# ---- design 1 ----
Fig. 1: design 1, gate-type map
Scale bar: 50 um.
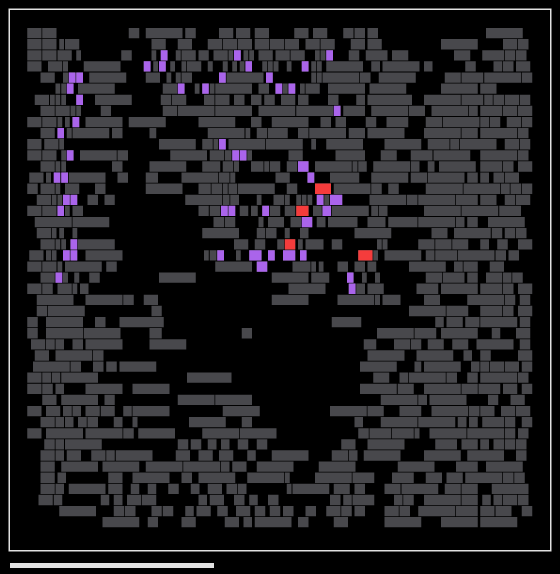

[src/rtl/mem_port_arbiter.sv]
// Single-port memory arbiter between instruction-fetch (read-only) and data-memory ports.
// DM has priority; a saturating starvation counter forces an IF grant after STARVE_LIMIT DM wins.
module mem_port_arbiter #(
    parameter int MEM_LAT      = 1,
    parameter int STARVE_LIMIT = 4
) (
    input  logic        clk,
    input  logic        reset,
    input  logic        if_req,
    input  logic [31:0] if_addr,
    output logic [31:0] if_rdata,
    output logic        if_done,
    output logic        if_stall,
    input  logic        dm_req,
    input  logic        dm_we,
    input  logic [31:0] dm_addr,
    input  logic [31:0] dm_wdata,
    output logic [31:0] dm_rdata,
    output logic        dm_done,
    output logic        dm_stall,
    output logic        misalign_err,
    output logic        mem_en,
    output logic        mem_we,
    output logic [31:0] mem_addr,
    output logic [31:0] mem_wdata,
    input  logic [31:0] mem_rdata
);

    typedef enum logic [1:0] {
        ST_IDLE,
        ST_ACCESS,
        ST_WAIT,
        ST_DONE
    } state_t;

    localparam logic [3:0] LIMIT     = 4'(STARVE_LIMIT);
    localparam logic [2:0] LAST_WAIT = 3'(MEM_LAT - 1);

    state_t      state_q, state_d;
    logic        owner_q, owner_d;
    logic        we_q, we_d;
    logic [31:0] addr_q, addr_d;
    logic [31:0] wdata_q, wdata_d;
    logic [3:0]  starve_q, starve_d;
    logic [2:0]  wait_q, wait_d;
    logic [31:0] if_rdata_q, if_rdata_d;
    logic [31:0] dm_rdata_q, dm_rdata_d;
    logic        if_done_q, if_done_d;
    logic        dm_done_q, dm_done_d;
    logic        misalign_q, misalign_d;
    logic        mem_en_q, mem_en_d;
    logic        mem_we_q, mem_we_d;
    logic [31:0] mem_addr_q, mem_addr_d;
    logic [31:0] mem_wdata_q, mem_wdata_d;
    logic        grant_dm;

    always_comb begin
        state_d     = state_q;
        owner_d     = owner_q;
        we_d        = we_q;
        addr_d      = addr_q;
        wdata_d     = wdata_q;
        starve_d    = starve_q;
        wait_d      = wait_q;
        if_rdata_d  = if_rdata_q;
        dm_rdata_d  = dm_rdata_q;
        if_done_d   = 1'b0;
        dm_done_d   = 1'b0;
        misalign_d  = 1'b0;
        mem_en_d    = 1'b0;
        mem_we_d    = 1'b0;
        mem_addr_d  = 32'd0;
        mem_wdata_d = 32'd0;
        grant_dm    = 1'b0;

        case (state_q)
            ST_IDLE: begin
                if (if_req || dm_req) begin
                    grant_dm = dm_req && !(if_req && (starve_q == LIMIT));
                    owner_d  = grant_dm;
                    we_d     = grant_dm && dm_we;
                    addr_d   = grant_dm ? dm_addr : if_addr;
                    wdata_d  = grant_dm ? dm_wdata : 32'd0;
                    if (grant_dm && if_req) begin
                        starve_d = (starve_q == LIMIT) ? starve_q : starve_q + 4'd1;
                    end else begin
                        starve_d = 4'd0;
                    end
                    // Misaligned requests never touch memory and complete on the next cycle.
                    if (addr_d[1:0] != 2'b00) begin
                        state_d    = ST_DONE;
                        misalign_d = 1'b1;
                        if_done_d  = !grant_dm;
                        dm_done_d  = grant_dm;
                        if (!we_d) begin
                            if (grant_dm) begin
                                dm_rdata_d = 32'd0;
                            end else begin
                                if_rdata_d = 32'd0;
                            end
                        end
                    end else begin
                        state_d     = ST_ACCESS;
                        mem_en_d    = 1'b1;
                        mem_we_d    = we_d;
                        mem_addr_d  = addr_d;
                        mem_wdata_d = wdata_d;
                    end
                end
            end
            ST_ACCESS: begin
                state_d = ST_WAIT;
                wait_d  = 3'd0;
            end
            ST_WAIT: begin
                if (wait_q == LAST_WAIT) begin
                    state_d   = ST_DONE;
                    if_done_d = !owner_q;
                    dm_done_d = owner_q;
                    if (!we_q) begin
                        if (owner_q) begin
                            dm_rdata_d = mem_rdata;
                        end else begin
                            if_rdata_d = mem_rdata;
                        end
                    end
                end else begin
                    wait_d = wait_q + 3'd1;
                end
            end
            ST_DONE: begin
                state_d = ST_IDLE;
            end
            default: begin
                state_d = ST_IDLE;
            end
        endcase
    end

    always_ff @(posedge clk or negedge reset) begin
        if (!reset) begin
            state_q     <= ST_IDLE;
            owner_q     <= 1'b0;
            we_q        <= 1'b0;
            addr_q      <= 32'd0;
            wdata_q     <= 32'd0;
            starve_q    <= 4'd0;
            wait_q      <= 3'd0;
            if_rdata_q  <= 32'd0;
            dm_rdata_q  <= 32'd0;
            if_done_q   <= 1'b0;
            dm_done_q   <= 1'b0;
            misalign_q  <= 1'b0;
            mem_en_q    <= 1'b0;
            mem_we_q    <= 1'b0;
            mem_addr_q  <= 32'd0;
            mem_wdata_q <= 32'd0;
        end else begin
            state_q     <= state_d;
            owner_q     <= owner_d;
            we_q        <= we_d;
            addr_q      <= addr_d;
            wdata_q     <= wdata_d;
            starve_q    <= starve_d;
            wait_q      <= wait_d;
            if_rdata_q  <= if_rdata_d;
            dm_rdata_q  <= dm_rdata_d;
            if_done_q   <= if_done_d;
            dm_done_q   <= dm_done_d;
            misalign_q  <= misalign_d;
            mem_en_q    <= mem_en_d;
            mem_we_q    <= mem_we_d;
            mem_addr_q  <= mem_addr_d;
            mem_wdata_q <= mem_wdata_d;
        end
    end

    // Stalls are gated by reset so every output reads 0 while reset is held.
    assign if_stall     = reset & if_req & ~if_done_q;
    assign dm_stall     = reset & dm_req & ~dm_done_q;
    assign if_rdata     = if_rdata_q;
    assign dm_rdata     = dm_rdata_q;
    assign if_done      = if_done_q;
    assign dm_done      = dm_done_q;
    assign misalign_err = misalign_q;
    assign mem_en       = mem_en_q;
    assign mem_we       = mem_we_q;
    assign mem_addr     = mem_addr_q;
    assign mem_wdata    = mem_wdata_q;

endmodule
[config.mk]
export PLATFORM = sky130hd
export DESIGN_NAME = mem_port_arbiter
export DESIGN_NICKNAME = d
export VERILOG_FILES = /design/src/rtl/mem_port_arbiter.sv
export SDC_FILE = /design/constraint.sdc
export NUM_CORES = 1
export LEC_CHECK = 0
export CORE_MARGIN = 4
export CORE_UTILIZATION = 38
export CTS_CLUSTER_DIAMETER = 150
export CTS_CLUSTER_SIZE = 12
export DETAILED_ROUTE_END_ITERATION = 6
export GPL_TIMING_DRIVEN = 1
export PLACE_DENSITY = 0.77
export SYNTH_ARGS = -nofsm -noshare
export SYNTH_HDL_FRONTEND = slang
export SYNTH_SLANG_ARGS = --single-unit
[constraint.sdc]
create_clock -name clk -period 2.2 [get_ports clk]
set_input_delay 0.22 -clock clk [delete_from_list [all_inputs] [get_ports clk]]
set_output_delay 0.22 -clock clk [all_outputs]
set_load 0.1 [all_outputs]
# ---- design 2 ----
### config.mk
export PLATFORM = sky130hd
export DESIGN_NAME = stage_memory
export DESIGN_NICKNAME = d
export VERILOG_FILES = /design/src/rtl/stage_memory_pkg.sv /design/src/rtl/stage_memory_mem_align.sv /design/src/rtl/stage_memory.sv
export SDC_FILE = /design/constraint.sdc
export NUM_CORES = 1
export LEC_CHECK = 0
export CAP_MARGIN = 20
export CORE_AREA = 2 2 148 150
export CTS_BUF_LIST = sky130_fd_sc_hd__clkbuf_8 sky130_fd_sc_hd__clkbuf_16
export DETAILED_ROUTE_END_ITERATION = 6
export DIE_AREA = 0 0 150 152
export PLACE_DENSITY = 0.9
export SYNTH_ARGS = -nofsm -noshare
export SYNTH_HDL_FRONTEND = slang
export SYNTH_SLANG_ARGS = --single-unit
### constraint.sdc
create_clock -name clk -period 4.8 [get_ports clk]
set_input_delay 0.48 -clock clk [delete_from_list [all_inputs] [get_ports clk]]
set_output_delay 0.48 -clock clk [all_outputs]
set_load 0.01 [all_outputs]
### src/rtl/stage_memory_pkg.sv
// Shared encodings for the memory stage: access width codes and FSM states.
// Latency: n/a (constants only).
// Backpressure: n/a.
package stage_memory_pkg;

    localparam logic [1:0] MEMW_BYTE = 2'd0;
    localparam logic [1:0] MEMW_HALF = 2'd1;
    localparam logic [1:0] MEMW_WORD = 2'd2;

    typedef enum logic [1:0] {
        MS_IDLE = 2'd0,
        MS_REQ  = 2'd1,
        MS_DONE = 2'd2
    } mem_state_t;

endpackage

### src/rtl/stage_memory_mem_align.sv
// Lane steering for stores, lane extraction/extension for loads, misalign detection.
// Latency: purely combinational.
// Backpressure: none; follows its inputs.
module mem_align
    import stage_memory_pkg::*;
(
    input  logic [1:0]  addr_lo,
    input  logic [1:0]  width,
    input  logic        extend,
    input  logic [31:0] store_data,
    input  logic [31:0] rdata,
    output logic [3:0]  be,
    output logic [31:0] wdata,
    output logic [31:0] load_data,
    output logic        mis
);

    logic [7:0]  byte_sel;
    logic [15:0] half_sel;

    // Store side: byte enables, replicated write data and the misalign flag.
    always_comb begin
        be    = 4'b0000;
        wdata = store_data;
        mis   = 1'b0;
        case (width)
            MEMW_BYTE: begin
                be    = 4'b0001 << addr_lo;
                wdata = {4{store_data[7:0]}};
            end
            MEMW_HALF: begin
                be    = 4'b0011 << {addr_lo[1], 1'b0};
                wdata = {2{store_data[15:0]}};
                mis   = addr_lo[0];
            end
            MEMW_WORD: begin
                be    = 4'b1111;
                mis   = (addr_lo != 2'b00);
            end
            default: begin
                // width code 3 is illegal and always faults
                be    = 4'b0000;
                mis   = 1'b1;
            end
        endcase
    end

    // Load side: pick the addressed lane, then sign- or zero-extend it.
    always_comb begin
        byte_sel  = rdata[7:0];
        half_sel  = addr_lo[1] ? rdata[31:16] : rdata[15:0];
        load_data = rdata;
        case (addr_lo)
            2'd0:    byte_sel = rdata[7:0];
            2'd1:    byte_sel = rdata[15:8];
            2'd2:    byte_sel = rdata[23:16];
            default: byte_sel = rdata[31:24];
        endcase
        case (width)
            MEMW_BYTE: load_data = {{24{extend & byte_sel[7]}}, byte_sel};
            MEMW_HALF: load_data = {{16{extend & half_sel[15]}}, half_sel};
            default:   load_data = rdata;
        endcase
    end

endmodule

### src/rtl/stage_memory.sv
// Memory stage: single-outstanding data bus access, branch redirect, misalign trap, writeback register.
// Latency: non-memory ops 1 cycle; memory ops >= 3 cycles (issue, REQ until ack, DONE).
// Backpressure: mem_stall holds upstream from issue until ack; dbus_req is held until dbus_ack.
module stage_memory
    import stage_memory_pkg::*;
(
    input  logic        clk,
    input  logic        reset_n,
    input  logic        mem_valid,
    input  logic [31:0] mem_pc,
    input  logic [31:0] mem_data0,
    input  logic [31:0] mem_data1,
    input  logic        mem_read,
    input  logic        mem_write,
    input  logic        mem_extend,
    input  logic [1:0]  mem_width,
    input  logic        mem_jmp,
    input  logic        mem_br,
    input  logic        mem_br_inv,
    input  logic [4:0]  wb_reg,
    output logic        mem_stall,
    output logic [31:0] mem_forward_data,
    output logic        mem_wen,
    output logic        br_taken,
    output logic [31:0] br_target,
    output logic        dbus_req,
    output logic        dbus_we,
    output logic [31:0] dbus_addr,
    output logic [31:0] dbus_wdata,
    output logic [3:0]  dbus_be,
    input  logic        dbus_ack,
    input  logic [31:0] dbus_rdata,
    output logic        wb_valid,
    output logic        wb_wen,
    output logic [4:0]  wb_reg_r,
    output logic [31:0] wb_data,
    output logic        exc_valid,
    output logic [31:0] exc_pc,
    output logic [31:0] exc_addr
);

    mem_state_t  state;
    mem_state_t  state_next;
    logic        memop;
    logic        mis;
    logic        issue;
    logic        fault;
    logic        ack_take;
    logic [3:0]  al_be;
    logic [31:0] al_wdata;
    logic [31:0] al_load;
    logic [31:0] load_q;

    mem_align u_align (
        .addr_lo    (mem_data0[1:0]),
        .width      (mem_width),
        .extend     (mem_extend),
        .store_data (mem_data1),
        .rdata      (dbus_rdata),
        .be         (al_be),
        .wdata      (al_wdata),
        .load_data  (al_load),
        .mis        (mis)
    );

    assign memop    = mem_valid & (mem_read | mem_write);
    assign issue    = (state == MS_IDLE) & memop & ~mis;
    assign fault    = (state == MS_IDLE) & memop & mis;
    // acks outside REQ (e.g. after a reset mid-access) are ignored
    assign ack_take = (state == MS_REQ) & dbus_ack;

    assign mem_forward_data = mem_data0;
    assign mem_wen          = mem_valid & ~mem_read & ~mem_write & (wb_reg != 5'd0);
    assign br_taken         = mem_valid & ~mem_stall
                            & (mem_jmp | (mem_br & (mem_data0[0] ^ mem_br_inv)));
    assign br_target        = {mem_data1[31:1], 1'b0};

    // FSM state register.
    always_ff @(posedge clk) begin
        if (!reset_n) state <= MS_IDLE;
        else          state <= state_next;
    end

    // FSM next state and stall output.
    always_comb begin
        state_next = state;
        mem_stall  = 1'b0;
        case (state)
            MS_IDLE: begin
                if (issue) begin
                    state_next = MS_REQ;
                    mem_stall  = 1'b1;
                end
            end
            MS_REQ: begin
                mem_stall = 1'b1;
                if (dbus_ack) state_next = MS_DONE;
            end
            MS_DONE: state_next = MS_IDLE;
            default: state_next = MS_IDLE;
        endcase
    end

    // Bus request registers: launched on issue, held until ack.
    always_ff @(posedge clk) begin
        if (!reset_n) begin
            dbus_req   <= 1'b0;
            dbus_we    <= 1'b0;
            dbus_addr  <= 32'd0;
            dbus_wdata <= 32'd0;
            dbus_be    <= 4'b0000;
            load_q     <= 32'd0;
        end else if (issue) begin
            dbus_req   <= 1'b1;
            dbus_we    <= mem_write;
            dbus_addr  <= {mem_data0[31:2], 2'b00};
            dbus_wdata <= al_wdata;
            dbus_be    <= al_be;
        end else if (ack_take) begin
            dbus_req   <= 1'b0;
            dbus_we    <= 1'b0;
            load_q     <= al_load;
        end
    end

    // Writeback bundle: retires on every non-stalled cycle.
    always_ff @(posedge clk) begin
        if (!reset_n) begin
            wb_valid <= 1'b0;
            wb_wen   <= 1'b0;
            wb_reg_r <= 5'd0;
            wb_data  <= 32'd0;
        end else if (mem_stall) begin
            wb_valid <= 1'b0;
            wb_wen   <= 1'b0;
        end else begin
            wb_valid <= mem_valid;
            wb_wen   <= mem_valid & (wb_reg != 5'd0) & ~mem_write & ~mem_br & ~(memop & mis);
            wb_data  <= (mem_read & ~mem_write) ? load_q : mem_data0;
            wb_reg_r <= wb_reg;
        end
    end

    // Exception pulse for misaligned or illegal-width accesses.
    always_ff @(posedge clk) begin
        if (!reset_n) begin
            exc_valid <= 1'b0;
            exc_pc    <= 32'd0;
            exc_addr  <= 32'd0;
        end else begin
            exc_valid <= fault;
            if (fault) begin
                exc_pc   <= mem_pc;
                exc_addr <= mem_data0;
            end
        end
    end

endmodule


==> gallery <==
Clock nets.
image #1
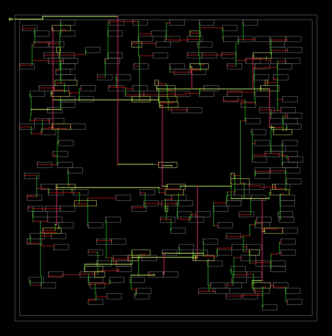
image #2
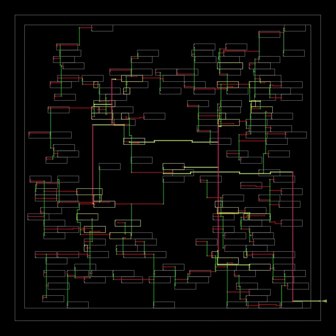
Image #1 comes from design 2.
Image #2 comes from design 1.
- most sequential cells: image #1

Fig. 2: design 2, ports around the boundary
Pins as bars across the die edge, other pins in grey.
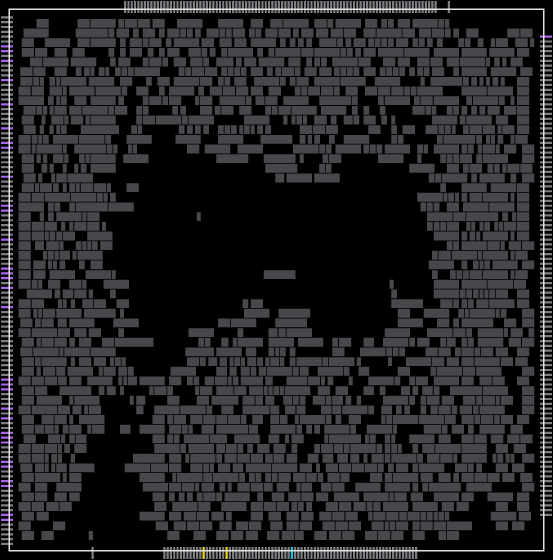
Key: yellow = mem_width [pins 2, direction input, edge south]; cyan = br_taken [pins 1, direction output, edge south]; purple = br_target [pins 32, direction output, edge 31 west, 1 east]

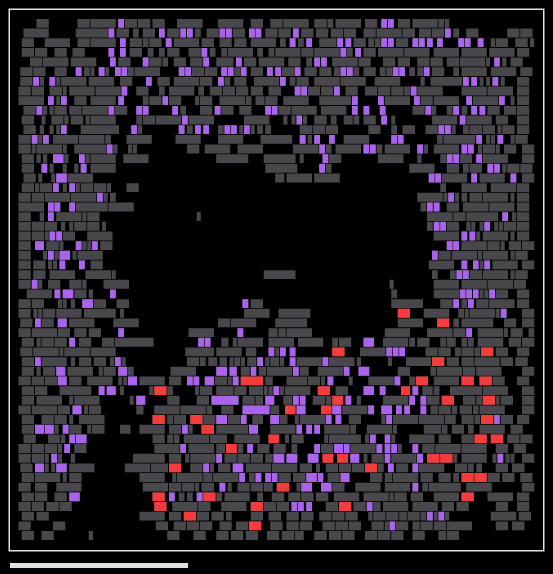
Fig. 3. Gate-type map (design 2).
Scale bar: 50 um.
Key: purple = aoi and oai cells [cells 310, where widely spread]; red = non-inverting ao/oa cells [cells 42]

==> out/results.ini, design 2 <==
[place]
dpl.hpwl_um=24300
place.gp.congestion=0.875

[logic_synthesis]
syn_area_per_cell_um2=8.40

[worst_setup_path]
crit_type=in -> out
timing.critical_path.buf_inv=4
crit_arrival_ns=2.98

[route]
vias=9464
drt-met1-wl_um=12500

[clocking]
clockBufferDepth=3

[final_timing]
setup_tns_ns=0
hold_viol=0
fin_skew_ns=0.0124
slew_headroom_pct=26.6
rsz0062_at_grt=false

[pwr]
pwr-share-clk_pct=38.5

[layout]
layout.nets=1487
largestClassByArea=registers
final_cells=1635
n_all_inverters=6

[hold_path]
min_path_cells=2
hp-class=reg -> reg

[run_status]
outcome=finished clean

[run]
maxCapViolations=0
warning_count=26

design 2: Yosys cell counts, types with 2 or more instances:
cell,instances
a211oi_1,8
a21oi_1,140
a21oi_2,4
a221oi_1,7
a22o_1,7
a22oi_1,8
a311oi_1,8
and2_1,2
and3b_1,2
buf_2,26
buf_4,67
buf_6,2
clkbuf_1,67
clkbuf_2,2
dfxtp_1,206
inv_1,5
mux2i_1,56
nand2_1,138
nand3_1,98
nand4_1,6
nor2_1,33
nor2b_1,3
nor3_1,4
nor3_2,2
nor3b_1,2
o211a_1,34
o211ai_1,4
o21ai_0,124
design 2: cells by family after synthesis:
kind of cell	after synthesis	synth area share, %
flops	206	45.3
other cells	1	0.0412
simple gates	296	14.5
compound gates	352	23.3
mux	57	6.41
buf+inv	171	10.4
xor+xnor	1	0.0962
design 2: sequential cells by signal, indices dropped and copies added, names as in the netlist:
| register | flops |
|---|---|
| dbus_addr | 30 |
| dbus_be | 4 |
| dbus_req | 1 |
| dbus_wdata | 32 |
| dbus_we | 1 |
| exc_addr | 32 |
| exc_pc | 32 |
| exc_valid | 1 |
| load_q | 32 |
| state | 2 |
| wb_data | 32 |
| wb_reg_r | 5 |
| wb_valid | 1 |
| wb_wen | 1 |
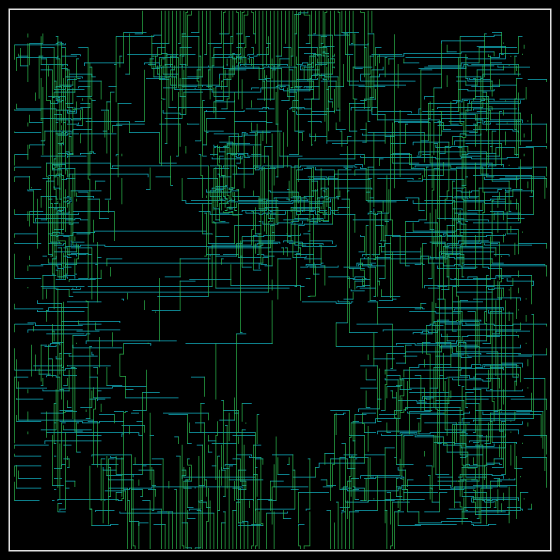
Fig. 4. Wiring by layer (design 1).
Only two layers are drawn.
Key: green = M2 [wire length 8020 um]; cyan = M1 [wire length 6550 um]

About Fig. 1:
Key: red = non-inverting ao/oa cells [cells 4, where centre]; purple = aoi and oai cells [cells 50]

==> out/results.ini, design 1 <==
[run_status]
outcome=finished, violations left
violations=setup timing

[clocking]
root_buffer=clkbuf_16

[layout]
logic_area_um2=2120

[pwr]
pwr-share-clk_pct=20.9
switching_share_pct=47.2
cellLeakagePower_nw=4.71
clk-power_mw=2.88

[route]
maxUsedRoutingLayer=met4
vias=4628
vias_per_cell=4.79

[final_timing]
setup_viol=32
rsz0062_at_grt=true
setup_slack_ns=-0.119
fmax_ghz=0.431

[worst_setup_path]
worstReg2RegEnd=dm_rdata[30]
worstPathCellList=inv_2 -> ha_4 -> and4b_4 -> or4_4 -> a221o_2 -> buf_12 -> mux2_4

[place]
numPortBuffers=267

[logic_synthesis]
yosys_area_um2=5860

design 1: flip-flops by register name, summed over array words and instances, names as in the netlist:
name	count
dm_done	1
dm_rdata	32
if_done	1
if_rdata	32
mem_addr	32
mem_en	1
mem_wdata	32
mem_we	1
misalign_err	1
owner_q	1
starve_q	4
state_q	2
wait_q	3
we_q	1
design 1: cells by family (layout without fill, tap and decap cells):
group / count (synthesis) / after routing / synth area share [%]
compound gates: 54 / 54 / 5.17
fa+ha+maj: 7 / 7 / 1.50
buf+inv: 36 / 339 / 2.84
flops: 144 / 144 / 61.5
mux: 66 / 66 / 14.6
other cells: 1 / 2 / 0.0640
simple gates: 166 / 166 / 14.3
design 1: stage by stage:
step	util, %	area (um2)	TNS, ns
6_report	61.0	9240	-3.07
3_3_place_gp	56.6	8570	-5.63
4_1_cts	60.6	9180	-2.68
2_1_floorplan	-	5880	-0.450
3_5_place_dp	56.6	8570	-6.63
5_1_grt	61.0	9240	-3.67
design 1: what timing repair did:
item | 4_1_cts | 5_1_grt
endpoints found under the setup margin | 32 | 32
setup buffers | 0 | 3
resized | 2 | 0
hold buffers | 1 | 0
cloned | 0 | 2
hold endpoints to repair | 35 | 0
pin swaps | 0 | 1

# ---- design 3 ----
Fig. 5: design 3, clock nets
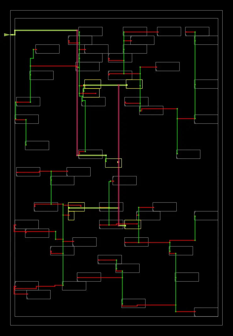

===== src/rtl/ps2_host_tx_pkg.sv =====
// Shared types and helpers for the PS/2 host-to-device transmitter.
package ps2_host_tx_pkg;

  localparam int PS2_FRAME_BITS = 11;

  typedef enum logic [3:0] {
    IDLE,
    INHIBIT,
    REQ,
    WAIT_DEV,
    SEND,
    ACK,
    WAIT_REL,
    DONE,
    ERR
  } tx_state_t;

  // Microseconds to system-clock cycles, truncated to the 24-bit timer width.
  function automatic logic [23:0] US_TO_CYC(input logic [63:0] us, input logic [63:0] clk_hz);
    logic [63:0] cyc;
    cyc = us * clk_hz / 64'd1_000_000;
    return cyc[23:0];
  endfunction

endpackage


===== src/rtl/ps2_host_tx_if.sv =====
// Command-byte handshake and frame status between a client and ps2_host_tx.
// tx_data is taken on a cycle where tx_valid && tx_ready; tx_valid while tx_ready=0 is dropped, not held.
interface ps2_host_tx_if;
  logic [7:0] tx_data;
  logic       tx_valid;
  logic       tx_ready;
  logic       busy;
  logic       done;
  logic       ack_err;
  logic       timeout_err;

  modport master (
    output tx_data, tx_valid,
    input  tx_ready, busy, done, ack_err, timeout_err
  );

  modport slave (
    input  tx_data, tx_valid,
    output tx_ready, busy, done, ack_err, timeout_err
  );
endinterface


===== src/rtl/ps2_line_sync.sv =====
// Synchronises raw PS/2 clock/data lines; clock gets a 3-sample majority filter and a falling-edge strobe.
module ps2_line_sync (
  input  logic clk,
  input  logic reset,
  input  logic clk_raw,
  input  logic data_raw,
  output logic clk_filt,
  output logic data_sync,
  output logic fe
);
  logic [1:0] clk_ff;
  logic [1:0] data_ff;
  logic [2:0] clk_hist;
  logic       maj;

  always_ff @(posedge clk) begin
    if (reset) begin
      clk_ff   <= '1;
      data_ff  <= '1;
      clk_hist <= '1;
      clk_filt <= 1'b1;
    end else begin
      clk_ff   <= {clk_ff[0], clk_raw};
      data_ff  <= {data_ff[0], data_raw};
      clk_hist <= {clk_hist[1:0], clk_ff[1]};
      clk_filt <= maj;
    end
  end

  assign maj       = (clk_hist[0] & clk_hist[1]) | (clk_hist[0] & clk_hist[2]) | (clk_hist[1] & clk_hist[2]);
  assign data_sync = data_ff[1];
  assign fe        = clk_filt & ~maj;
endmodule


===== src/rtl/ps2_host_tx.sv =====
// PS/2 host-to-device transmitter: inhibit, request-to-send, clock out one byte, check device ACK.
module ps2_host_tx
  import ps2_host_tx_pkg::*;
#(
  parameter int unsigned CLK_HZ      = 100_000_000,
  parameter int unsigned INHIBIT_US  = 100,
  parameter int unsigned START_TO_US = 15000,
  parameter int unsigned FRAME_TO_US = 2000
) (
  input  logic         clk,
  input  logic         reset,
  ps2_host_tx_if.slave tx,
  input  logic         ps2_clk_in,
  input  logic         ps2_data_in,
  output logic         ps2_clk_oe,
  output logic         ps2_data_oe,
  output tx_state_t    debug_state
);
  localparam logic [23:0] INHIBIT_CYC = US_TO_CYC(64'(INHIBIT_US), 64'(CLK_HZ));
  localparam logic [23:0] START_CYC   = US_TO_CYC(64'(START_TO_US), 64'(CLK_HZ));
  localparam logic [23:0] FRAME_CYC   = US_TO_CYC(64'(FRAME_TO_US), 64'(CLK_HZ));
  localparam logic [3:0]  LAST_SEND   = 4'(PS2_FRAME_BITS - 3);
  localparam logic [3:0]  ACK_IDX     = 4'(PS2_FRAME_BITS - 1);

  tx_state_t   state_q, state_d;
  logic [23:0] cnt_q, cnt_d;
  logic [3:0]  bit_idx_q, bit_idx_d;
  logic [9:0]  shift_q, shift_d;
  logic        ack_err_q, ack_err_d;
  logic        timeout_err_q, timeout_err_d;
  logic        clk_filt, data_sync, fe;

  ps2_line_sync u_sync (
    .clk       (clk),
    .reset     (reset),
    .clk_raw   (ps2_clk_in),
    .data_raw  (ps2_data_in),
    .clk_filt  (clk_filt),
    .data_sync (data_sync),
    .fe        (fe)
  );

  always_ff @(posedge clk) begin
    if (reset) begin
      state_q       <= IDLE;
      cnt_q         <= '0;
      bit_idx_q     <= '0;
      shift_q       <= '1;
      ack_err_q     <= 1'b0;
      timeout_err_q <= 1'b0;
    end else begin
      state_q       <= state_d;
      cnt_q         <= cnt_d;
      bit_idx_q     <= bit_idx_d;
      shift_q       <= shift_d;
      ack_err_q     <= ack_err_d;
      timeout_err_q <= timeout_err_d;
    end
  end

  always_comb begin
    state_d       = state_q;
    cnt_d         = (cnt_q == '1) ? cnt_q : cnt_q + 24'd1;
    bit_idx_d     = bit_idx_q;
    shift_d       = shift_q;
    ack_err_d     = ack_err_q;
    timeout_err_d = timeout_err_q;
    ps2_clk_oe    = 1'b0;
    ps2_data_oe   = 1'b0;
    case (state_q)
      IDLE: begin
        cnt_d = '0;
        if (tx.tx_valid) begin
          shift_d       = {1'b1, ~^tx.tx_data, tx.tx_data};
          ack_err_d     = 1'b0;
          timeout_err_d = 1'b0;
          state_d       = INHIBIT;
        end
      end
      INHIBIT: begin
        ps2_clk_oe = 1'b1;
        if (cnt_q >= INHIBIT_CYC - 24'd1) state_d = REQ;
      end
      REQ: begin
        ps2_clk_oe  = 1'b1;
        ps2_data_oe = 1'b1;
        cnt_d       = '0;
        state_d     = WAIT_DEV;
      end
      WAIT_DEV: begin
        ps2_data_oe = 1'b1;
        if (fe) begin
          // Frame timeout runs from the first device edge onwards.
          cnt_d     = '0;
          bit_idx_d = '0;
          state_d   = SEND;
        end else if (cnt_q >= START_CYC) begin
          timeout_err_d = 1'b1;
          state_d       = ERR;
        end
      end
      SEND: begin
        ps2_data_oe = ~shift_q[0];
        if (cnt_q >= FRAME_CYC) begin
          timeout_err_d = 1'b1;
          state_d       = ERR;
        end else if (fe) begin
          shift_d   = {1'b1, shift_q[9:1]};
          bit_idx_d = bit_idx_q + 4'd1;
          if (bit_idx_q == LAST_SEND) state_d = ACK;
        end
      end
      ACK: begin
        if (cnt_q >= FRAME_CYC) begin
          timeout_err_d = 1'b1;
          state_d       = ERR;
        end else if (fe) begin
          ack_err_d = data_sync;
          bit_idx_d = ACK_IDX;
          state_d   = WAIT_REL;
        end
      end
      WAIT_REL: begin
        if (cnt_q >= FRAME_CYC) begin
          timeout_err_d = 1'b1;
          state_d       = ERR;
        end else if (clk_filt && data_sync) begin
          state_d = DONE;
        end
      end
      DONE:    state_d = IDLE;
      ERR:     state_d = IDLE;
      default: state_d = IDLE;
    endcase
  end

  assign tx.tx_ready    = (state_q == IDLE);
  assign tx.busy        = (state_q != IDLE);
  assign tx.done        = (state_q == DONE) || (state_q == ERR);
  assign tx.ack_err     = ack_err_q;
  assign tx.timeout_err = timeout_err_q;
  assign debug_state    = state_q;
endmodule


===== src/flat_wrapper.sv =====
// flat-port wrapper written by rule: the top's interface ports become plain ports
module ps2_host_tx_flat import ps2_host_tx_pkg::*;
#(
  parameter int unsigned CLK_HZ      = 100_000_000,
  parameter int unsigned INHIBIT_US  = 100,
  parameter int unsigned START_TO_US = 15000,
  parameter int unsigned FRAME_TO_US = 2000
)
  (clk, reset, ps2_clk_in, ps2_data_in, ps2_clk_oe, ps2_data_oe, debug_state, tx_tx_data, tx_tx_valid, tx_tx_ready, tx_busy, tx_done, tx_ack_err, tx_timeout_err);
  ps2_host_tx_if tx_i ();
  input  logic clk;
  input  logic reset;
  input  logic ps2_clk_in;
  input  logic ps2_data_in;
  output logic ps2_clk_oe;
  output logic ps2_data_oe;
  output tx_state_t debug_state;
  input wire logic [$bits(tx_i.tx_data)-1:0] tx_tx_data;
  input wire logic [$bits(tx_i.tx_valid)-1:0] tx_tx_valid;
  output wire logic [$bits(tx_i.tx_ready)-1:0] tx_tx_ready;
  output wire logic [$bits(tx_i.busy)-1:0] tx_busy;
  output wire logic [$bits(tx_i.done)-1:0] tx_done;
  output wire logic [$bits(tx_i.ack_err)-1:0] tx_ack_err;
  output wire logic [$bits(tx_i.timeout_err)-1:0] tx_timeout_err;
  assign tx_i.tx_data = tx_tx_data;
  assign tx_i.tx_valid = tx_tx_valid;
  assign tx_tx_ready = tx_i.tx_ready;
  assign tx_busy = tx_i.busy;
  assign tx_done = tx_i.done;
  assign tx_ack_err = tx_i.ack_err;
  assign tx_timeout_err = tx_i.timeout_err;
  ps2_host_tx #(.CLK_HZ(CLK_HZ), .INHIBIT_US(INHIBIT_US), .START_TO_US(START_TO_US), .FRAME_TO_US(FRAME_TO_US)) u_core (.clk(clk), .reset(reset), .tx(tx_i), .ps2_clk_in(ps2_clk_in), .ps2_data_in(ps2_data_in), .ps2_clk_oe(ps2_clk_oe), .ps2_data_oe(ps2_data_oe), .debug_state(debug_state));
endmodule

===== config.mk =====
export PLATFORM = sky130hd
export DESIGN_NAME = ps2_host_tx_flat
export DESIGN_NICKNAME = d
export VERILOG_FILES = /design/src/rtl/ps2_host_tx_pkg.sv /design/src/rtl/ps2_host_tx_if.sv /design/src/rtl/ps2_line_sync.sv /design/src/rtl/ps2_host_tx.sv /design/src/flat_wrapper.sv
export SDC_FILE = /design/constraint.sdc
export NUM_CORES = 1
export LEC_CHECK = 0
export ABC_CLOCK_PERIOD_IN_PS = 3100
export CAP_MARGIN = 10
export CORE_ASPECT_RATIO = 1.5
export CORE_MARGIN = 1
export CORE_UTILIZATION = 45
export DETAILED_ROUTE_END_ITERATION = 6
export SLEW_MARGIN = 40
export SYNTH_ARGS = -nofsm -noshare
export SYNTH_HDL_FRONTEND = slang
export SYNTH_HIERARCHICAL = 1
export SYNTH_SLANG_ARGS = --single-unit

===== constraint.sdc =====
create_clock -name clk -period 3.1 [get_ports clk]
set_input_delay 0.62 -clock clk [delete_from_list [all_inputs] [get_ports clk]]
set_output_delay 0.62 -clock clk [all_outputs]
set_load 0.02 [all_outputs]

# ---- design 4 ----
--- src/rtl/fb_fill_engine_if.sv ---
// Register, CPU-store and framebuffer-write signals of the rectangle-fill engine.
// The master side (CPU/testbench) drives the requests and the slave side (engine) drives the responses.
interface fb_fill_engine_if #(
  parameter int ADDR_W = 18
);
  logic              i_cfg_we;
  logic [2:0]        i_cfg_addr;
  logic [31:0]       i_cfg_wdata;
  logic [31:0]       o_cfg_rdata;
  logic              i_cpu_we;
  logic [ADDR_W-1:0] i_cpu_offset;
  logic [31:0]       i_cpu_wdata;
  logic              o_fb_we;
  logic [ADDR_W-1:0] o_fb_offset;
  logic [31:0]       o_fb_wdata;
  logic              o_irq;

  modport master (
    output i_cfg_we, i_cfg_addr, i_cfg_wdata, i_cpu_we, i_cpu_offset, i_cpu_wdata,
    input  o_cfg_rdata, o_fb_we, o_fb_offset, o_fb_wdata, o_irq
  );

  modport slave (
    input  i_cfg_we, i_cfg_addr, i_cfg_wdata, i_cpu_we, i_cpu_offset, i_cpu_wdata,
    output o_cfg_rdata, o_fb_we, o_fb_offset, o_fb_wdata, o_irq
  );
endinterface

--- src/rtl/fb_fill_engine.sv ---
// Rectangle-fill engine in front of the framebuffer write port.
// It streams COLOR words over a clipped rectangle, one word per cycle.
// CPU stores share the output register and always win; when that happens the engine stalls for the cycle.
module fb_fill_engine #(
  parameter int ADDR_W = 18,
  parameter int STRIDE = 320,
  parameter int HEIGHT = 480
) (
  input  logic            CLK,
  input  logic            RST_X,
  fb_fill_engine_if.slave bus
);
  localparam logic [ADDR_W-1:0] STRIDE_A = ADDR_W'(STRIDE);
  localparam logic [ADDR_W-1:0] HEIGHT_A = ADDR_W'(HEIGHT);
  localparam logic [ADDR_W-1:0] ONE_A    = ADDR_W'(1);

  typedef enum logic [1:0] {S_IDLE, S_SETUP, S_RUN, S_DONE} state_t;
  state_t state_q, state_d;

  // programmed registers
  logic [8:0]  x0_q, y0_q, w_q, h_q;
  logic [31:0] color_q;
  logic        irq_en_q, done_q;
  // shadow copies used by the active fill
  logic [8:0]  sx0_q, sy0_q, sw_q, sh_q;
  logic [31:0] scolor_q;
  // walk state
  logic [ADDR_W-1:0] wc_q, hc_q, col_q, row_q, base_q;
  // output register
  logic              fb_we_q;
  logic [ADDR_W-1:0] fb_off_q;
  logic [31:0]       fb_data_q;

  logic ctrl_wr, start, abort, clr_done, busy;
  assign ctrl_wr  = bus.i_cfg_we && (bus.i_cfg_addr == 3'd5);
  // abort beats a start carried in the same write
  assign start    = ctrl_wr && bus.i_cfg_wdata[0] && !bus.i_cfg_wdata[2];
  assign abort    = ctrl_wr && bus.i_cfg_wdata[2];
  assign clr_done = ctrl_wr && bus.i_cfg_wdata[1];
  assign busy     = (state_q != S_IDLE);

  // Clipping terms; only meaningful when the origin lies on-screen, which the empty check guarantees.
  logic [ADDR_W-1:0] x0_e, y0_e, w_e, h_e, rem_w, rem_h, wclip, hclip;
  logic              empty, last_col, last_row, step;
  assign x0_e     = ADDR_W'(sx0_q);
  assign y0_e     = ADDR_W'(sy0_q);
  assign w_e      = ADDR_W'(sw_q);
  assign h_e      = ADDR_W'(sh_q);
  assign rem_w    = STRIDE_A - x0_e;
  assign rem_h    = HEIGHT_A - y0_e;
  assign wclip    = (w_e < rem_w) ? w_e : rem_w;
  assign hclip    = (h_e < rem_h) ? h_e : rem_h;
  assign empty    = (x0_e >= STRIDE_A) || (y0_e >= HEIGHT_A) || (w_e == '0) || (h_e == '0);
  assign last_col = (col_q == wc_q - ONE_A);
  assign last_row = (row_q == hc_q - ONE_A);
  // engine advances only when it owns the output port and the fill is not being aborted
  assign step     = (state_q == S_RUN) && !bus.i_cpu_we && !abort;

  // State register
  always_ff @(posedge CLK or negedge RST_X) begin
    if (!RST_X) state_q <= S_IDLE;
    else        state_q <= state_d;
  end

  // Next-state logic; abort overrides every non-idle transition
  always_comb begin
    state_d = state_q;
    case (state_q)
      S_IDLE:  if (start) state_d = S_SETUP;
      S_SETUP: state_d = empty ? S_DONE : S_RUN;
      S_RUN:   if (step && last_col && last_row) state_d = S_DONE;
      S_DONE:  state_d = S_IDLE;
      default: state_d = S_IDLE;
    endcase
    if (abort && state_q != S_IDLE) state_d = S_IDLE;
  end

  // Programmed registers and sticky done flag (set beats clear)
  always_ff @(posedge CLK or negedge RST_X) begin
    if (!RST_X) begin
      x0_q <= '0; y0_q <= '0; w_q <= '0; h_q <= '0;
      color_q <= '0; irq_en_q <= 1'b0; done_q <= 1'b0;
    end else begin
      if (bus.i_cfg_we) begin
        case (bus.i_cfg_addr)
          3'd0: x0_q    <= bus.i_cfg_wdata[8:0];
          3'd1: y0_q    <= bus.i_cfg_wdata[8:0];
          3'd2: w_q     <= bus.i_cfg_wdata[8:0];
          3'd3: h_q     <= bus.i_cfg_wdata[8:0];
          3'd4: color_q <= bus.i_cfg_wdata;
          3'd5: irq_en_q <= bus.i_cfg_wdata[3];
          default: ;
        endcase
      end
      if (state_q == S_DONE && !abort) done_q <= 1'b1;
      else if (clr_done)               done_q <= 1'b0;
    end
  end

  // Shadow capture on start, setup of clipped extents, and the column/row walk
  always_ff @(posedge CLK or negedge RST_X) begin
    if (!RST_X) begin
      sx0_q <= '0; sy0_q <= '0; sw_q <= '0; sh_q <= '0; scolor_q <= '0;
      wc_q <= '0; hc_q <= '0; col_q <= '0; row_q <= '0; base_q <= '0;
    end else begin
      if (state_q == S_IDLE && start) begin
        sx0_q <= x0_q; sy0_q <= y0_q; sw_q <= w_q; sh_q <= h_q; scolor_q <= color_q;
      end
      if (state_q == S_SETUP) begin
        wc_q   <= wclip;
        hc_q   <= hclip;
        base_q <= y0_e * STRIDE_A + x0_e;
        col_q  <= '0;
        row_q  <= '0;
      end else if (step) begin
        if (last_col) begin
          col_q  <= '0;
          base_q <= base_q + STRIDE_A;
          row_q  <= row_q + ONE_A;
        end else begin
          col_q  <= col_q + ONE_A;
        end
      end
    end
  end

  // Output register: CPU store first, otherwise the engine's current word
  always_ff @(posedge CLK or negedge RST_X) begin
    if (!RST_X) begin
      fb_we_q <= 1'b0; fb_off_q <= '0; fb_data_q <= '0;
    end else if (bus.i_cpu_we) begin
      fb_we_q <= 1'b1; fb_off_q <= bus.i_cpu_offset; fb_data_q <= bus.i_cpu_wdata;
    end else if (step) begin
      fb_we_q <= 1'b1; fb_off_q <= base_q + col_q; fb_data_q <= scolor_q;
    end else begin
      fb_we_q <= 1'b0;
    end
  end

  // Register read mux
  always_comb begin
    bus.o_cfg_rdata = '0;
    case (bus.i_cfg_addr)
      3'd0: bus.o_cfg_rdata = {23'd0, x0_q};
      3'd1: bus.o_cfg_rdata = {23'd0, y0_q};
      3'd2: bus.o_cfg_rdata = {23'd0, w_q};
      3'd3: bus.o_cfg_rdata = {23'd0, h_q};
      3'd4: bus.o_cfg_rdata = color_q;
      3'd5: bus.o_cfg_rdata = {28'd0, irq_en_q, 1'b0, done_q, busy};
      default: ;
    endcase
  end

  assign bus.o_fb_we     = fb_we_q;
  assign bus.o_fb_offset = fb_off_q;
  assign bus.o_fb_wdata  = fb_data_q;
  assign bus.o_irq       = done_q & irq_en_q;
endmodule

--- src/flat_wrapper.sv ---
// flat-port wrapper written by rule: the top's interface ports become plain ports
module fb_fill_engine_flat 
#(
  parameter int ADDR_W = 18,
  parameter int STRIDE = 320,
  parameter int HEIGHT = 480
)
  (CLK, RST_X, bus_i_cfg_we, bus_i_cfg_addr, bus_i_cfg_wdata, bus_i_cpu_we, bus_i_cpu_offset, bus_i_cpu_wdata, bus_o_cfg_rdata, bus_o_fb_we, bus_o_fb_offset, bus_o_fb_wdata, bus_o_irq);
  fb_fill_engine_if #(.ADDR_W(ADDR_W)) bus_i ();
  input  logic CLK;
  input  logic RST_X;
  input wire logic [$bits(bus_i.i_cfg_we)-1:0] bus_i_cfg_we;
  input wire logic [$bits(bus_i.i_cfg_addr)-1:0] bus_i_cfg_addr;
  input wire logic [$bits(bus_i.i_cfg_wdata)-1:0] bus_i_cfg_wdata;
  input wire logic [$bits(bus_i.i_cpu_we)-1:0] bus_i_cpu_we;
  input wire logic [$bits(bus_i.i_cpu_offset)-1:0] bus_i_cpu_offset;
  input wire logic [$bits(bus_i.i_cpu_wdata)-1:0] bus_i_cpu_wdata;
  output wire logic [$bits(bus_i.o_cfg_rdata)-1:0] bus_o_cfg_rdata;
  output wire logic [$bits(bus_i.o_fb_we)-1:0] bus_o_fb_we;
  output wire logic [$bits(bus_i.o_fb_offset)-1:0] bus_o_fb_offset;
  output wire logic [$bits(bus_i.o_fb_wdata)-1:0] bus_o_fb_wdata;
  output wire logic [$bits(bus_i.o_irq)-1:0] bus_o_irq;
  assign bus_i.i_cfg_we = bus_i_cfg_we;
  assign bus_i.i_cfg_addr = bus_i_cfg_addr;
  assign bus_i.i_cfg_wdata = bus_i_cfg_wdata;
  assign bus_i.i_cpu_we = bus_i_cpu_we;
  assign bus_i.i_cpu_offset = bus_i_cpu_offset;
  assign bus_i.i_cpu_wdata = bus_i_cpu_wdata;
  assign bus_o_cfg_rdata = bus_i.o_cfg_rdata;
  assign bus_o_fb_we = bus_i.o_fb_we;
  assign bus_o_fb_offset = bus_i.o_fb_offset;
  assign bus_o_fb_wdata = bus_i.o_fb_wdata;
  assign bus_o_irq = bus_i.o_irq;
  fb_fill_engine #(.ADDR_W(ADDR_W), .STRIDE(STRIDE), .HEIGHT(HEIGHT)) u_core (.CLK(CLK), .RST_X(RST_X), .bus(bus_i));
endmodule
--- config.mk ---
export PLATFORM = sky130hd
export DESIGN_NAME = fb_fill_engine_flat
export DESIGN_NICKNAME = d
export VERILOG_FILES = /design/src/rtl/fb_fill_engine_if.sv /design/src/rtl/fb_fill_engine.sv /design/src/flat_wrapper.sv
export SDC_FILE = /design/constraint.sdc
export NUM_CORES = 1
export LEC_CHECK = 0
export CELL_PAD_IN_SITES_DETAIL_PLACEMENT = 0
export CELL_PAD_IN_SITES_GLOBAL_PLACEMENT = 2
export CORE_MARGIN = 2
export CORE_UTILIZATION = 37
export CTS_CLUSTER_DIAMETER = 30
export DETAILED_ROUTE_END_ITERATION = 8
export GPL_ROUTABILITY_DRIVEN = 0
export PLACE_DENSITY = 0.78
export SETUP_SLACK_MARGIN = 0.05
export SYNTH_ARGS = -nofsm -noshare
export SYNTH_HDL_FRONTEND = slang
export SYNTH_SLANG_ARGS = --single-unit
--- constraint.sdc ---
create_clock -name CLK -period 3.9 [get_ports CLK]
set_input_delay 0.78 -clock CLK [delete_from_list [all_inputs] [get_ports CLK]]
set_output_delay 0.78 -clock CLK [all_outputs]
set_load 0.005 [all_outputs]
# ---- design 5 ----
**config.mk**
```make
export PLATFORM = sky130hd
export DESIGN_NAME = hsid_mse_sched
export DESIGN_NICKNAME = d
export VERILOG_FILES = /design/src/rtl/hsid_pkg.sv /design/src/rtl/hsid_mse_sched.sv
export SDC_FILE = /design/constraint.sdc
export NUM_CORES = 1
export LEC_CHECK = 0
export ABC_AREA = 1
export CAP_MARGIN = 20
export CORE_MARGIN = 1.5
export CORE_UTILIZATION = 25
export CTS_CLUSTER_SIZE = 25
export DETAILED_ROUTE_END_ITERATION = 7
export GPL_TIMING_DRIVEN = 1
export HOLD_SLACK_MARGIN = 0.15
export PLACE_DENSITY = 0.69
export SLEW_MARGIN = 10
export SYNTH_ARGS = -nofsm -noshare
export SYNTH_HDL_FRONTEND = slang
export SYNTH_SLANG_ARGS = --single-unit
```
**constraint.sdc**
```tcl
create_clock -name clk -period 2 [get_ports clk]
set_input_delay 0.3 -clock clk [delete_from_list [all_inputs] [get_ports clk]]
set_output_delay 0.3 -clock clk [all_outputs]
set_load 0.02 [all_outputs]
```
**src/rtl/hsid_pkg.sv**
```systemverilog
// Shared HSID types and constants: MSE scan scheduler state encoding and default widths.
package hsid_pkg;

    localparam int HSID_WORD_WIDTH                = 32;
    localparam int HSID_HSP_LIBRARY_WIDTH         = 8;
    localparam int HSID_MSE_SCHED_TIMEOUT_DEFAULT = 1024;

    typedef enum logic [2:0] {
        IDLE,
        CLEAR,
        ISSUE,
        WAIT,
        DRAIN,
        DONE
    } hsid_mse_sched_state_t;

endpackage

```
**src/rtl/hsid_mse_sched.sv**
```systemverilog
// Scan scheduler for one hyperspectral pixel: issues one MSE request per library reference,
// forwards responses to the min/max comparator and latches the result. Optional WAIT watchdog: HSID_MSE_SCHED_TIMEOUT_EN.
module hsid_mse_sched
    import hsid_pkg::*;
#(
    parameter int WORD_WIDTH        = HSID_WORD_WIDTH,
    parameter int HSP_LIBRARY_WIDTH = HSID_HSP_LIBRARY_WIDTH,
    parameter int TIMEOUT_CYCLES    = HSID_MSE_SCHED_TIMEOUT_DEFAULT
) (
    input  logic                         clk,
    input  logic                         rst,
    input  logic                         start,
    input  logic [HSP_LIBRARY_WIDTH-1:0] lib_size,
    output logic                         busy,
    output logic                         done,
    output logic                         empty,
    output logic                         ref_err,
    output logic                         timeout,
    output logic                         eng_req_valid,
    input  logic                         eng_req_ready,
    output logic [HSP_LIBRARY_WIDTH-1:0] eng_req_ref,
    input  logic                         eng_rsp_valid,
    input  logic                         eng_rsp_of,
    input  logic [WORD_WIDTH-1:0]        eng_rsp_value,
    input  logic [HSP_LIBRARY_WIDTH-1:0] eng_rsp_ref,
    output logic                         cmp_clear,
    output logic                         cmp_in_valid,
    output logic                         cmp_in_of,
    output logic [WORD_WIDTH-1:0]        cmp_in_value,
    output logic [HSP_LIBRARY_WIDTH-1:0] cmp_in_ref,
    input  logic [WORD_WIDTH-1:0]        cmp_min_value,
    input  logic [HSP_LIBRARY_WIDTH-1:0] cmp_min_ref,
    input  logic [WORD_WIDTH-1:0]        cmp_max_value,
    input  logic [HSP_LIBRARY_WIDTH-1:0] cmp_max_ref,
    output logic [WORD_WIDTH-1:0]        res_min_value,
    output logic [HSP_LIBRARY_WIDTH-1:0] res_min_ref,
    output logic [WORD_WIDTH-1:0]        res_max_value,
    output logic [HSP_LIBRARY_WIDTH-1:0] res_max_ref
);

    localparam logic [HSP_LIBRARY_WIDTH-1:0] LIB_ONE = {{(HSP_LIBRARY_WIDTH-1){1'b0}}, 1'b1};

    hsid_mse_sched_state_t        state, state_nxt;
    logic [HSP_LIBRARY_WIDTH-1:0] idx, idx_nxt;
    logic [HSP_LIBRARY_WIDTH-1:0] size_q;
    logic                         rsp_in_wait;
    logic                         last_ref;
    logic                         timeout_hit;

    // Responses outside WAIT (e.g. stragglers from before a reset) never reach the comparator.
    assign rsp_in_wait = eng_rsp_valid && (state == WAIT);
    assign last_ref    = (idx == size_q - LIB_ONE);

`ifdef HSID_MSE_SCHED_TIMEOUT_EN
    localparam int CNT_W = $clog2(TIMEOUT_CYCLES + 1);

    logic [CNT_W-1:0] wait_cnt;

    always_ff @(posedge clk) begin
        if (rst || state != WAIT) wait_cnt <= '0;
        else                      wait_cnt <= wait_cnt + CNT_W'(1);
    end

    assign timeout_hit = (state == WAIT) && (wait_cnt == CNT_W'(TIMEOUT_CYCLES - 1));
`else
    // Watchdog compiled out; the parameter is still referenced so both builds share one interface.
    assign timeout_hit = 1'b0 & (TIMEOUT_CYCLES == 0);
`endif

    always_comb begin
        // NOTE: every combinational output gets a default first so no path infers a latch.
        state_nxt     = state;
        idx_nxt       = idx;
        eng_req_valid = 1'b0;
        cmp_clear     = 1'b0;
        unique case (state)
            IDLE: begin
                if (start) begin
                    state_nxt = CLEAR;
                    idx_nxt   = '0;
                end
            end
            CLEAR: begin
                cmp_clear = 1'b1;
                state_nxt = (size_q == '0) ? DONE : ISSUE;
            end
            ISSUE: begin
                eng_req_valid = 1'b1;
                if (eng_req_ready) state_nxt = WAIT;
            end
            WAIT: begin
                if (eng_rsp_valid) begin
                    if (last_ref) begin
                        state_nxt = DRAIN;
                    end else begin
                        idx_nxt   = idx + LIB_ONE;
                        state_nxt = ISSUE;
                    end
                end else if (timeout_hit) begin
                    state_nxt = DONE;
                end
            end
            DRAIN:   state_nxt = DONE;
            DONE:    state_nxt = IDLE;
            default: state_nxt = IDLE;
        endcase
    end

    // NOTE: sequential state uses non-blocking assignments only, so every flop sees pre-edge values.
    always_ff @(posedge clk) begin
        if (rst) begin
            state         <= IDLE;
            idx           <= '0;
            size_q        <= '0;
            ref_err       <= 1'b0;
            empty         <= 1'b0;
            timeout       <= 1'b0;
            res_min_value <= '1;
            res_min_ref   <= '0;
            res_max_value <= '0;
            res_max_ref   <= '0;
        end else begin
            state <= state_nxt;
            idx   <= idx_nxt;
            if (state == IDLE && start) begin
                size_q  <= lib_size;
                ref_err <= 1'b0;
                empty   <= 1'b0;
                timeout <= 1'b0;
            end
            if (rsp_in_wait && eng_rsp_ref != idx) ref_err <= 1'b1;
            if (state == CLEAR && size_q == '0)    empty   <= 1'b1;
            if (state == WAIT && !eng_rsp_valid && timeout_hit) timeout <= 1'b1;
            if (state == DONE) begin
                // An empty scan reports the comparator's cleared values without trusting its outputs.
                res_min_value <= empty ? '1 : cmp_min_value;
                res_min_ref   <= empty ? '0 : cmp_min_ref;
                res_max_value <= empty ? '0 : cmp_max_value;
                res_max_ref   <= empty ? '0 : cmp_max_ref;
            end
        end
    end

    assign busy         = (state != IDLE);
    assign done         = (state == DONE);
    assign eng_req_ref  = idx;
    assign cmp_in_valid = rsp_in_wait;
    assign cmp_in_of    = rsp_in_wait & eng_rsp_of;
    assign cmp_in_value = rsp_in_wait ? eng_rsp_value : '0;
    assign cmp_in_ref   = rsp_in_wait ? eng_rsp_ref : '0;

endmodule

```
# ---- design 6 ----
## src/rtl/counter_pkg.sv

```systemverilog
// Shared constants for the counter family: default width and the
// all-ones terminal value used to detect a wrap.
package counter_pkg;

    // Width used when the instantiating code does not override it.
    localparam int DEFAULT_WIDTH = 32;

    // All-ones value for a counter of the given width (1..64), returned
    // in 64 bits; callers truncate to their own width.
    function automatic logic [63:0] all_ones(input int width);
        logic [63:0] mask;
        mask = '0;
        for (int i = 0; i < 64; i++) begin
            if (i < width) begin
                mask[i] = 1'b1;
            end
        end
        return mask;
    endfunction

endpackage

```

## src/rtl/counter_32bit.sv

```systemverilog
// Free-running up counter with enable and a registered wrap indication.
// Optional build macro COUNTER_OVF_STICKY_EN: when defined, overflow sets on
// the first wrap and stays high until reset; otherwise it is a one-cycle
// pulse coincident with count returning to zero.
module counter_32bit
    import counter_pkg::*;
#(
    parameter int WIDTH = DEFAULT_WIDTH
) (
    input  logic             clk,
    input  logic             rst_n,
    input  logic             enable,
    output logic [WIDTH-1:0] count,
    output logic             overflow
);

    // Terminal value: the enabled edge that sees this value wraps to zero.
    localparam logic [WIDTH-1:0] COUNT_MAX = WIDTH'(all_ones(WIDTH));

    // A wrap happens only on an enabled edge at the terminal value.
    logic wrap;
    assign wrap = enable && (count == COUNT_MAX);

    // Counter and overflow registers; count has no next-state source other
    // than this increment so it can be forced and released in simulation.
    always_ff @(posedge clk or negedge rst_n) begin
        if (!rst_n) begin
            count    <= '0;
            overflow <= 1'b0;
        end else begin
            if (enable) begin
                count <= count + WIDTH'(1);
            end
`ifdef COUNTER_OVF_STICKY_EN
            if (wrap) begin
                overflow <= 1'b1;
            end
`else
            overflow <= wrap;
`endif
        end
    end

endmodule

```

## config.mk

```make
export PLATFORM = sky130hd
export DESIGN_NAME = counter_32bit
export DESIGN_NICKNAME = d
export VERILOG_FILES = /design/src/rtl/counter_pkg.sv /design/src/rtl/counter_32bit.sv
export SDC_FILE = /design/constraint.sdc
export NUM_CORES = 1
export LEC_CHECK = 0
export CAP_MARGIN = 30
export CORE_AREA = 5 5 63 65
export CTS_CLUSTER_SIZE = 20
export DETAILED_ROUTE_END_ITERATION = 8
export DIE_AREA = 0 0 68 70
export HOLD_SLACK_MARGIN = 0.02
export PLACE_DENSITY = 0.76
export SLEW_MARGIN = 20
export SYNTH_ARGS = -nofsm -noshare
export SYNTH_HDL_FRONTEND = slang
export SYNTH_SLANG_ARGS = --single-unit
export TNS_END_PERCENT = 10
```

## constraint.sdc

```tcl
create_clock -name clk -period 1.75 [get_ports clk]
set_input_delay 0.35 -clock clk [delete_from_list [all_inputs] [get_ports clk]]
set_output_delay 0.35 -clock clk [all_outputs]
set_load 0.01 [all_outputs]
```

Fig. 6: design 6, clock nets
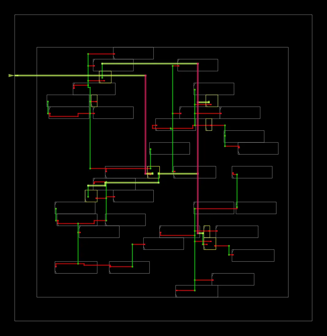
Latency at later pin: 0.34 ns
Clock Skew: 0.00363 ns
CLK BUF: 8
Num CTS Buffers: 5

==> out/results.ini, design 6 <==
[run_status]
outcome=finished clean

[logic_synthesis]
ys_sh_adder_pct=0.804
ys_top_logic_family=simple AND/OR/NAND/NOR gates

[floorplan]
io_pins=36

[route]
drt_iter0_drc=60
routed_wl_um=3310
vias=1196

[worst_setup_path]
required_ns=1.40
timing.critical_path.buf_inv=1
path_delay_family=buffers and inverters
slowest_delay_ns=0.57

[clocking]
root_buffer=clkbuf_4
cts_tree=built

[layout]
clk_share_pct=2.38
n_all_inverters=1
stdcell_area_um2=2050
buffer_area_share_pct=19.7
layout.cells.most_common=clkdlybuf4s50_1
logic_area_um2=699

[global_route]
grt_pass1_vias=1219
grt_pass1_wl_um=5820
antenna_found_initial=0

[final_timing]
setup_viol=0

[run]
maxCapViolations=0

==> design 6: per-layer routing <==
layer  vias to the layer above  track usage [%]  wire length [um]
met5                         -                0                 0
met1                       588             19.9              1400
li1                        575                -                 -
met4                         0             6.84                61
met3                         6             6.57               202
met2                        27             25.4              1640
==> design 6: sequential cells by signal (all words and copies together) (netlist names) <==
register	count
count	32
overflow	1
==> design 6: synth_stat cells (all sizes together) <==
library cell | instances | area share, %
nand2 | 9 | 2.2
and4 | 6 | 3.4
ha | 1 | 0.80
dfrtp | 33 | 53
xnor2 | 20 | 11
mux2 | 1 | 0.72
nor3 | 7 | 2.6
buf | 5 | 2.1
nor2 | 3 | 0.72
xor2 | 11 | 6.2
and3 | 7 | 2.8
nor4 | 3 | 2.0
inv | 1 | 0.24
nand4 | 15 | 7.0
and2 | 2 | 0.80
nand3 | 13 | 4.2
==> design 6: cell families after synthesis <==
group	Yosys count
and+or+nand+nor	65
DFF	33
xor gates and xnor gates	31
buffers and inverters	6
muxes	1
adders and majority gates	1
==> design 6: per-stage QoR <==
stage	util (%)	hold WS [ns]
after floorplan	-	0.0544
after global placement	60.2	0.476
after detailed placement	60.2	0.480
after CTS	61.8	0.416
after global routing	62.5	0.425
final	62.5	0.407
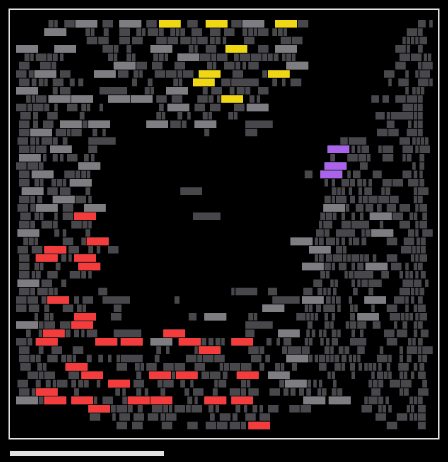
Fig. 7. Sequential cells coloured by netlist name (design 5).
Scale bar: 50 um. Other sequential cells in the stronger grey, the rest of the logic in the fainter grey.
Key: yellow = res_min_ref [placed flops 8, where north]; purple = state [placed flops 3]; red = res_min_value [placed flops 32]
Another 58 sequential cells are not coloured.

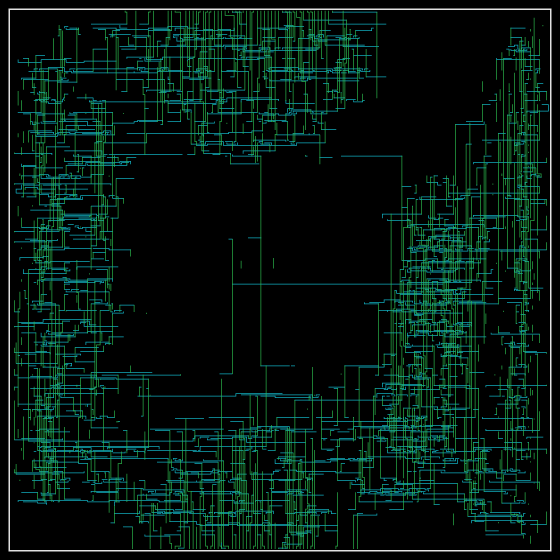
Fig. 8. Wiring by layer (design 5).
Only two layers are drawn.
Key: green = M2 [wire length 7780 um]; cyan = M1 [wire length 6210 um]

==> out/results.ini, design 5 <==
[layout]
seq_share_pct=26.0
n_all_inverters=70
post-route-util_pct=43.1

[place]
dpl.hpwl_um=11700

[logic_synthesis]
yosys_most_used_dff=dfxtp_1
ys_top_logic_family=simple AND/OR/NAND/NOR gates

[pwr]
vdd_drop_max_uv=388

[worst_setup_path]
path_delay_family=buffers and inverters
path_max_fanout=41
worstReg2RegEnd=res_min_ref[0]
worstSetupEndpoint=cmp_in_ref[2]

[route]
drc=25
drtPass1Iterations=7

[run_status]
outcome=finished, violations left
violations=DRC

[global_route]
grt.busiest_layer=met2
grt_max_degree=81

[hold_path]
worstHoldEndpoint=res_min_value[27]

-- design 5: timing repair --
| action | CTS | global route |
|---|---|---|
| endpoints found under the setup margin | 46 | 34 |
| resized | 154 | 34 |
| setup buffers | 0 | 0 |
-- design 5: cell usage in the layout, fill, tap and decap left out, types with 2 or more instances in the layout --
| master | netlist | layout |
|---|---|---|
| clkdlybuf4s50_1 | 0 | 222 |
| nand2_1 | 141 | 141 |
| dfxtp_1 | 101 | 101 |
| nand3_1 | 97 | 97 |
| a21oi_1 | 68 | 68 |
| inv_1 | 63 | 63 |
| nor2_1 | 61 | 59 |
| o21ai_0 | 44 | 44 |
| buf_4 | 1 | 36 |
| buf_2 | 13 | 29 |
| clkbuf_16 | 0 | 9 |
| nand4_1 | 8 | 8 |
| inv_2 | 7 | 7 |
| xnor2_1 | 7 | 7 |
| nor2_2 | 4 | 5 |
| xor2_1 | 5 | 5 |
| clkinv_4 | 0 | 4 |
| dlygate4sd2_1 | 0 | 4 |
| buf_12 | 0 | 4 |
| nor3_1 | 3 | 3 |
| nor3b_1 | 3 | 3 |
| nor3_4 | 2 | 2 |
| nand3_4 | 2 | 2 |
| ha_1 | 3 | 2 |
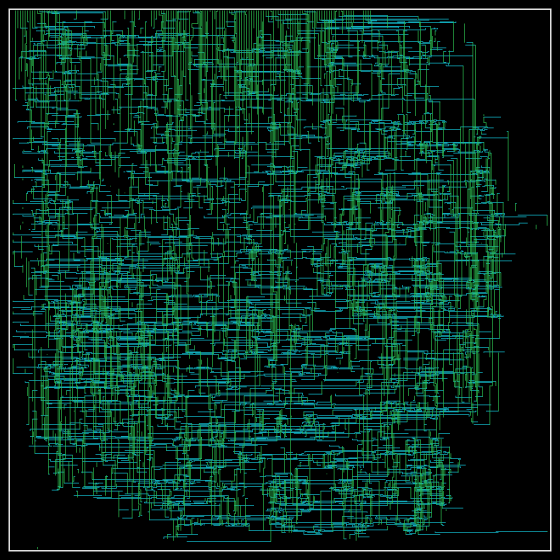
Fig. 9. Wiring by layer (design 4).
Only two layers are drawn.
Key: green = M2 [wire length 19800 um]; cyan = M1 [wire length 19800 um]

==> out/results.ini, design 4 <==
[run_status]
outcome=finished clean

[clocking]
holdBufCountCts=0
postCtsResizedCells=0

[route]
wl_per_cell_um=19.1
drt-met1-wl_um=19800
drc=0

[worst_setup_path]
crit_arrival_ns=2.88
crit_start=bus_i_cfg_addr[2]
crit_path_frequent_cell=clkdlybuf4s50_1

[pwr]
pwr-share-seq_pct=29.8
clk-power_mw=5.93

[final_timing]
slew_headroom_pct=34.3
rsz0062_at_grt=false
hold_viol=0
setup_tns_ns=0
period_needed_ns=3.66
maxSlewViolCount=0

[logic_synthesis]
synth.distinct_cells=68
ys_ff=265
syn_area_per_cell_um2=10.3
ys_cells=1435

[layout]
drive_gt1_share_pct=19.8

[floorplan]
fp_util_pct=37.4
io_pins=173

[global_route]
gr-total-overflow=0

## design 4: cell type report
type	count	area (um2)	share of cell area, %
Tap cell	525	657	3.33
Clock buffer	96	2010	10.2
Timing Repair Buffer	205	2020	10.2
Multi-Input combinational cell	1063	7800	39.6
Sequential cell	265	6630	33.6
Clock inverter	31	455	2.31
Antenna cell	1	2.50	0.0127
Inverter	36	135	0.685
## design 4: cell usage after synthesis, types with 4 or more instances
master,number
dfrtp_1,265
mux2_2,146
nand2_1,127
o21ai_0,89
nor2_1,74
ha_1,61
a21oi_1,59
xnor2_1,59
mux2i_1,57
clkbuf_1,52
inv_1,36
a31oi_1,32
and2_1,30
nor3_1,27
nand3_1,25
xor2_1,24
nor2b_1,22
a21o_1,18
and3_1,17
or2_2,17
nand4_1,15
buf_1,14
nand2b_1,14
o311ai_0,10
o22ai_1,9
or4_1,9
nor3b_1,8
nor4_1,8
o21ai_1,8
a22oi_1,7
a211oi_1,6
o211ai_1,6
o21a_1,6
a211o_1,5
o221ai_1,5
a22o_1,4
nand4b_1,4
nor3_2,4
nor4b_2,4
o41ai_1,4
or3_1,4
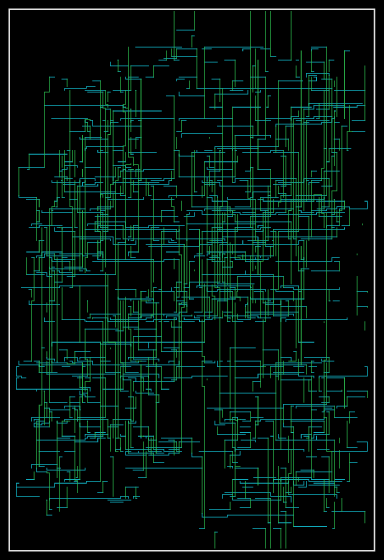
Fig. 10. Wiring by layer (design 3).
Only two layers are drawn.
Key: green = M2 [wire length 3070 um]; cyan = M1 [wire length 2620 um]

About Fig. 5:
registers: 51
Clock Skew: 0.0105 ns
Clock group: 0.390 mW
Num CTS Buffers: 5

==> out/results.ini, design 3 <==
[logic_synthesis]
yosys_area_um2=2750
synth.net_count=362
syn_area_per_cell_um2=7.96

[worst_setup_path]
ff2ff_setup_slack_ns=0.76
worstReg2RegEnd=u_core/cnt_q[23]
slowest_delay_ns=0.73
worstPathCellList=nor4_1 -> clkdlybuf4s50_1

[pwr]
vdd_drop_max_uv=249
p_int_mw=1.14

[layout]
logic_area_um2=1590
clock_buffers=6
reg_top3=u_core/cnt_q: 24 flops, u_core/shift_q: 9 flops
regMostFlops=u_core/cnt_q
layout.nets=381

[place]
numPortBuffers=23

[final_timing]
fmax_ghz=0.356
setup_viol=0
slew_headroom_pct=50.7
period_used_pct=90.7
whs_ns=0.405

[clocking]
clock.latency.late_pin_ns=0.30
htree_levels=2
postCtsResizedCells=0

[run_status]
outcome=finished clean

[floorplan]
fp.dieW_um=65.8

[hold_path]
hp-class=reg -> reg

[run]
warning_count=29

design 3: Yosys cell counts, types with 4 or more instances:
| master | n | share of area, % |
|---|---|---|
| dfxtp_1 | 51 | 37 |
| nor2_1 | 46 | 6.3 |
| nand2_1 | 37 | 5.1 |
| nand3_1 | 18 | 3.3 |
| nor3_1 | 18 | 3.3 |
| inv_1 | 12 | 1.6 |
| xnor2_1 | 12 | 3.8 |
| xor2_1 | 12 | 3.8 |
| and3_1 | 11 | 2.5 |
| a21oi_1 | 10 | 1.8 |
| o21ai_1 | 10 | 1.8 |
| nand4_1 | 9 | 2.1 |
| o21ai_0 | 9 | 1.6 |
| or2_1 | 8 | 1.8 |
| buf_2 | 6 | 1.1 |
| clkbuf_1 | 6 | 0.82 |
| nor4_1 | 6 | 1.4 |
| a211oi_1 | 5 | 1.4 |
| buf_4 | 4 | 1.1 |
| ha_1 | 4 | 1.8 |
| nand2b_1 | 4 | 0.91 |
design 3: cells by family after synthesis:
family | synth area share (%)
muxes | 1.14
buffers and inverters | 5.20
adders and majority gates | 2.23
xor gates and xnor gates | 7.66
DFF | 37.2
AOI/OAI and AO/OA | 14.0
and+or+nand+nor | 32.5

# ---- design 7 ----
Fig. 11: design 7, sequential cells coloured by netlist name
Scale bar: 20 um. Other sequential cells in the stronger grey, the rest of the logic in the fainter grey.
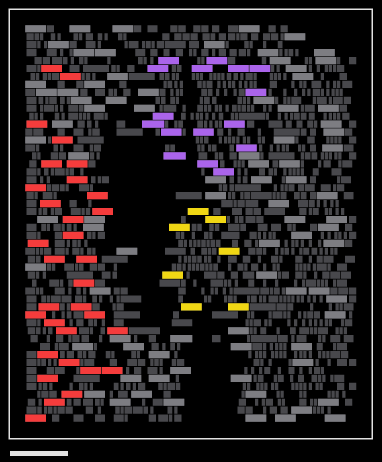

--- src/rtl/maluma_pkg.sv ---
// Shared definitions for the mALUma command-side blocks: op codes, flag
// positions, response status codes, canonical NaNs and the dispatcher states.
package maluma_pkg;

  localparam logic [2:0] OP_ADD = 3'b000;
  localparam logic [2:0] OP_SUB = 3'b001;
  localparam logic [2:0] OP_MUL = 3'b010;
  localparam logic [2:0] OP_DIV = 3'b011;

  // Bit positions within the 5-bit {inexact, invalid, divzero, overflow, underflow} vector
  localparam int FLAG_INEXACT   = 4;
  localparam int FLAG_INVALID   = 3;
  localparam int FLAG_DIVZERO   = 2;
  localparam int FLAG_OVERFLOW  = 1;
  localparam int FLAG_UNDERFLOW = 0;

  localparam logic [4:0] FLAGS_INVALID = 5'b00001 << FLAG_INVALID;

  localparam logic [1:0] STAT_OK      = 2'b00;
  localparam logic [1:0] STAT_TIMEOUT = 2'b01;
  localparam logic [1:0] STAT_ILLEGAL = 2'b10;

  localparam logic [31:0] SP_QNAN = 32'h7FC0_0000;
  localparam logic [15:0] HP_QNAN = 16'h7E00;

  typedef enum logic [2:0] {
    ST_IDLE,
    ST_ARST,
    ST_SETUP,
    ST_START,
    ST_WAIT,
    ST_RESP
  } state_e;

  function automatic logic is_legal_op(input logic [2:0] op);
    return (op == OP_ADD) || (op == OP_SUB) || (op == OP_MUL) || (op == OP_DIV);
  endfunction

  // Half-precision values live in [15:0]; the upper half is always driven to zero.
  function automatic logic [31:0] hp_mask(input logic mode_fp, input logic [31:0] v);
    return mode_fp ? v : {16'h0000, v[15:0]};
  endfunction

endpackage

--- src/rtl/maluma_timeout_ctr.sv ---
// Loadable down-counter: load sets the count, en decrements until zero.
// expire_o is high while the count is zero.
module maluma_timeout_ctr #(
  parameter int W = 8
) (
  input  logic         clk,
  input  logic         rst,
  input  logic         load_i,
  input  logic [W-1:0] load_val_i,
  input  logic         en_i,
  output logic         expire_o
);

  logic [W-1:0] cnt_q, cnt_d;

  always_comb begin
    cnt_d = cnt_q;
    if (load_i) begin
      cnt_d = load_val_i;
    end else if (en_i && (cnt_q != '0)) begin
      cnt_d = cnt_q - W'(1);
    end
  end

  always_ff @(posedge clk) begin
    if (!rst) begin
      cnt_q <= '0;
    end else begin
      cnt_q <= cnt_d;
    end
  end

  assign expire_o = (cnt_q == '0);

endmodule

--- src/rtl/maluma_dispatcher.sv ---
// Runs one mALUma operation per command: ALU reset, setup, start, wait, then holds
// the response until rsp_ready. ALU start at cycle 3 after the command handshake.
module maluma_dispatcher
  import maluma_pkg::*;
#(
  parameter int TIMEOUT_CYCLES = 64,
  parameter int CNT_W          = 16
) (
  input  logic             clk,
  input  logic             rst,
  input  logic             cmd_valid,
  output logic             cmd_ready,
  input  logic [31:0]      cmd_op_a,
  input  logic [31:0]      cmd_op_b,
  input  logic [2:0]       cmd_op_code,
  input  logic             cmd_mode_fp,
  input  logic             cmd_round_mode,
  output logic             alu_rst,
  output logic             alu_start,
  output logic [31:0]      alu_op_a,
  output logic [31:0]      alu_op_b,
  output logic [2:0]       alu_op_code,
  output logic             alu_mode_fp,
  output logic             alu_round_mode,
  input  logic [31:0]      alu_result,
  input  logic             alu_valid_out,
  input  logic [4:0]       alu_flags,
  output logic             rsp_valid,
  input  logic             rsp_ready,
  output logic [31:0]      rsp_result,
  output logic [4:0]       rsp_flags,
  output logic [1:0]       rsp_status,
  output logic [4:0]       sticky_flags,
  input  logic             clear_sticky,
  output logic [CNT_W-1:0] op_count
);

  localparam int             TW       = $clog2(TIMEOUT_CYCLES + 1);
  localparam logic [TW-1:0]  TMO_LOAD = TW'(TIMEOUT_CYCLES - 1);

  state_e             state_q, state_d;
  logic [31:0]        op_a_q, op_a_d, op_b_q, op_b_d;
  logic [2:0]         opc_q, opc_d;
  logic               mode_q, mode_d, rnd_q, rnd_d;
  logic [31:0]        res_q, res_d;
  logic [4:0]         flg_q, flg_d;
  logic [1:0]         stat_q, stat_d;
  logic [4:0]         sticky_q, sticky_d;
  logic [CNT_W-1:0]   count_q, count_d;
  logic               tmo_load, tmo_en, tmo_expire;

  maluma_timeout_ctr #(.W(TW)) u_tmo (
    .clk        (clk),
    .rst        (rst),
    .load_i     (tmo_load),
    .load_val_i (TMO_LOAD),
    .en_i       (tmo_en),
    .expire_o   (tmo_expire)
  );

  always_comb begin
    state_d   = state_q;
    op_a_d    = op_a_q;
    op_b_d    = op_b_q;
    opc_d     = opc_q;
    mode_d    = mode_q;
    rnd_d     = rnd_q;
    res_d     = res_q;
    flg_d     = flg_q;
    stat_d    = stat_q;
    sticky_d  = clear_sticky ? '0 : sticky_q;
    count_d   = count_q;
    cmd_ready = 1'b0;
    alu_rst   = 1'b0;
    alu_start = 1'b0;
    rsp_valid = 1'b0;
    tmo_load  = 1'b0;
    tmo_en    = 1'b0;

    case (state_q)
      ST_IDLE: begin
        cmd_ready = 1'b1;
        if (cmd_valid) begin
          // Illegal ops never touch the ALU-facing registers.
          if (is_legal_op(cmd_op_code)) begin
            op_a_d  = hp_mask(cmd_mode_fp, cmd_op_a);
            op_b_d  = hp_mask(cmd_mode_fp, cmd_op_b);
            opc_d   = cmd_op_code;
            mode_d  = cmd_mode_fp;
            rnd_d   = cmd_round_mode;
            state_d = ST_ARST;
          end else begin
            res_d   = '0;
            flg_d   = FLAGS_INVALID;
            stat_d  = STAT_ILLEGAL;
            state_d = ST_RESP;
          end
        end
      end
      ST_ARST: begin
        alu_rst = 1'b1;
        state_d = ST_SETUP;
      end
      ST_SETUP: state_d = ST_START;
      ST_START: begin
        alu_start = 1'b1;
        tmo_load  = 1'b1;
        state_d   = ST_WAIT;
      end
      ST_WAIT: begin
        tmo_en = 1'b1;
        if (alu_valid_out) begin
          res_d   = hp_mask(mode_q, alu_result);
          flg_d   = alu_flags;
          stat_d  = STAT_OK;
          state_d = ST_RESP;
        end else if (tmo_expire) begin
          res_d   = mode_q ? SP_QNAN : {16'h0000, HP_QNAN};
          flg_d   = FLAGS_INVALID;
          stat_d  = STAT_TIMEOUT;
          state_d = ST_RESP;
        end
      end
      ST_RESP: begin
        rsp_valid = 1'b1;
        if (rsp_ready) begin
          sticky_d = sticky_d | flg_q;
          count_d  = count_q + CNT_W'(1);
          state_d  = ST_IDLE;
        end
      end
      default: state_d = ST_IDLE;
    endcase

    if (!rst) begin
      cmd_ready = 1'b0;
      alu_rst   = 1'b1;
      alu_start = 1'b0;
      rsp_valid = 1'b0;
    end
  end

  always_ff @(posedge clk) begin
    if (!rst) begin
      state_q  <= ST_IDLE;
      op_a_q   <= '0;
      op_b_q   <= '0;
      opc_q    <= '0;
      mode_q   <= 1'b0;
      rnd_q    <= 1'b0;
      res_q    <= '0;
      flg_q    <= '0;
      stat_q   <= '0;
      sticky_q <= '0;
      count_q  <= '0;
    end else begin
      state_q  <= state_d;
      op_a_q   <= op_a_d;
      op_b_q   <= op_b_d;
      opc_q    <= opc_d;
      mode_q   <= mode_d;
      rnd_q    <= rnd_d;
      res_q    <= res_d;
      flg_q    <= flg_d;
      stat_q   <= stat_d;
      sticky_q <= sticky_d;
      count_q  <= count_d;
    end
  end

  assign alu_op_a       = op_a_q;
  assign alu_op_b       = op_b_q;
  assign alu_op_code    = opc_q;
  assign alu_mode_fp    = mode_q;
  assign alu_round_mode = rnd_q;
  assign rsp_result     = res_q;
  assign rsp_flags      = flg_q;
  assign rsp_status     = stat_q;
  assign sticky_flags   = sticky_q;
  assign op_count       = count_q;

endmodule

--- config.mk ---
export PLATFORM = sky130hd
export DESIGN_NAME = maluma_dispatcher
export DESIGN_NICKNAME = d
export VERILOG_FILES = /design/src/rtl/maluma_pkg.sv /design/src/rtl/maluma_timeout_ctr.sv /design/src/rtl/maluma_dispatcher.sv
export SDC_FILE = /design/constraint.sdc
export NUM_CORES = 1
export LEC_CHECK = 0
export ABC_AREA = 1
export CORE_ASPECT_RATIO = 1.2
export CORE_MARGIN = 5
export CORE_UTILIZATION = 40
export DETAILED_ROUTE_END_ITERATION = 7
export PLACE_DENSITY = 0.75
export SLEW_MARGIN = 20
export SYNTH_ARGS = -nofsm -noshare
export SYNTH_HDL_FRONTEND = slang
export SYNTH_SLANG_ARGS = --single-unit
--- constraint.sdc ---
create_clock -name clk -period 2 [get_ports clk]
set_input_delay 0.2 -clock clk [delete_from_list [all_inputs] [get_ports clk]]
set_output_delay 0.2 -clock clk [all_outputs]
set_load 0.1 [all_outputs]
# ---- design 8 ----
`config.mk`:
```
export PLATFORM = sky130hd
export DESIGN_NAME = io_device_out_flat
export DESIGN_NICKNAME = d
export VERILOG_FILES = /design/src/rtl/zx_io_pkg.sv /design/src/rtl/io_device_out_if.sv /design/src/rtl/io_evt_fifo.sv /design/src/rtl/io_device_out.sv /design/src/flat_wrapper.sv
export SDC_FILE = /design/constraint.sdc
export NUM_CORES = 1
export LEC_CHECK = 0
export ABC_CLOCK_PERIOD_IN_PS = 6100
export CAP_MARGIN = 20
export CELL_PAD_IN_SITES_DETAIL_PLACEMENT = 1
export CELL_PAD_IN_SITES_GLOBAL_PLACEMENT = 1
export CORE_UTILIZATION = 38
export DETAILED_ROUTE_END_ITERATION = 6
export PLACE_DENSITY_LB_ADDON = 0.1
export SLEW_MARGIN = 0
export SYNTH_ARGS = -nofsm -noshare
export SYNTH_HDL_FRONTEND = slang
export SYNTH_SLANG_ARGS = --single-unit
```
`constraint.sdc`:
```
create_clock -name clk -period 6.1 [get_ports clk]
set_input_delay 0.915 -clock clk [delete_from_list [all_inputs] [get_ports clk]]
set_output_delay 0.915 -clock clk [all_outputs]
set_load 0.03 [all_outputs]
```
`src/rtl/zx_io_pkg.sv`:
```
// Shared constants and types for the ZX ULA I/O port devices.
// FE bit layout, port-select decode and the OUT-cycle FSM states.
package zx_io_pkg;

  localparam int BORDER_LSB = 0;
  localparam int MIC_BIT    = 3;
  localparam int EAR_BIT    = 4;

  // The ULA answers any even port address.
  localparam logic PORT_A0 = 1'b0;

  typedef enum logic [1:0] {
    IDLE,
    SETTLE,
    HOLD
  } wr_state_e;

  // rd and wr together is a bus conflict, never a write.
  function automatic logic port_hit(
    input logic ce,
    input logic rd,
    input logic wr,
    input logic a0
  );
    return ce & wr & ~rd & (a0 == PORT_A0);
  endfunction

endpackage

```
`src/rtl/io_device_out_if.sv`:
```
// CPU bus and border-event handshake bundle for io_device_out.
// master: CPU/decoder + video consumer side; slave: the port device.
interface io_device_out_if;

  logic        ce;
  logic        rd;
  logic        wr;
  logic [15:0] ad;
  logic [7:0]  data_bus;
  logic [2:0]  border;
  logic        mic;
  logic        ear;
  logic        evt_valid;
  logic [2:0]  evt_border;
  logic        evt_ready;
  logic        evt_overflow;
  logic [15:0] tone_period;

  modport master (
    output ce, rd, wr, ad, data_bus,
    output evt_ready,
    input  border, mic, ear,
    input  evt_valid, evt_border,
    input  evt_overflow, tone_period
  );

  modport slave (
    input  ce, rd, wr, ad, data_bus,
    input  evt_ready,
    output border, mic, ear,
    output evt_valid, evt_border,
    output evt_overflow, tone_period
  );

endinterface

```
`src/rtl/io_evt_fifo.sv`:
```
// Synchronous FIFO for border-change events with sticky overflow.
// Ports: push_i/data_i in, pop_i/head_o out, full_o, empty_o, overflow_o.
module io_evt_fifo #(
  parameter int DEPTH = 4,
  parameter int W     = 3
) (
  input  logic         clk,
  input  logic         reset,
  input  logic         push_i,
  input  logic [W-1:0] data_i,
  input  logic         pop_i,
  output logic [W-1:0] head_o,
  output logic         full_o,
  output logic         empty_o,
  output logic         overflow_o
);

  localparam int AW = $clog2(DEPTH);

  logic [W-1:0]  mem_q [DEPTH];
  logic [AW-1:0] wr_ptr_q;
  logic [AW-1:0] rd_ptr_q;
  logic [AW:0]   cnt_q;
  logic          ovf_q;
  logic          do_push;
  logic          do_pop;

  assign empty_o = (cnt_q == '0);
  assign full_o  = (cnt_q == (AW+1)'(DEPTH));

  // A pop in the same cycle frees the slot a full push needs.
  assign do_pop  = pop_i & ~empty_o;
  assign do_push = push_i & (~full_o | do_pop);

  assign head_o     = empty_o ? '0 : mem_q[rd_ptr_q];
  assign overflow_o = ovf_q;

  always_ff @(posedge clk or posedge reset) begin
    if (reset) begin
      for (int i = 0; i < DEPTH; i++) begin
        mem_q[i] <= '0;
      end
      wr_ptr_q <= '0;
      rd_ptr_q <= '0;
      cnt_q    <= '0;
      ovf_q    <= 1'b0;
    end else begin
      if (do_push) begin
        mem_q[wr_ptr_q] <= data_i;
        wr_ptr_q        <= wr_ptr_q + 1'b1;
      end
      if (do_pop) begin
        rd_ptr_q <= rd_ptr_q + 1'b1;
      end
      case ({do_push, do_pop})
        2'b10:   cnt_q <= cnt_q + 1'b1;
        2'b01:   cnt_q <= cnt_q - 1'b1;
        default: cnt_q <= cnt_q;
      endcase
      if (push_i && !do_push) begin
        ovf_q <= 1'b1;
      end
    end
  end

endmodule

```
`src/rtl/io_device_out.sv`:
```
// ULA output port (0xFE): border/MIC/EAR latch plus border-event FIFO.
// Ports: clk, reset, bus (io_device_out_if.slave). Option: IO_OUT_TONE_EN.
module io_device_out
  import zx_io_pkg::*;
#(
  parameter int WR_SETTLE  = 2,
  parameter int FIFO_DEPTH = 4
) (
  input logic            clk,
  input logic            reset,
  io_device_out_if.slave bus
);

  wr_state_e  state_q;
  wr_state_e  state_d;
  logic [3:0] cnt_q;
  logic [3:0] cnt_d;
  logic       hit;
  logic       capture;

  logic [2:0] border_q;
  logic       mic_q;
  logic       ear_q;
  logic [2:0] new_border;
  logic       evt_push;
  logic       evt_full_unused;
  logic       evt_empty;
  logic       unused_bits;

  assign hit = port_hit(bus.ce, bus.rd, bus.wr, bus.ad[0]);

  assign unused_bits = ^{bus.ad[15:1], bus.data_bus[7:5]};

  always_ff @(posedge clk or posedge reset) begin
    if (reset) begin
      state_q <= IDLE;
      cnt_q   <= '0;
    end else begin
      state_q <= state_d;
      cnt_q   <= cnt_d;
    end
  end

  always_comb begin
    state_d = state_q;
    cnt_d   = cnt_q;
    capture = 1'b0;
    case (state_q)
      IDLE: begin
        if (hit) begin
          state_d = SETTLE;
          cnt_d   = 4'(WR_SETTLE - 1);
        end
      end
      SETTLE: begin
        if (!hit) begin
          state_d = IDLE;
        end else if (cnt_q == '0) begin
          capture = 1'b1;
          state_d = HOLD;
        end else begin
          cnt_d = cnt_q - 1'b1;
        end
      end
      HOLD: begin
        if (!hit) begin
          state_d = IDLE;
        end
      end
      default: state_d = IDLE;
    endcase
  end

  assign new_border = bus.data_bus[BORDER_LSB +: 3];
  assign evt_push   = capture & (new_border != border_q);

  always_ff @(posedge clk or posedge reset) begin
    if (reset) begin
      border_q <= '0;
      mic_q    <= 1'b0;
      ear_q    <= 1'b0;
    end else if (capture) begin
      border_q <= new_border;
      mic_q    <= bus.data_bus[MIC_BIT];
      ear_q    <= bus.data_bus[EAR_BIT];
    end
  end

  assign bus.border = border_q;
  assign bus.mic    = mic_q;
  assign bus.ear    = ear_q;

  io_evt_fifo #(
    .DEPTH (FIFO_DEPTH),
    .W     (3)
  ) u_fifo (
    .clk        (clk),
    .reset      (reset),
    .push_i     (evt_push),
    .data_i     (new_border),
    .pop_i      (bus.evt_ready),
    .head_o     (bus.evt_border),
    .full_o     (evt_full_unused),
    .empty_o    (evt_empty),
    .overflow_o (bus.evt_overflow)
  );

  assign bus.evt_valid = ~evt_empty;

`ifdef IO_OUT_TONE_EN
  logic [15:0] tone_cnt_q;
  logic [15:0] tone_q;

  // Cycles between EAR edges; the counter saturates on silence.
  always_ff @(posedge clk or posedge reset) begin
    if (reset) begin
      tone_cnt_q <= '0;
      tone_q     <= '0;
    end else if (capture && bus.data_bus[EAR_BIT] != ear_q) begin
      tone_q     <= tone_cnt_q;
      tone_cnt_q <= '0;
    end else if (tone_cnt_q != 16'hFFFF) begin
      tone_cnt_q <= tone_cnt_q + 1'b1;
    end
  end

  assign bus.tone_period = tone_q;
`else
  assign bus.tone_period = '0;
`endif

endmodule

```
`src/flat_wrapper.sv`:
```
// flat-port wrapper written by rule: the top's interface ports become plain ports
module io_device_out_flat import zx_io_pkg::*;
#(
  parameter int WR_SETTLE  = 2,
  parameter int FIFO_DEPTH = 4
)
  (clk, reset, bus_ce, bus_rd, bus_wr, bus_ad, bus_data_bus, bus_evt_ready, bus_border, bus_mic, bus_ear, bus_evt_valid, bus_evt_border, bus_evt_overflow, bus_tone_period);
  io_device_out_if bus_i ();
  input logic clk;
  input logic reset;
  input wire logic [$bits(bus_i.ce)-1:0] bus_ce;
  input wire logic [$bits(bus_i.rd)-1:0] bus_rd;
  input wire logic [$bits(bus_i.wr)-1:0] bus_wr;
  input wire logic [$bits(bus_i.ad)-1:0] bus_ad;
  input wire logic [$bits(bus_i.data_bus)-1:0] bus_data_bus;
  input wire logic [$bits(bus_i.evt_ready)-1:0] bus_evt_ready;
  output wire logic [$bits(bus_i.border)-1:0] bus_border;
  output wire logic [$bits(bus_i.mic)-1:0] bus_mic;
  output wire logic [$bits(bus_i.ear)-1:0] bus_ear;
  output wire logic [$bits(bus_i.evt_valid)-1:0] bus_evt_valid;
  output wire logic [$bits(bus_i.evt_border)-1:0] bus_evt_border;
  output wire logic [$bits(bus_i.evt_overflow)-1:0] bus_evt_overflow;
  output wire logic [$bits(bus_i.tone_period)-1:0] bus_tone_period;
  assign bus_i.ce = bus_ce;
  assign bus_i.rd = bus_rd;
  assign bus_i.wr = bus_wr;
  assign bus_i.ad = bus_ad;
  assign bus_i.data_bus = bus_data_bus;
  assign bus_i.evt_ready = bus_evt_ready;
  assign bus_border = bus_i.border;
  assign bus_mic = bus_i.mic;
  assign bus_ear = bus_i.ear;
  assign bus_evt_valid = bus_i.evt_valid;
  assign bus_evt_border = bus_i.evt_border;
  assign bus_evt_overflow = bus_i.evt_overflow;
  assign bus_tone_period = bus_i.tone_period;
  io_device_out #(.WR_SETTLE(WR_SETTLE), .FIFO_DEPTH(FIFO_DEPTH)) u_core (.clk(clk), .reset(reset), .bus(bus_i));
endmodule
```
# ---- design 9 ----
===== config.mk =====
export PLATFORM = sky130hd
export DESIGN_NAME = nes_pad_scheduler
export DESIGN_NICKNAME = d
export VERILOG_FILES = /design/src/rtl/tetris_input_pkg.sv /design/src/rtl/nes_pad_shifter.sv /design/src/rtl/nes_pad_scheduler.sv
export SDC_FILE = /design/constraint.sdc
export NUM_CORES = 1
export LEC_CHECK = 0
export CAP_MARGIN = 20
export CORE_MARGIN = 2
export CORE_UTILIZATION = 55
export DETAILED_ROUTE_END_ITERATION = 7
export GPL_TIMING_DRIVEN = 0
export PLACE_DENSITY = 0.73
export SLEW_MARGIN = 20
export SYNTH_ARGS = -nofsm -noshare
export SYNTH_HDL_FRONTEND = slang
export SYNTH_HIERARCHICAL = 1
export SYNTH_SLANG_ARGS = --single-unit

===== constraint.sdc =====
create_clock -name clk -period 2 [get_ports clk]
set_input_delay 0.4 -clock clk [delete_from_list [all_inputs] [get_ports clk]]
set_output_delay 0.4 -clock clk [all_outputs]
set_load 0.03 [all_outputs]

===== src/rtl/tetris_input_pkg.sv =====
// Shared constants for the NES pad front end: button indices, command codes,
// shifter state encoding and the priority encoder used by the command queue.
package tetris_input_pkg;

   localparam int NUM_BUTTONS = 8;

   localparam int BTN_A      = 0;
   localparam int BTN_B      = 1;
   localparam int BTN_SELECT = 2;
   localparam int BTN_START  = 3;
   localparam int BTN_UP     = 4;
   localparam int BTN_DOWN   = 5;
   localparam int BTN_LEFT   = 6;
   localparam int BTN_RIGHT  = 7;

   localparam logic [3:0] CMD_NONE   = 4'd0;
   localparam logic [3:0] CMD_A      = 4'd1;
   localparam logic [3:0] CMD_B      = 4'd2;
   localparam logic [3:0] CMD_SELECT = 4'd3;
   localparam logic [3:0] CMD_START  = 4'd4;
   localparam logic [3:0] CMD_UP     = 4'd5;
   localparam logic [3:0] CMD_DOWN   = 4'd6;
   localparam logic [3:0] CMD_LEFT   = 4'd7;
   localparam logic [3:0] CMD_RIGHT  = 4'd8;

   typedef enum logic [2:0] {
      SH_IDLE  = 3'd0,
      SH_LATCH = 3'd1,
      SH_LOW   = 3'd2,
      SH_HIGH  = 3'd3,
      SH_DONE  = 3'd4
   } shift_state_t;

   // Command code of the lowest set button (A wins); CMD_NONE for an empty mask.
   function automatic logic [3:0] lowest_cmd(input logic [NUM_BUTTONS-1:0] mask);
      logic [3:0] code;
      code = CMD_NONE;
      for (int i = NUM_BUTTONS - 1; i >= 0; i--) begin
         if (mask[i]) code = 4'(i + 1);
      end
      return code;
   endfunction

endpackage


===== src/rtl/nes_pad_shifter.sv =====
// Poll timer and pad serial sequencer: latches the pad once per poll frame,
// clocks out 8 bits and presents the completed active-high word.
module nes_pad_shifter
   import tetris_input_pkg::*;
#(
   parameter int POLL_DIV = 833333,
   parameter int HALF_BIT = 300
) (
   input  logic                   clk,
   input  logic                   reset,
   input  logic                   pad_data,
   output logic                   pad_latch,
   output logic                   pad_pulse,
   output logic [NUM_BUTTONS-1:0] word,
   output logic                   frame_done
);

   localparam int CNT_W = $clog2(POLL_DIV);
   localparam int PH_W  = $clog2(2 * HALF_BIT);
   localparam logic [CNT_W-1:0] POLL_LAST  = CNT_W'(POLL_DIV - 1);
   localparam logic [PH_W-1:0]  LATCH_LAST = PH_W'(2 * HALF_BIT - 1);
   localparam logic [PH_W-1:0]  HALF_LAST  = PH_W'(HALF_BIT - 1);

   shift_state_t           state;
   shift_state_t           state_nxt;
   logic [CNT_W-1:0]       poll_cnt;
   logic [PH_W-1:0]        ph;
   logic [2:0]             bit_idx;
   logic [NUM_BUTTONS-2:0] sr;
   logic                   poll_wrap;
   logic                   sample;

   assign poll_wrap = (poll_cnt == POLL_LAST);
   assign sample    = (state == SH_LOW) && (ph == HALF_LAST);

   always_comb begin
      state_nxt = state;
      case (state)
         SH_IDLE:  if (poll_wrap) state_nxt = SH_LATCH;
         SH_LATCH: if (ph == LATCH_LAST) state_nxt = SH_LOW;
         SH_LOW:   if (ph == HALF_LAST) state_nxt = (bit_idx == 3'd7) ? SH_DONE : SH_HIGH;
         SH_HIGH:  if (ph == HALF_LAST) state_nxt = SH_LOW;
         SH_DONE:  state_nxt = SH_IDLE;
         default:  state_nxt = SH_IDLE;
      endcase
   end

   // Pad strobes are registered from the next state so they never glitch.
   always_ff @(posedge clk or posedge reset) begin
      if (reset) begin
         state      <= SH_IDLE;
         poll_cnt   <= '0;
         ph         <= '0;
         bit_idx    <= '0;
         pad_latch  <= 1'b0;
         pad_pulse  <= 1'b0;
         frame_done <= 1'b0;
         word       <= '0;
      end else begin
         state      <= state_nxt;
         poll_cnt   <= poll_wrap ? '0 : poll_cnt + 1'b1;
         ph         <= (state_nxt != state) ? '0 : ph + 1'b1;
         pad_latch  <= (state_nxt == SH_LATCH);
         pad_pulse  <= (state_nxt == SH_HIGH);
         frame_done <= (state_nxt == SH_DONE);
         if (state == SH_LATCH && state_nxt == SH_LOW && bit_idx != 3'd0)
            bit_idx <= 3'd0;
         else if (state == SH_IDLE)
            bit_idx <= 3'd0;
         else if (state == SH_LOW && state_nxt == SH_HIGH)
            bit_idx <= bit_idx + 1'b1;
         if (sample && bit_idx == 3'd7)
            word <= {~pad_data, sr};
      end
   end

   // Bits 0..6 collect here; the word is only published once bit 7 arrives.
   always_ff @(posedge clk) begin
      if (sample) sr <= {~pad_data, sr[NUM_BUTTONS-2:1]};
   end

endmodule


===== src/rtl/nes_pad_scheduler.sv =====
// NES pad to game-command bridge: press detection, auto-repeat on Down/Left/Right
// and a one-command-at-a-time valid/ready queue with A as highest priority.
module nes_pad_scheduler
   import tetris_input_pkg::*;
#(
   parameter int POLL_DIV     = 833333,
   parameter int HALF_BIT     = 300,
   parameter int REPEAT_DELAY = 16,
   parameter int REPEAT_RATE  = 4
) (
   input  logic                   clk,
   input  logic                   reset,
   input  logic                   pad_data,
   output logic                   pad_latch,
   output logic                   pad_pulse,
   output logic [NUM_BUTTONS-1:0] buttons,
   output logic                   frame_done,
   output logic                   cmd_valid,
   output logic [3:0]             cmd_code,
   input  logic                   cmd_ready
);

   localparam int HOLD_W = $clog2(REPEAT_DELAY + 1);
   localparam logic [HOLD_W:0]   DELAY_V  = (HOLD_W + 1)'(REPEAT_DELAY);
   localparam logic [HOLD_W-1:0] RELOAD_V = HOLD_W'(REPEAT_DELAY - REPEAT_RATE);

   logic [NUM_BUTTONS-1:0] prev;
   logic [NUM_BUTTONS-1:0] pending;
   logic [NUM_BUTTONS-1:0] new_press;
   logic [NUM_BUTTONS-1:0] rpt_mask;
   logic [NUM_BUTTONS-1:0] set_mask;
   logic [NUM_BUTTONS-1:0] deq_mask;
   logic [2:0]             rpt_hit;
   logic [3:0]             next_code;
   logic                   load_cmd;

   nes_pad_shifter #(
      .POLL_DIV (POLL_DIV),
      .HALF_BIT (HALF_BIT)
   ) u_shifter (
      .clk        (clk),
      .reset      (reset),
      .pad_data   (pad_data),
      .pad_latch  (pad_latch),
      .pad_pulse  (pad_pulse),
      .word       (buttons),
      .frame_done (frame_done)
   );

   assign new_press = buttons & ~prev;

   // Hold counters for Down/Left/Right; they never exceed REPEAT_DELAY-1.
   for (genvar k = 0; k < 3; k++) begin : g_rpt
      localparam int B = BTN_DOWN + k;
      logic [HOLD_W-1:0] cnt;
      logic [HOLD_W:0]   cnt_inc;

      assign cnt_inc    = {1'b0, cnt} + 1'b1;
      assign rpt_hit[k] = frame_done && buttons[B] && !new_press[B] && (cnt_inc == DELAY_V);

      always_ff @(posedge clk or posedge reset) begin
         if (reset)
            cnt <= '0;
         else if (frame_done) begin
            if (!buttons[B] || new_press[B])
               cnt <= '0;
            else if (rpt_hit[k])
               cnt <= RELOAD_V;
            else if (cnt_inc < DELAY_V)
               cnt <= cnt_inc[HOLD_W-1:0];
         end
      end
   end

   assign rpt_mask  = {rpt_hit, 5'b0};
   assign set_mask  = frame_done ? (new_press | rpt_mask) : '0;
   assign next_code = lowest_cmd(pending);
   assign load_cmd  = !cmd_valid && (pending != '0);

   always_comb begin
      deq_mask = '0;
      for (int i = 0; i < NUM_BUTTONS; i++) begin
         if (load_cmd && next_code == 4'(i + 1)) deq_mask[i] = 1'b1;
      end
   end

   // A set arriving with a dequeue of the same bit wins, so no event is lost.
   always_ff @(posedge clk or posedge reset) begin
      if (reset) begin
         prev    <= '0;
         pending <= '0;
      end else begin
         pending <= (pending & ~deq_mask) | set_mask;
         if (frame_done) prev <= buttons;
      end
   end

   always_ff @(posedge clk or posedge reset) begin
      if (reset) begin
         cmd_valid <= 1'b0;
         cmd_code  <= CMD_NONE;
      end else if (load_cmd) begin
         cmd_valid <= 1'b1;
         cmd_code  <= next_code;
      end else if (cmd_valid && cmd_ready) begin
         cmd_valid <= 1'b0;
         cmd_code  <= CMD_NONE;
      end
   end

endmodule


# ---- design 10 ----
### src/rtl/uart_pkg.sv
// Shared UART definitions: transmitter state encoding and the default baud
// divisors for 115200 baud from a 100 MHz clock.
package uart_pkg;

    typedef enum logic [2:0] {
        IDLE   = 3'd0,
        START  = 3'd1,
        DATA   = 3'd2,
        PARITY = 3'd3,
        STOP   = 3'd4
    } tx_state_t;

    localparam int unsigned DEF_CLOCKS_PER_BAUD = 868;
    localparam int unsigned DEF_HALF_PER_BAUD   = 434;

endpackage

### src/rtl/tx_uart_baud_tick.sv
// Bit-period timer: loads CLOCKS_PER_BAUD-1, counts down while enabled and
// flags a bit boundary when the count is zero, reloading on that cycle.
module baud_tick #(
    parameter int unsigned TIMER_BITS      = 10,
    parameter int unsigned CLOCKS_PER_BAUD = 868
) (
    input  logic clk,
    input  logic i_reset,
    input  logic i_load,
    input  logic i_en,
    output logic o_tick_c
);

    localparam logic [TIMER_BITS-1:0] RELOAD = TIMER_BITS'(CLOCKS_PER_BAUD - 1);

    logic [TIMER_BITS-1:0] r_count;

    always_ff @(posedge clk) begin
        if (i_reset) begin
            r_count <= '0;
        end else if (i_load || (i_en && (r_count == '0))) begin
            r_count <= RELOAD;
        end else if (i_en) begin
            r_count <= r_count - 1'b1;
        end
    end

    assign o_tick_c = (r_count == '0);

endmodule

### src/rtl/tx_uart.sv
// UART transmitter: takes one word per valid/ready handshake and sends
// start, LSB-first data, optional parity and 1-2 stop bits on a registered line.
module tx_uart
    import uart_pkg::*;
#(
    parameter int unsigned DATA_BITS       = 8,
    parameter int unsigned TIMER_BITS      = 10,
    parameter int unsigned CLOCKS_PER_BAUD = DEF_CLOCKS_PER_BAUD,
    parameter int unsigned PARITY_EN       = 0,
    parameter int unsigned PARITY_ODD      = 0,
    parameter int unsigned STOP_BITS       = 1
) (
    input  logic                 clk,
    input  logic                 i_reset,
    input  logic                 in_valid,
    input  logic [DATA_BITS-1:0] in_data,
    output logic                 out_ready,
    output logic                 out_busy,
    output logic                 uart_rxd_out
);

    localparam int unsigned         IDX_W     = 4;
    localparam logic [IDX_W-1:0]    LAST_BIT  = IDX_W'(DATA_BITS - 1);
    localparam logic                ODD_BIT   = (PARITY_ODD != 0);
    localparam logic                LAST_STOP = (STOP_BITS == 2);

    tx_state_t            r_state;
    logic [DATA_BITS-1:0] r_shift;
    logic                 r_parity;
    logic [IDX_W-1:0]     r_bit_idx;
    logic                 r_stop_idx;
    logic                 r_ready;
    logic                 r_busy;
    logic                 r_line;
    logic                 w_tick;
    logic                 w_accept;

    assign w_accept = (r_state == IDLE) && in_valid && r_ready;

    baud_tick #(
        .TIMER_BITS      (TIMER_BITS),
        .CLOCKS_PER_BAUD (CLOCKS_PER_BAUD)
    ) u_baud (
        .clk      (clk),
        .i_reset  (i_reset),
        .i_load   (w_accept),
        .i_en     (r_busy),
        .o_tick_c (w_tick)
    );

    // Line value for the next bit is registered on the boundary that enters it.
    always_ff @(posedge clk) begin
        if (i_reset) begin
            r_state    <= IDLE;
            r_shift    <= '0;
            r_parity   <= 1'b0;
            r_bit_idx  <= '0;
            r_stop_idx <= 1'b0;
            r_ready    <= 1'b0;
            r_busy     <= 1'b0;
            r_line     <= 1'b1;
        end else begin
            case (r_state)
                IDLE: begin
                    if (w_accept) begin
                        r_shift  <= in_data;
                        r_parity <= (^in_data) ^ ODD_BIT;
                        r_state  <= START;
                        r_ready  <= 1'b0;
                        r_busy   <= 1'b1;
                        r_line   <= 1'b0;
                    end else begin
                        r_ready  <= 1'b1;
                    end
                end
                START: begin
                    if (w_tick) begin
                        r_state   <= DATA;
                        r_line    <= r_shift[0];
                        r_shift   <= r_shift >> 1;
                        r_bit_idx <= '0;
                    end
                end
                DATA: begin
                    if (w_tick) begin
                        if (r_bit_idx == LAST_BIT) begin
                            if (PARITY_EN != 0) begin
                                r_state <= PARITY;
                                r_line  <= r_parity;
                            end else begin
                                r_state    <= STOP;
                                r_line     <= 1'b1;
                                r_stop_idx <= 1'b0;
                            end
                        end else begin
                            r_bit_idx <= r_bit_idx + 1'b1;
                            r_line    <= r_shift[0];
                            r_shift   <= r_shift >> 1;
                        end
                    end
                end
                PARITY: begin
                    if (w_tick) begin
                        r_state    <= STOP;
                        r_line     <= 1'b1;
                        r_stop_idx <= 1'b0;
                    end
                end
                STOP: begin
                    if (w_tick) begin
                        if (r_stop_idx == LAST_STOP) begin
                            r_state <= IDLE;
                            r_ready <= 1'b1;
                            r_busy  <= 1'b0;
                        end else begin
                            r_stop_idx <= 1'b1;
                        end
                    end
                end
                default: begin
                    r_state <= IDLE;
                    r_line  <= 1'b1;
                    r_busy  <= 1'b0;
                end
            endcase
        end
    end

    assign out_ready    = r_ready;
    assign out_busy     = r_busy;
    assign uart_rxd_out = r_line;

endmodule

### config.mk
export PLATFORM = sky130hd
export DESIGN_NAME = tx_uart
export DESIGN_NICKNAME = d
export VERILOG_FILES = /design/src/rtl/uart_pkg.sv /design/src/rtl/tx_uart_baud_tick.sv /design/src/rtl/tx_uart.sv
export SDC_FILE = /design/constraint.sdc
export NUM_CORES = 1
export LEC_CHECK = 0
export ABC_AREA = 1
export CAP_MARGIN = 40
export CORE_MARGIN = 2
export CORE_UTILIZATION = 45
export CTS_CLUSTER_DIAMETER = 120
export CTS_CLUSTER_SIZE = 20
export DETAILED_ROUTE_END_ITERATION = 16
export PLACE_DENSITY = 0.61
export SLEW_MARGIN = 20
export SYNTH_ARGS = -nofsm -noshare
export SYNTH_HDL_FRONTEND = slang
export SYNTH_SLANG_ARGS = --single-unit
export TNS_END_PERCENT = 100
### constraint.sdc
create_clock -name clk -period 3.3 [get_ports clk]
set_input_delay 0.495 -clock clk [delete_from_list [all_inputs] [get_ports clk]]
set_output_delay 0.495 -clock clk [all_outputs]
set_load 0.005 [all_outputs]
Fig. 12: design 7, gate-type map
Scale bar: 20 um.
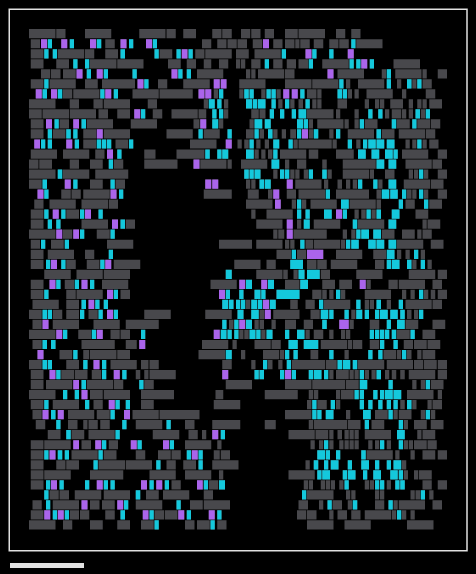
Key: cyan = nand cells [cells 403, where widely spread]; purple = aoi and oai cells [cells 103]

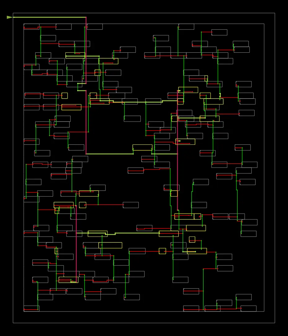
Fig. 13. Clock nets (design 7).
CLK BUF: 20
Clock Skew: 0.00950 ns
Clock group: 3.00 mW
Num CTS Buffers: 17

About Fig. 11:
Key: red = alu_op_b [placed flops 32]; purple = op_count [placed flops 16, where north]; yellow = u_tmo.cnt_q [placed flops 7, where centre]
Another 84 sequential cells are not coloured.

==> out/results.ini, design 7 <==
[final_timing]
period_used_pct=90.4
setup_viol=0
worstMarginPinSlew_ns=0.449
rsz0062_at_grt=false
maxSlewViolCount=0

[layout]
area_delta_synth_final_pct=48.1
sh_comb_area_pct=30.0
n_all_inverters=123
drive_gt1_share_pct=17.9

[clocking]
numClockSinks=139

[logic_synthesis]
syn-cell-area_um2=6210
ys_warn_count=0
ys_sh_adder_pct=0.604
async_reset_ff_share_pct=0

[hold_path]
min_path_cells=3

[route]
vias_per_cell=4.67
maxUsedRoutingLayer=met4
drt-met1-wl_um=7520

[worst_setup_path]
worstSetupEndpoint=alu_rst
crit_slowest_cell=dfxtp_1
path_max_fanout=11
crit_arrival_ns=1.61
worstPathCellList=buf_4 -> o31ai_2 -> buf_12

[run_status]
outcome=finished clean

[place]
place_inst=1363

[global_route]
grt_pass1_vias=6068

[design 7: report_power, final]
part / total [mW] / internal, mW / leakage [nW] / switching, mW
combinational: 8.09 / 1.99 / 2.78 / 6.10
clock: 3.00 / 1.75 / 0.260 / 1.24
sequential: 3.77 / 3.36 / 1.13 / 0.410
[design 7: metal layers]
metal,track usage [%],vias to the layer above
li1,-,3385
met1,23.0,2868
met2,33.5,238
met3,10.8,22
met4,5.82,0
met5,0,-
[design 7: tightest hold or removal path, cell delays in order]
cell,delay (ns)
buf_2,0.09
inv_2,0.17
nor2_1,0.14
[design 7: layout by cell type (no fill, tap or decap), types with 4 or more instances in the layout]
cell type	Yosys	routed
clkbuf_16	0	17
inv_1	117	117
buf_4	5	150
nor2_2	5	8
clkdlybuf4s50_1	0	110
buf_12	0	7
inv_2	4	4
clkinvlp_4	0	5
a21oi_1	91	91
nand3_1	27	26
nand2_1	321	321
o21ai_0	10	10
dfxtp_1	139	136
nor3_1	4	4
nand4_1	49	49
nor2_1	103	100
[design 7: what timing repair did]
action / CTS / global route
buffers inserted: 0 / 0
gates resized: 1 / 1
hold buffers: 0 / 0
setup endpoints to repair: 1 / 1
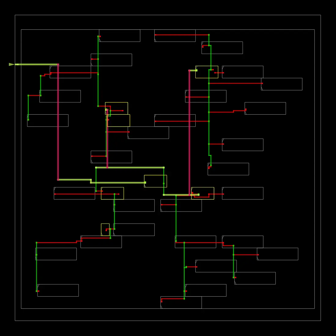
Fig. 14. Clock nets (design 8).
CLK BUF: 6
CTS sink count: 31
Num CTS Buffers: 5
Clock Skew: 0.00553 ns

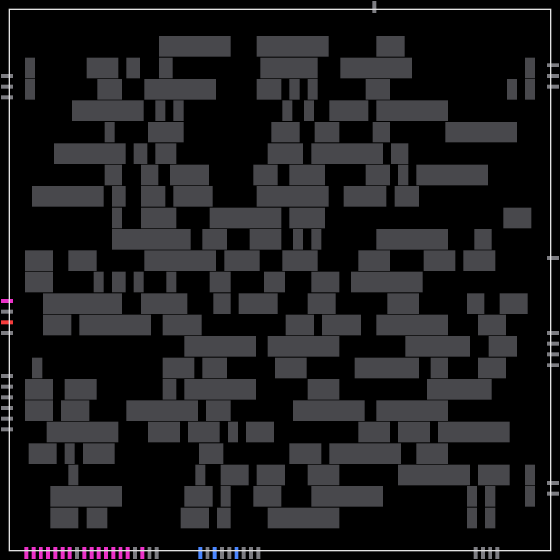
Fig. 15. Ports around the boundary (design 8).
Pins as bars across the die edge, other pins in grey.
Key: red = bus_wr [pins 1, direction input, edge west]; blue = bus_border [pins 3, direction output, edge south]; magenta = bus_ad [pins 16, direction input, edge 15 south, 1 west]

==> out/results.ini, design 8 <==
[run_status]
outcome=finished clean

[clocking]
holdBufCountCts=0
cts_setup_buffers=0

[global_route]
use_met2_pct=28.2

[logic_synthesis]
yosys_most_used_dff=dfrtp_1
syn_area_per_cell_um2=12.8
async_reset_ff_share_pct=100
ys_cells=131

[pwr]
cellLeakagePower_nw=0.912
power_density_nw_per_um2=270

[route]
vias_per_cell=4.97
antenna_left=0

[worst_setup_path]
crit_arrival_ns=3.28
endpoint_kind=register
path_delay_family=buffers and inverters
reg2reg_from=u_core.cnt_q[1]
crit_path_frequent_cell=xor2_1

[floorplan]
fp_util_pct=40.9

[layout]
final_cells=208
area_delta_synth_final_pct=17.8
post-route-util_pct=48.2

[final_timing]
hold_viol=0

[place]
place_inst=201

[hold_path]
hp-class=reg -> reg

## design 8: per-layer routing
layer | share of wire [%] | wire [um]
met3 | 3.7 | 117
met2 | 54 | 1700
met5 | 0 | 0
met1 | 40 | 1250
met4 | 2.1 | 66
## design 8: sequential cells by signal, summed over array words and instances, names as in the netlist
register / cells
u_core.u_fifo.mem_q: 12
u_core.bus.ear: 1
u_core.bus.mic: 1
u_core.u_fifo.cnt_q: 3
u_core.u_fifo.overflow_o: 1
u_core.state_q: 2
u_core.u_fifo.rd_ptr_q: 2
u_core.bus.border: 3
u_core.u_fifo.wr_ptr_q: 2
u_core.cnt_q: 4
## design 8: final cells by class
type,count,area [um2]
multi-input combinational,89,806
timing repair buffer,22,218
inverter,9,33.8
clock buffer,6,82.6
clock inverter,1,5.00
tap,50,62.6
fill,443,2130
sequential,31,776
## design 8: where the power goes
| group | internal, mW | switching [mW] |
|---|---|---|
| clock network | 0.0883 | 0.0720 |
| registers | 0.227 | 0.0278 |
| logic | 0.0567 | 0.0629 |
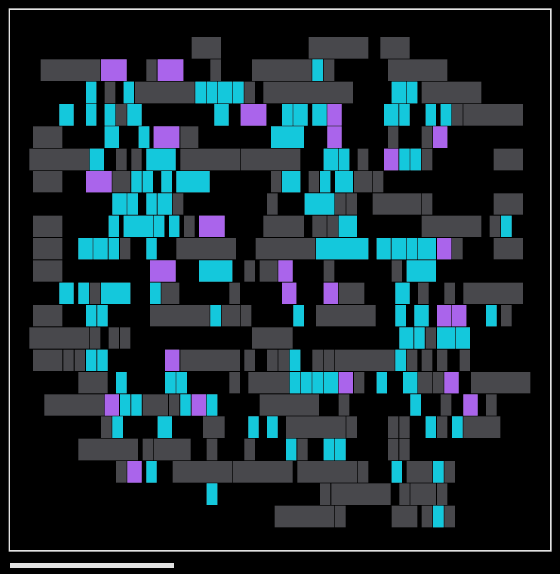
Fig. 16. Gate-type map (design 10).
Scale bar: 20 um.
Key: cyan = nand cells [cells 107]; purple = aoi and oai cells [cells 24]

==> out/results.ini, design 10 <==
[run_status]
outcome=finished clean

[final_timing]
rsz0062_at_grt=false
setup_slack_ns=1.45
fmax_ghz=0.539
maxSlewViolCount=0

[worst_setup_path]
slowest_delay_ns=0.56
cp-start-kind=register

[layout]
n_all_buffers=13
num-fill-cells=373
comb.multi_input.count=193
clk_share_pct=3.69
clock_buffers=3
n_all_inverters=33
area_delta_synth_final_pct=12.3
drive_gt1_share_pct=13.7

[logic_synthesis]
top_area_share_pct=32.6
synth.net_count=273
ys_top_logic_family=simple AND/OR/NAND/NOR gates
ys_warn_count=0

[floorplan]
fp.dieW_um=65.8

[clocking]
postCtsResizedCells=0
holdBufCountCts=0

[hold_path]
min_from=uart_rxd_out

[place]
numPortBuffers=13

[global_route]
antenna_found_initial=0

## design 10: synth_stat cells (all sizes together)
cell type	instances
xor2	5
clkinv	1
nor3	3
a21oi	18
nor3b	1
ha	2
buf	3
nor2	51
nand3	31
dfxtp	28
inv	32
nand2	74
nand4	2
clkbuf	3
o21ai	6
## design 10: worst paths after layout
| check | slack (ns) | cells after the start | endpoint |
|---|---|---|---|
| max | 1.45 | 1 | out_busy |
| max reg2reg | 1.50 | 9 | r_bit_idx[0] |
| min | 0.47 | 2 | uart_rxd_out |
| min reg2reg | 0.47 | 2 | uart_rxd_out |
## design 10: power breakdown
group	internal [mW]	switching (mW)	leakage, nW
Clock	0.163	0.117	0.0357
Combinational	0.461	0.789	0.651
Sequential	0.469	0.120	0.230
Total	1.09	1.03	0.917
## design 10: layer usage
| layer | vias to the layer above | part of all wire (%) | track usage (%) |
|---|---|---|---|
| met5 | - | 0 | 0 |
| met4 | 0 | 0.99 | 6.25 |
| met3 | 2 | 2.8 | 2.04 |
| met2 | 24 | 44 | 26.8 |
| met1 | 660 | 53 | 24.7 |
| li1 | 839 | - | - |
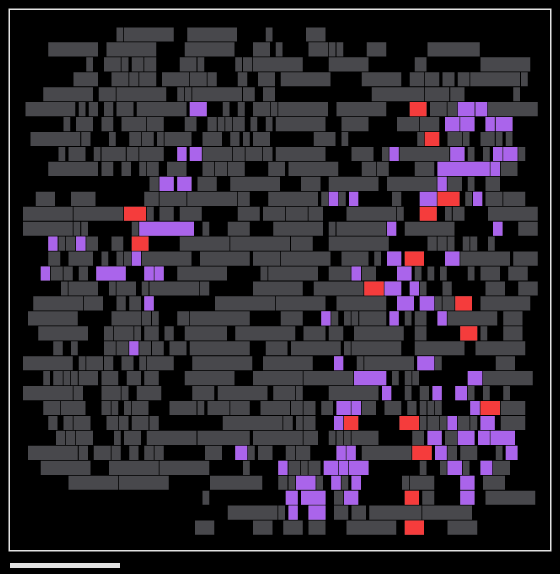
Fig. 17. Gate-type map (design 9).
Scale bar: 20 um.
Key: red = non-inverting ao/oa cells [cells 16]; purple = aoi and oai cells [cells 83, where widely spread]

==> out/results.ini, design 9 <==
[floorplan]
dieArea_um2=9660

[route]
maxUsedRoutingLayer=met4
antenna_left=0

[final_timing]
fin_skew_ns=0.0105
hold_viol=0
setup_tns_ns=0

[layout]
comb.multi_input.count=352
logic_area_um2=2460
antenna_cells=0
lay_top_cells=78 x dfrtp_1, 38 x nand2_1, 38 x nor2_1

[place]
numPortBuffers=19
placed_cell_area_um2=5260

[logic_synthesis]
ys_top_logic_family=simple AND/OR/NAND/NOR gates
ys_warn_count=6
ys_cells=493
common_cells=83 x dfrtp_1, 38 x nand2_1, 38 x nor2_1

[run]
maxCapViolations=0

[run_status]
outcome=finished clean

[worst_setup_path]
worstPathCellList=inv_1 -> ha_1 -> and4bb_2 -> nand4_1 -> o41ai_4 -> buf_4 -> nor3_1
path_max_fanout=10

-- design 9: sequential cells by signal, indices dropped and copies added (netlist names) --
register              cells
u_shifter/state           3
cmd_valid                 1
pending                   8
g_rpt.cnt                15
cmd_code                  4
u_shifter/pad_latch       1
prev                      8
u_shifter/ph             10
u_shifter/frame_done      1
u_shifter/poll_cnt       20
u_shifter/word            8
u_shifter/sr              7
u_shifter/bit_idx         3
u_shifter/pad_pulse       1
-- design 9: worst paths after layout --
check	cells after the start	start	end
worst max-delay path	7	u_shifter/poll_cnt[0]	u_shifter/ph[5]
worst min-delay path	2	reset	g_rpt[1].cnt[1]
worst max register to register	7	u_shifter/poll_cnt[0]	u_shifter/ph[5]
worst min register to register	0	u_shifter/sr[3]	u_shifter/sr[2]
max in group asynchronous	3	reset	u_shifter/ph[5]
min in group clk	0	u_shifter/sr[3]	u_shifter/sr[2]
-- design 9: report_power, final --
part,internal (mW),switching (mW)
sequential,1.84,0.00672
clock,0.689,0.626
combinational,0.0228,0.0516
-- design 9: metal layers --
layer / track usage, % / vias up
met5: 0 / -
met4: 7.17 / 0
met3: 4.29 / 20
met2: 34.5 / 89
met1: 29.6 / 1874
li1: - / 1890


==> screenshots <==
Sequential cells coloured by netlist name.
Plate I
Scale bar: 20 um. Other sequential cells in the stronger grey, the rest of the logic in the fainter grey.
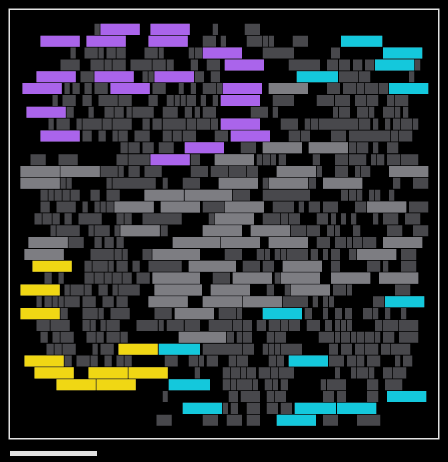
Plate II
Scale bar: 20 um. Other sequential cells in the stronger grey, the rest of the logic in the fainter grey.
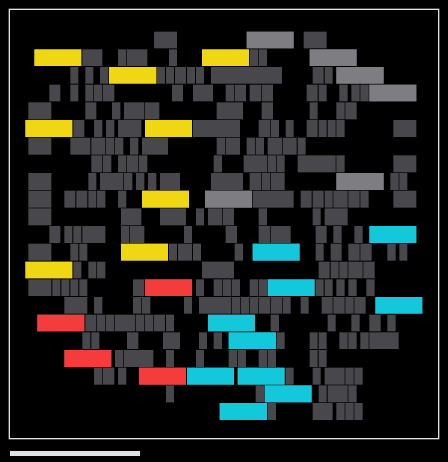
Plate III
Scale bar: 50 um. Other sequential cells in the stronger grey, the rest of the logic in the fainter grey.
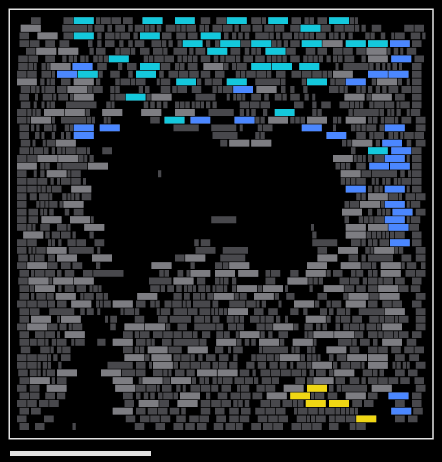
Plate IV
Scale bar: 20 um. Other sequential cells in the stronger grey, the rest of the logic in the fainter grey.
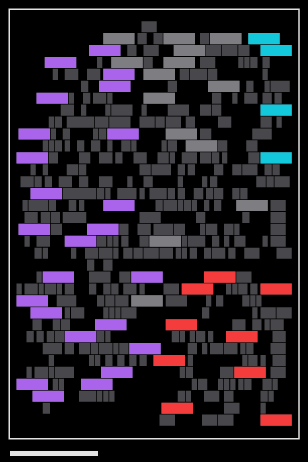
Plate V
Scale bar: 20 um. Other sequential cells in the stronger grey, the rest of the logic in the fainter grey.
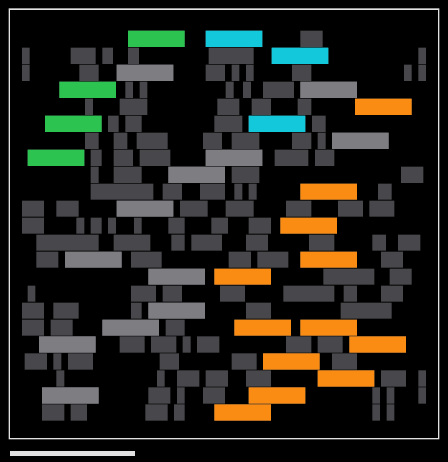
Plate VI
Scale bar: 50 um. Other sequential cells in the stronger grey, the rest of the logic in the fainter grey.
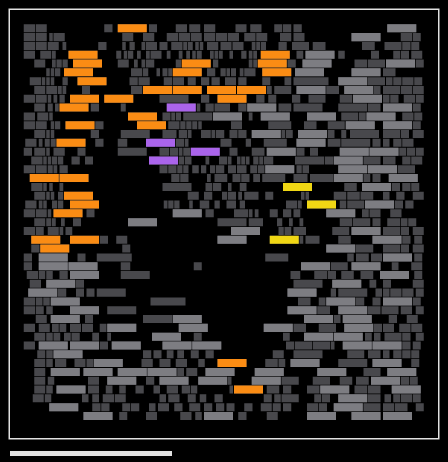
| picture | from |
|---|---|
| Plate III | design 2 |
| Plate IV | design 3 |
| Plate VI | design 1 |
| Plate V | design 8 |
| Plate I | design 9 |
| Plate II | design 10 |

Key to Plate V:
Key: cyan = u_core.u_fifo.cnt_q [placed flops 3]; green = u_core.cnt_q [placed flops 4, where north-west]; orange = u_core.u_fifo.mem_q [placed flops 12]


==> notes/layouts.md <==
Pictures saved along the way, in no particular order.

Wiring by layer.
Only two layers are drawn.
panel A
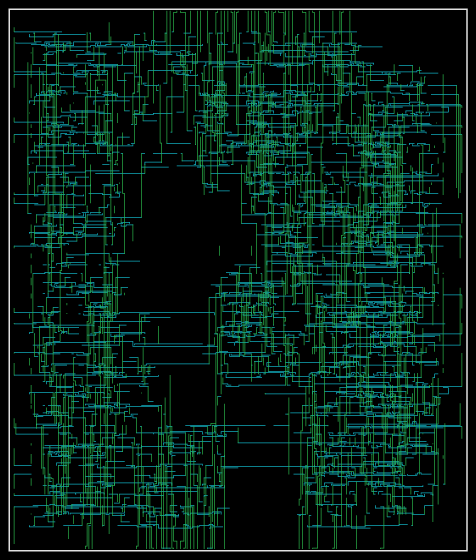
panel B
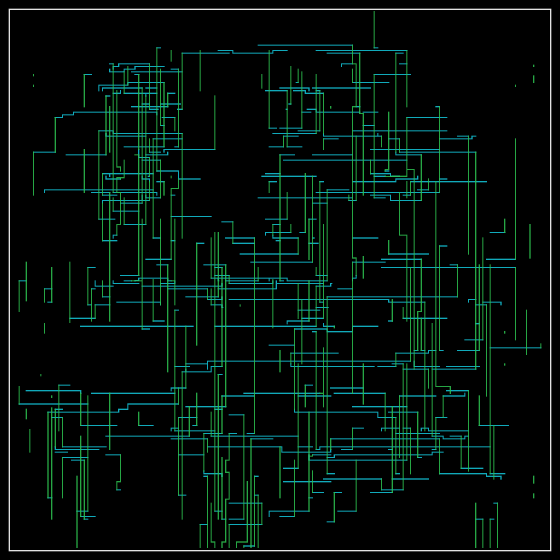
panel C
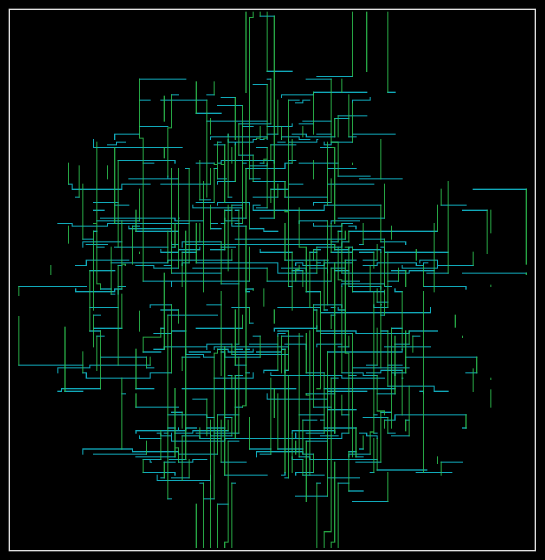
panel D
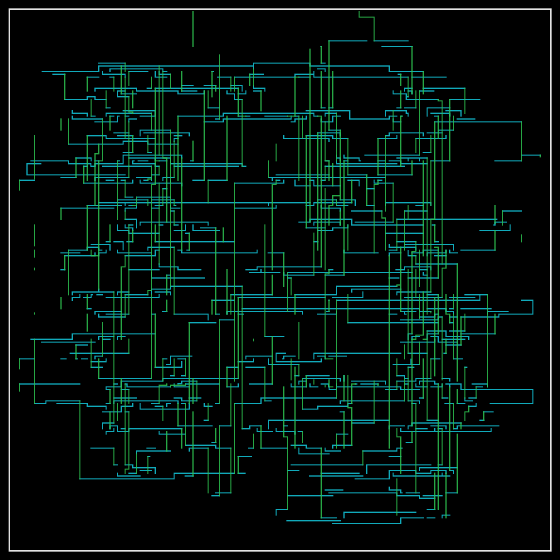
panel E
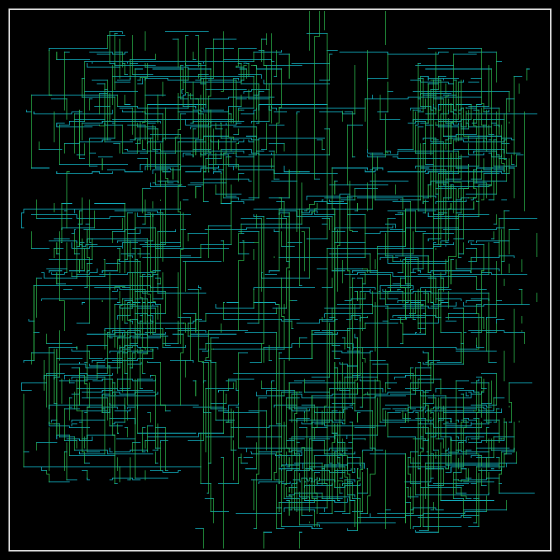
panel F
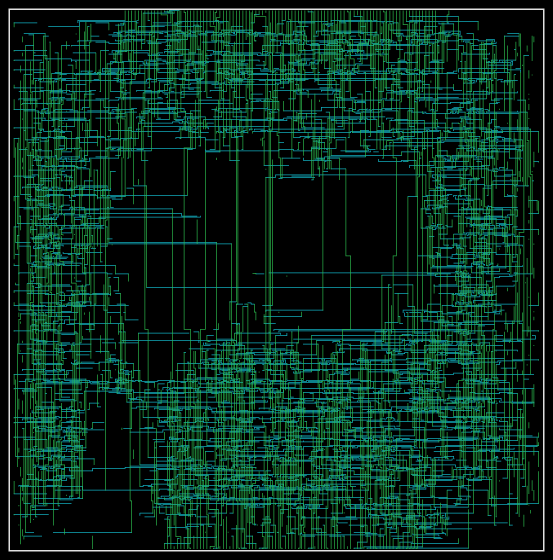
design 2 -> panel F
design 10 -> panel D
design 8 -> panel B
design 9 -> panel E
design 7 -> panel A
design 6 -> panel C
The one with the most wire is panel F.

Key to panel F:
Key: cyan = M1 [wire length 12500 um]; green = M2 [wire length 17000 um]

Power figures rest on the tool's default switching activity, not on a simulated workload.
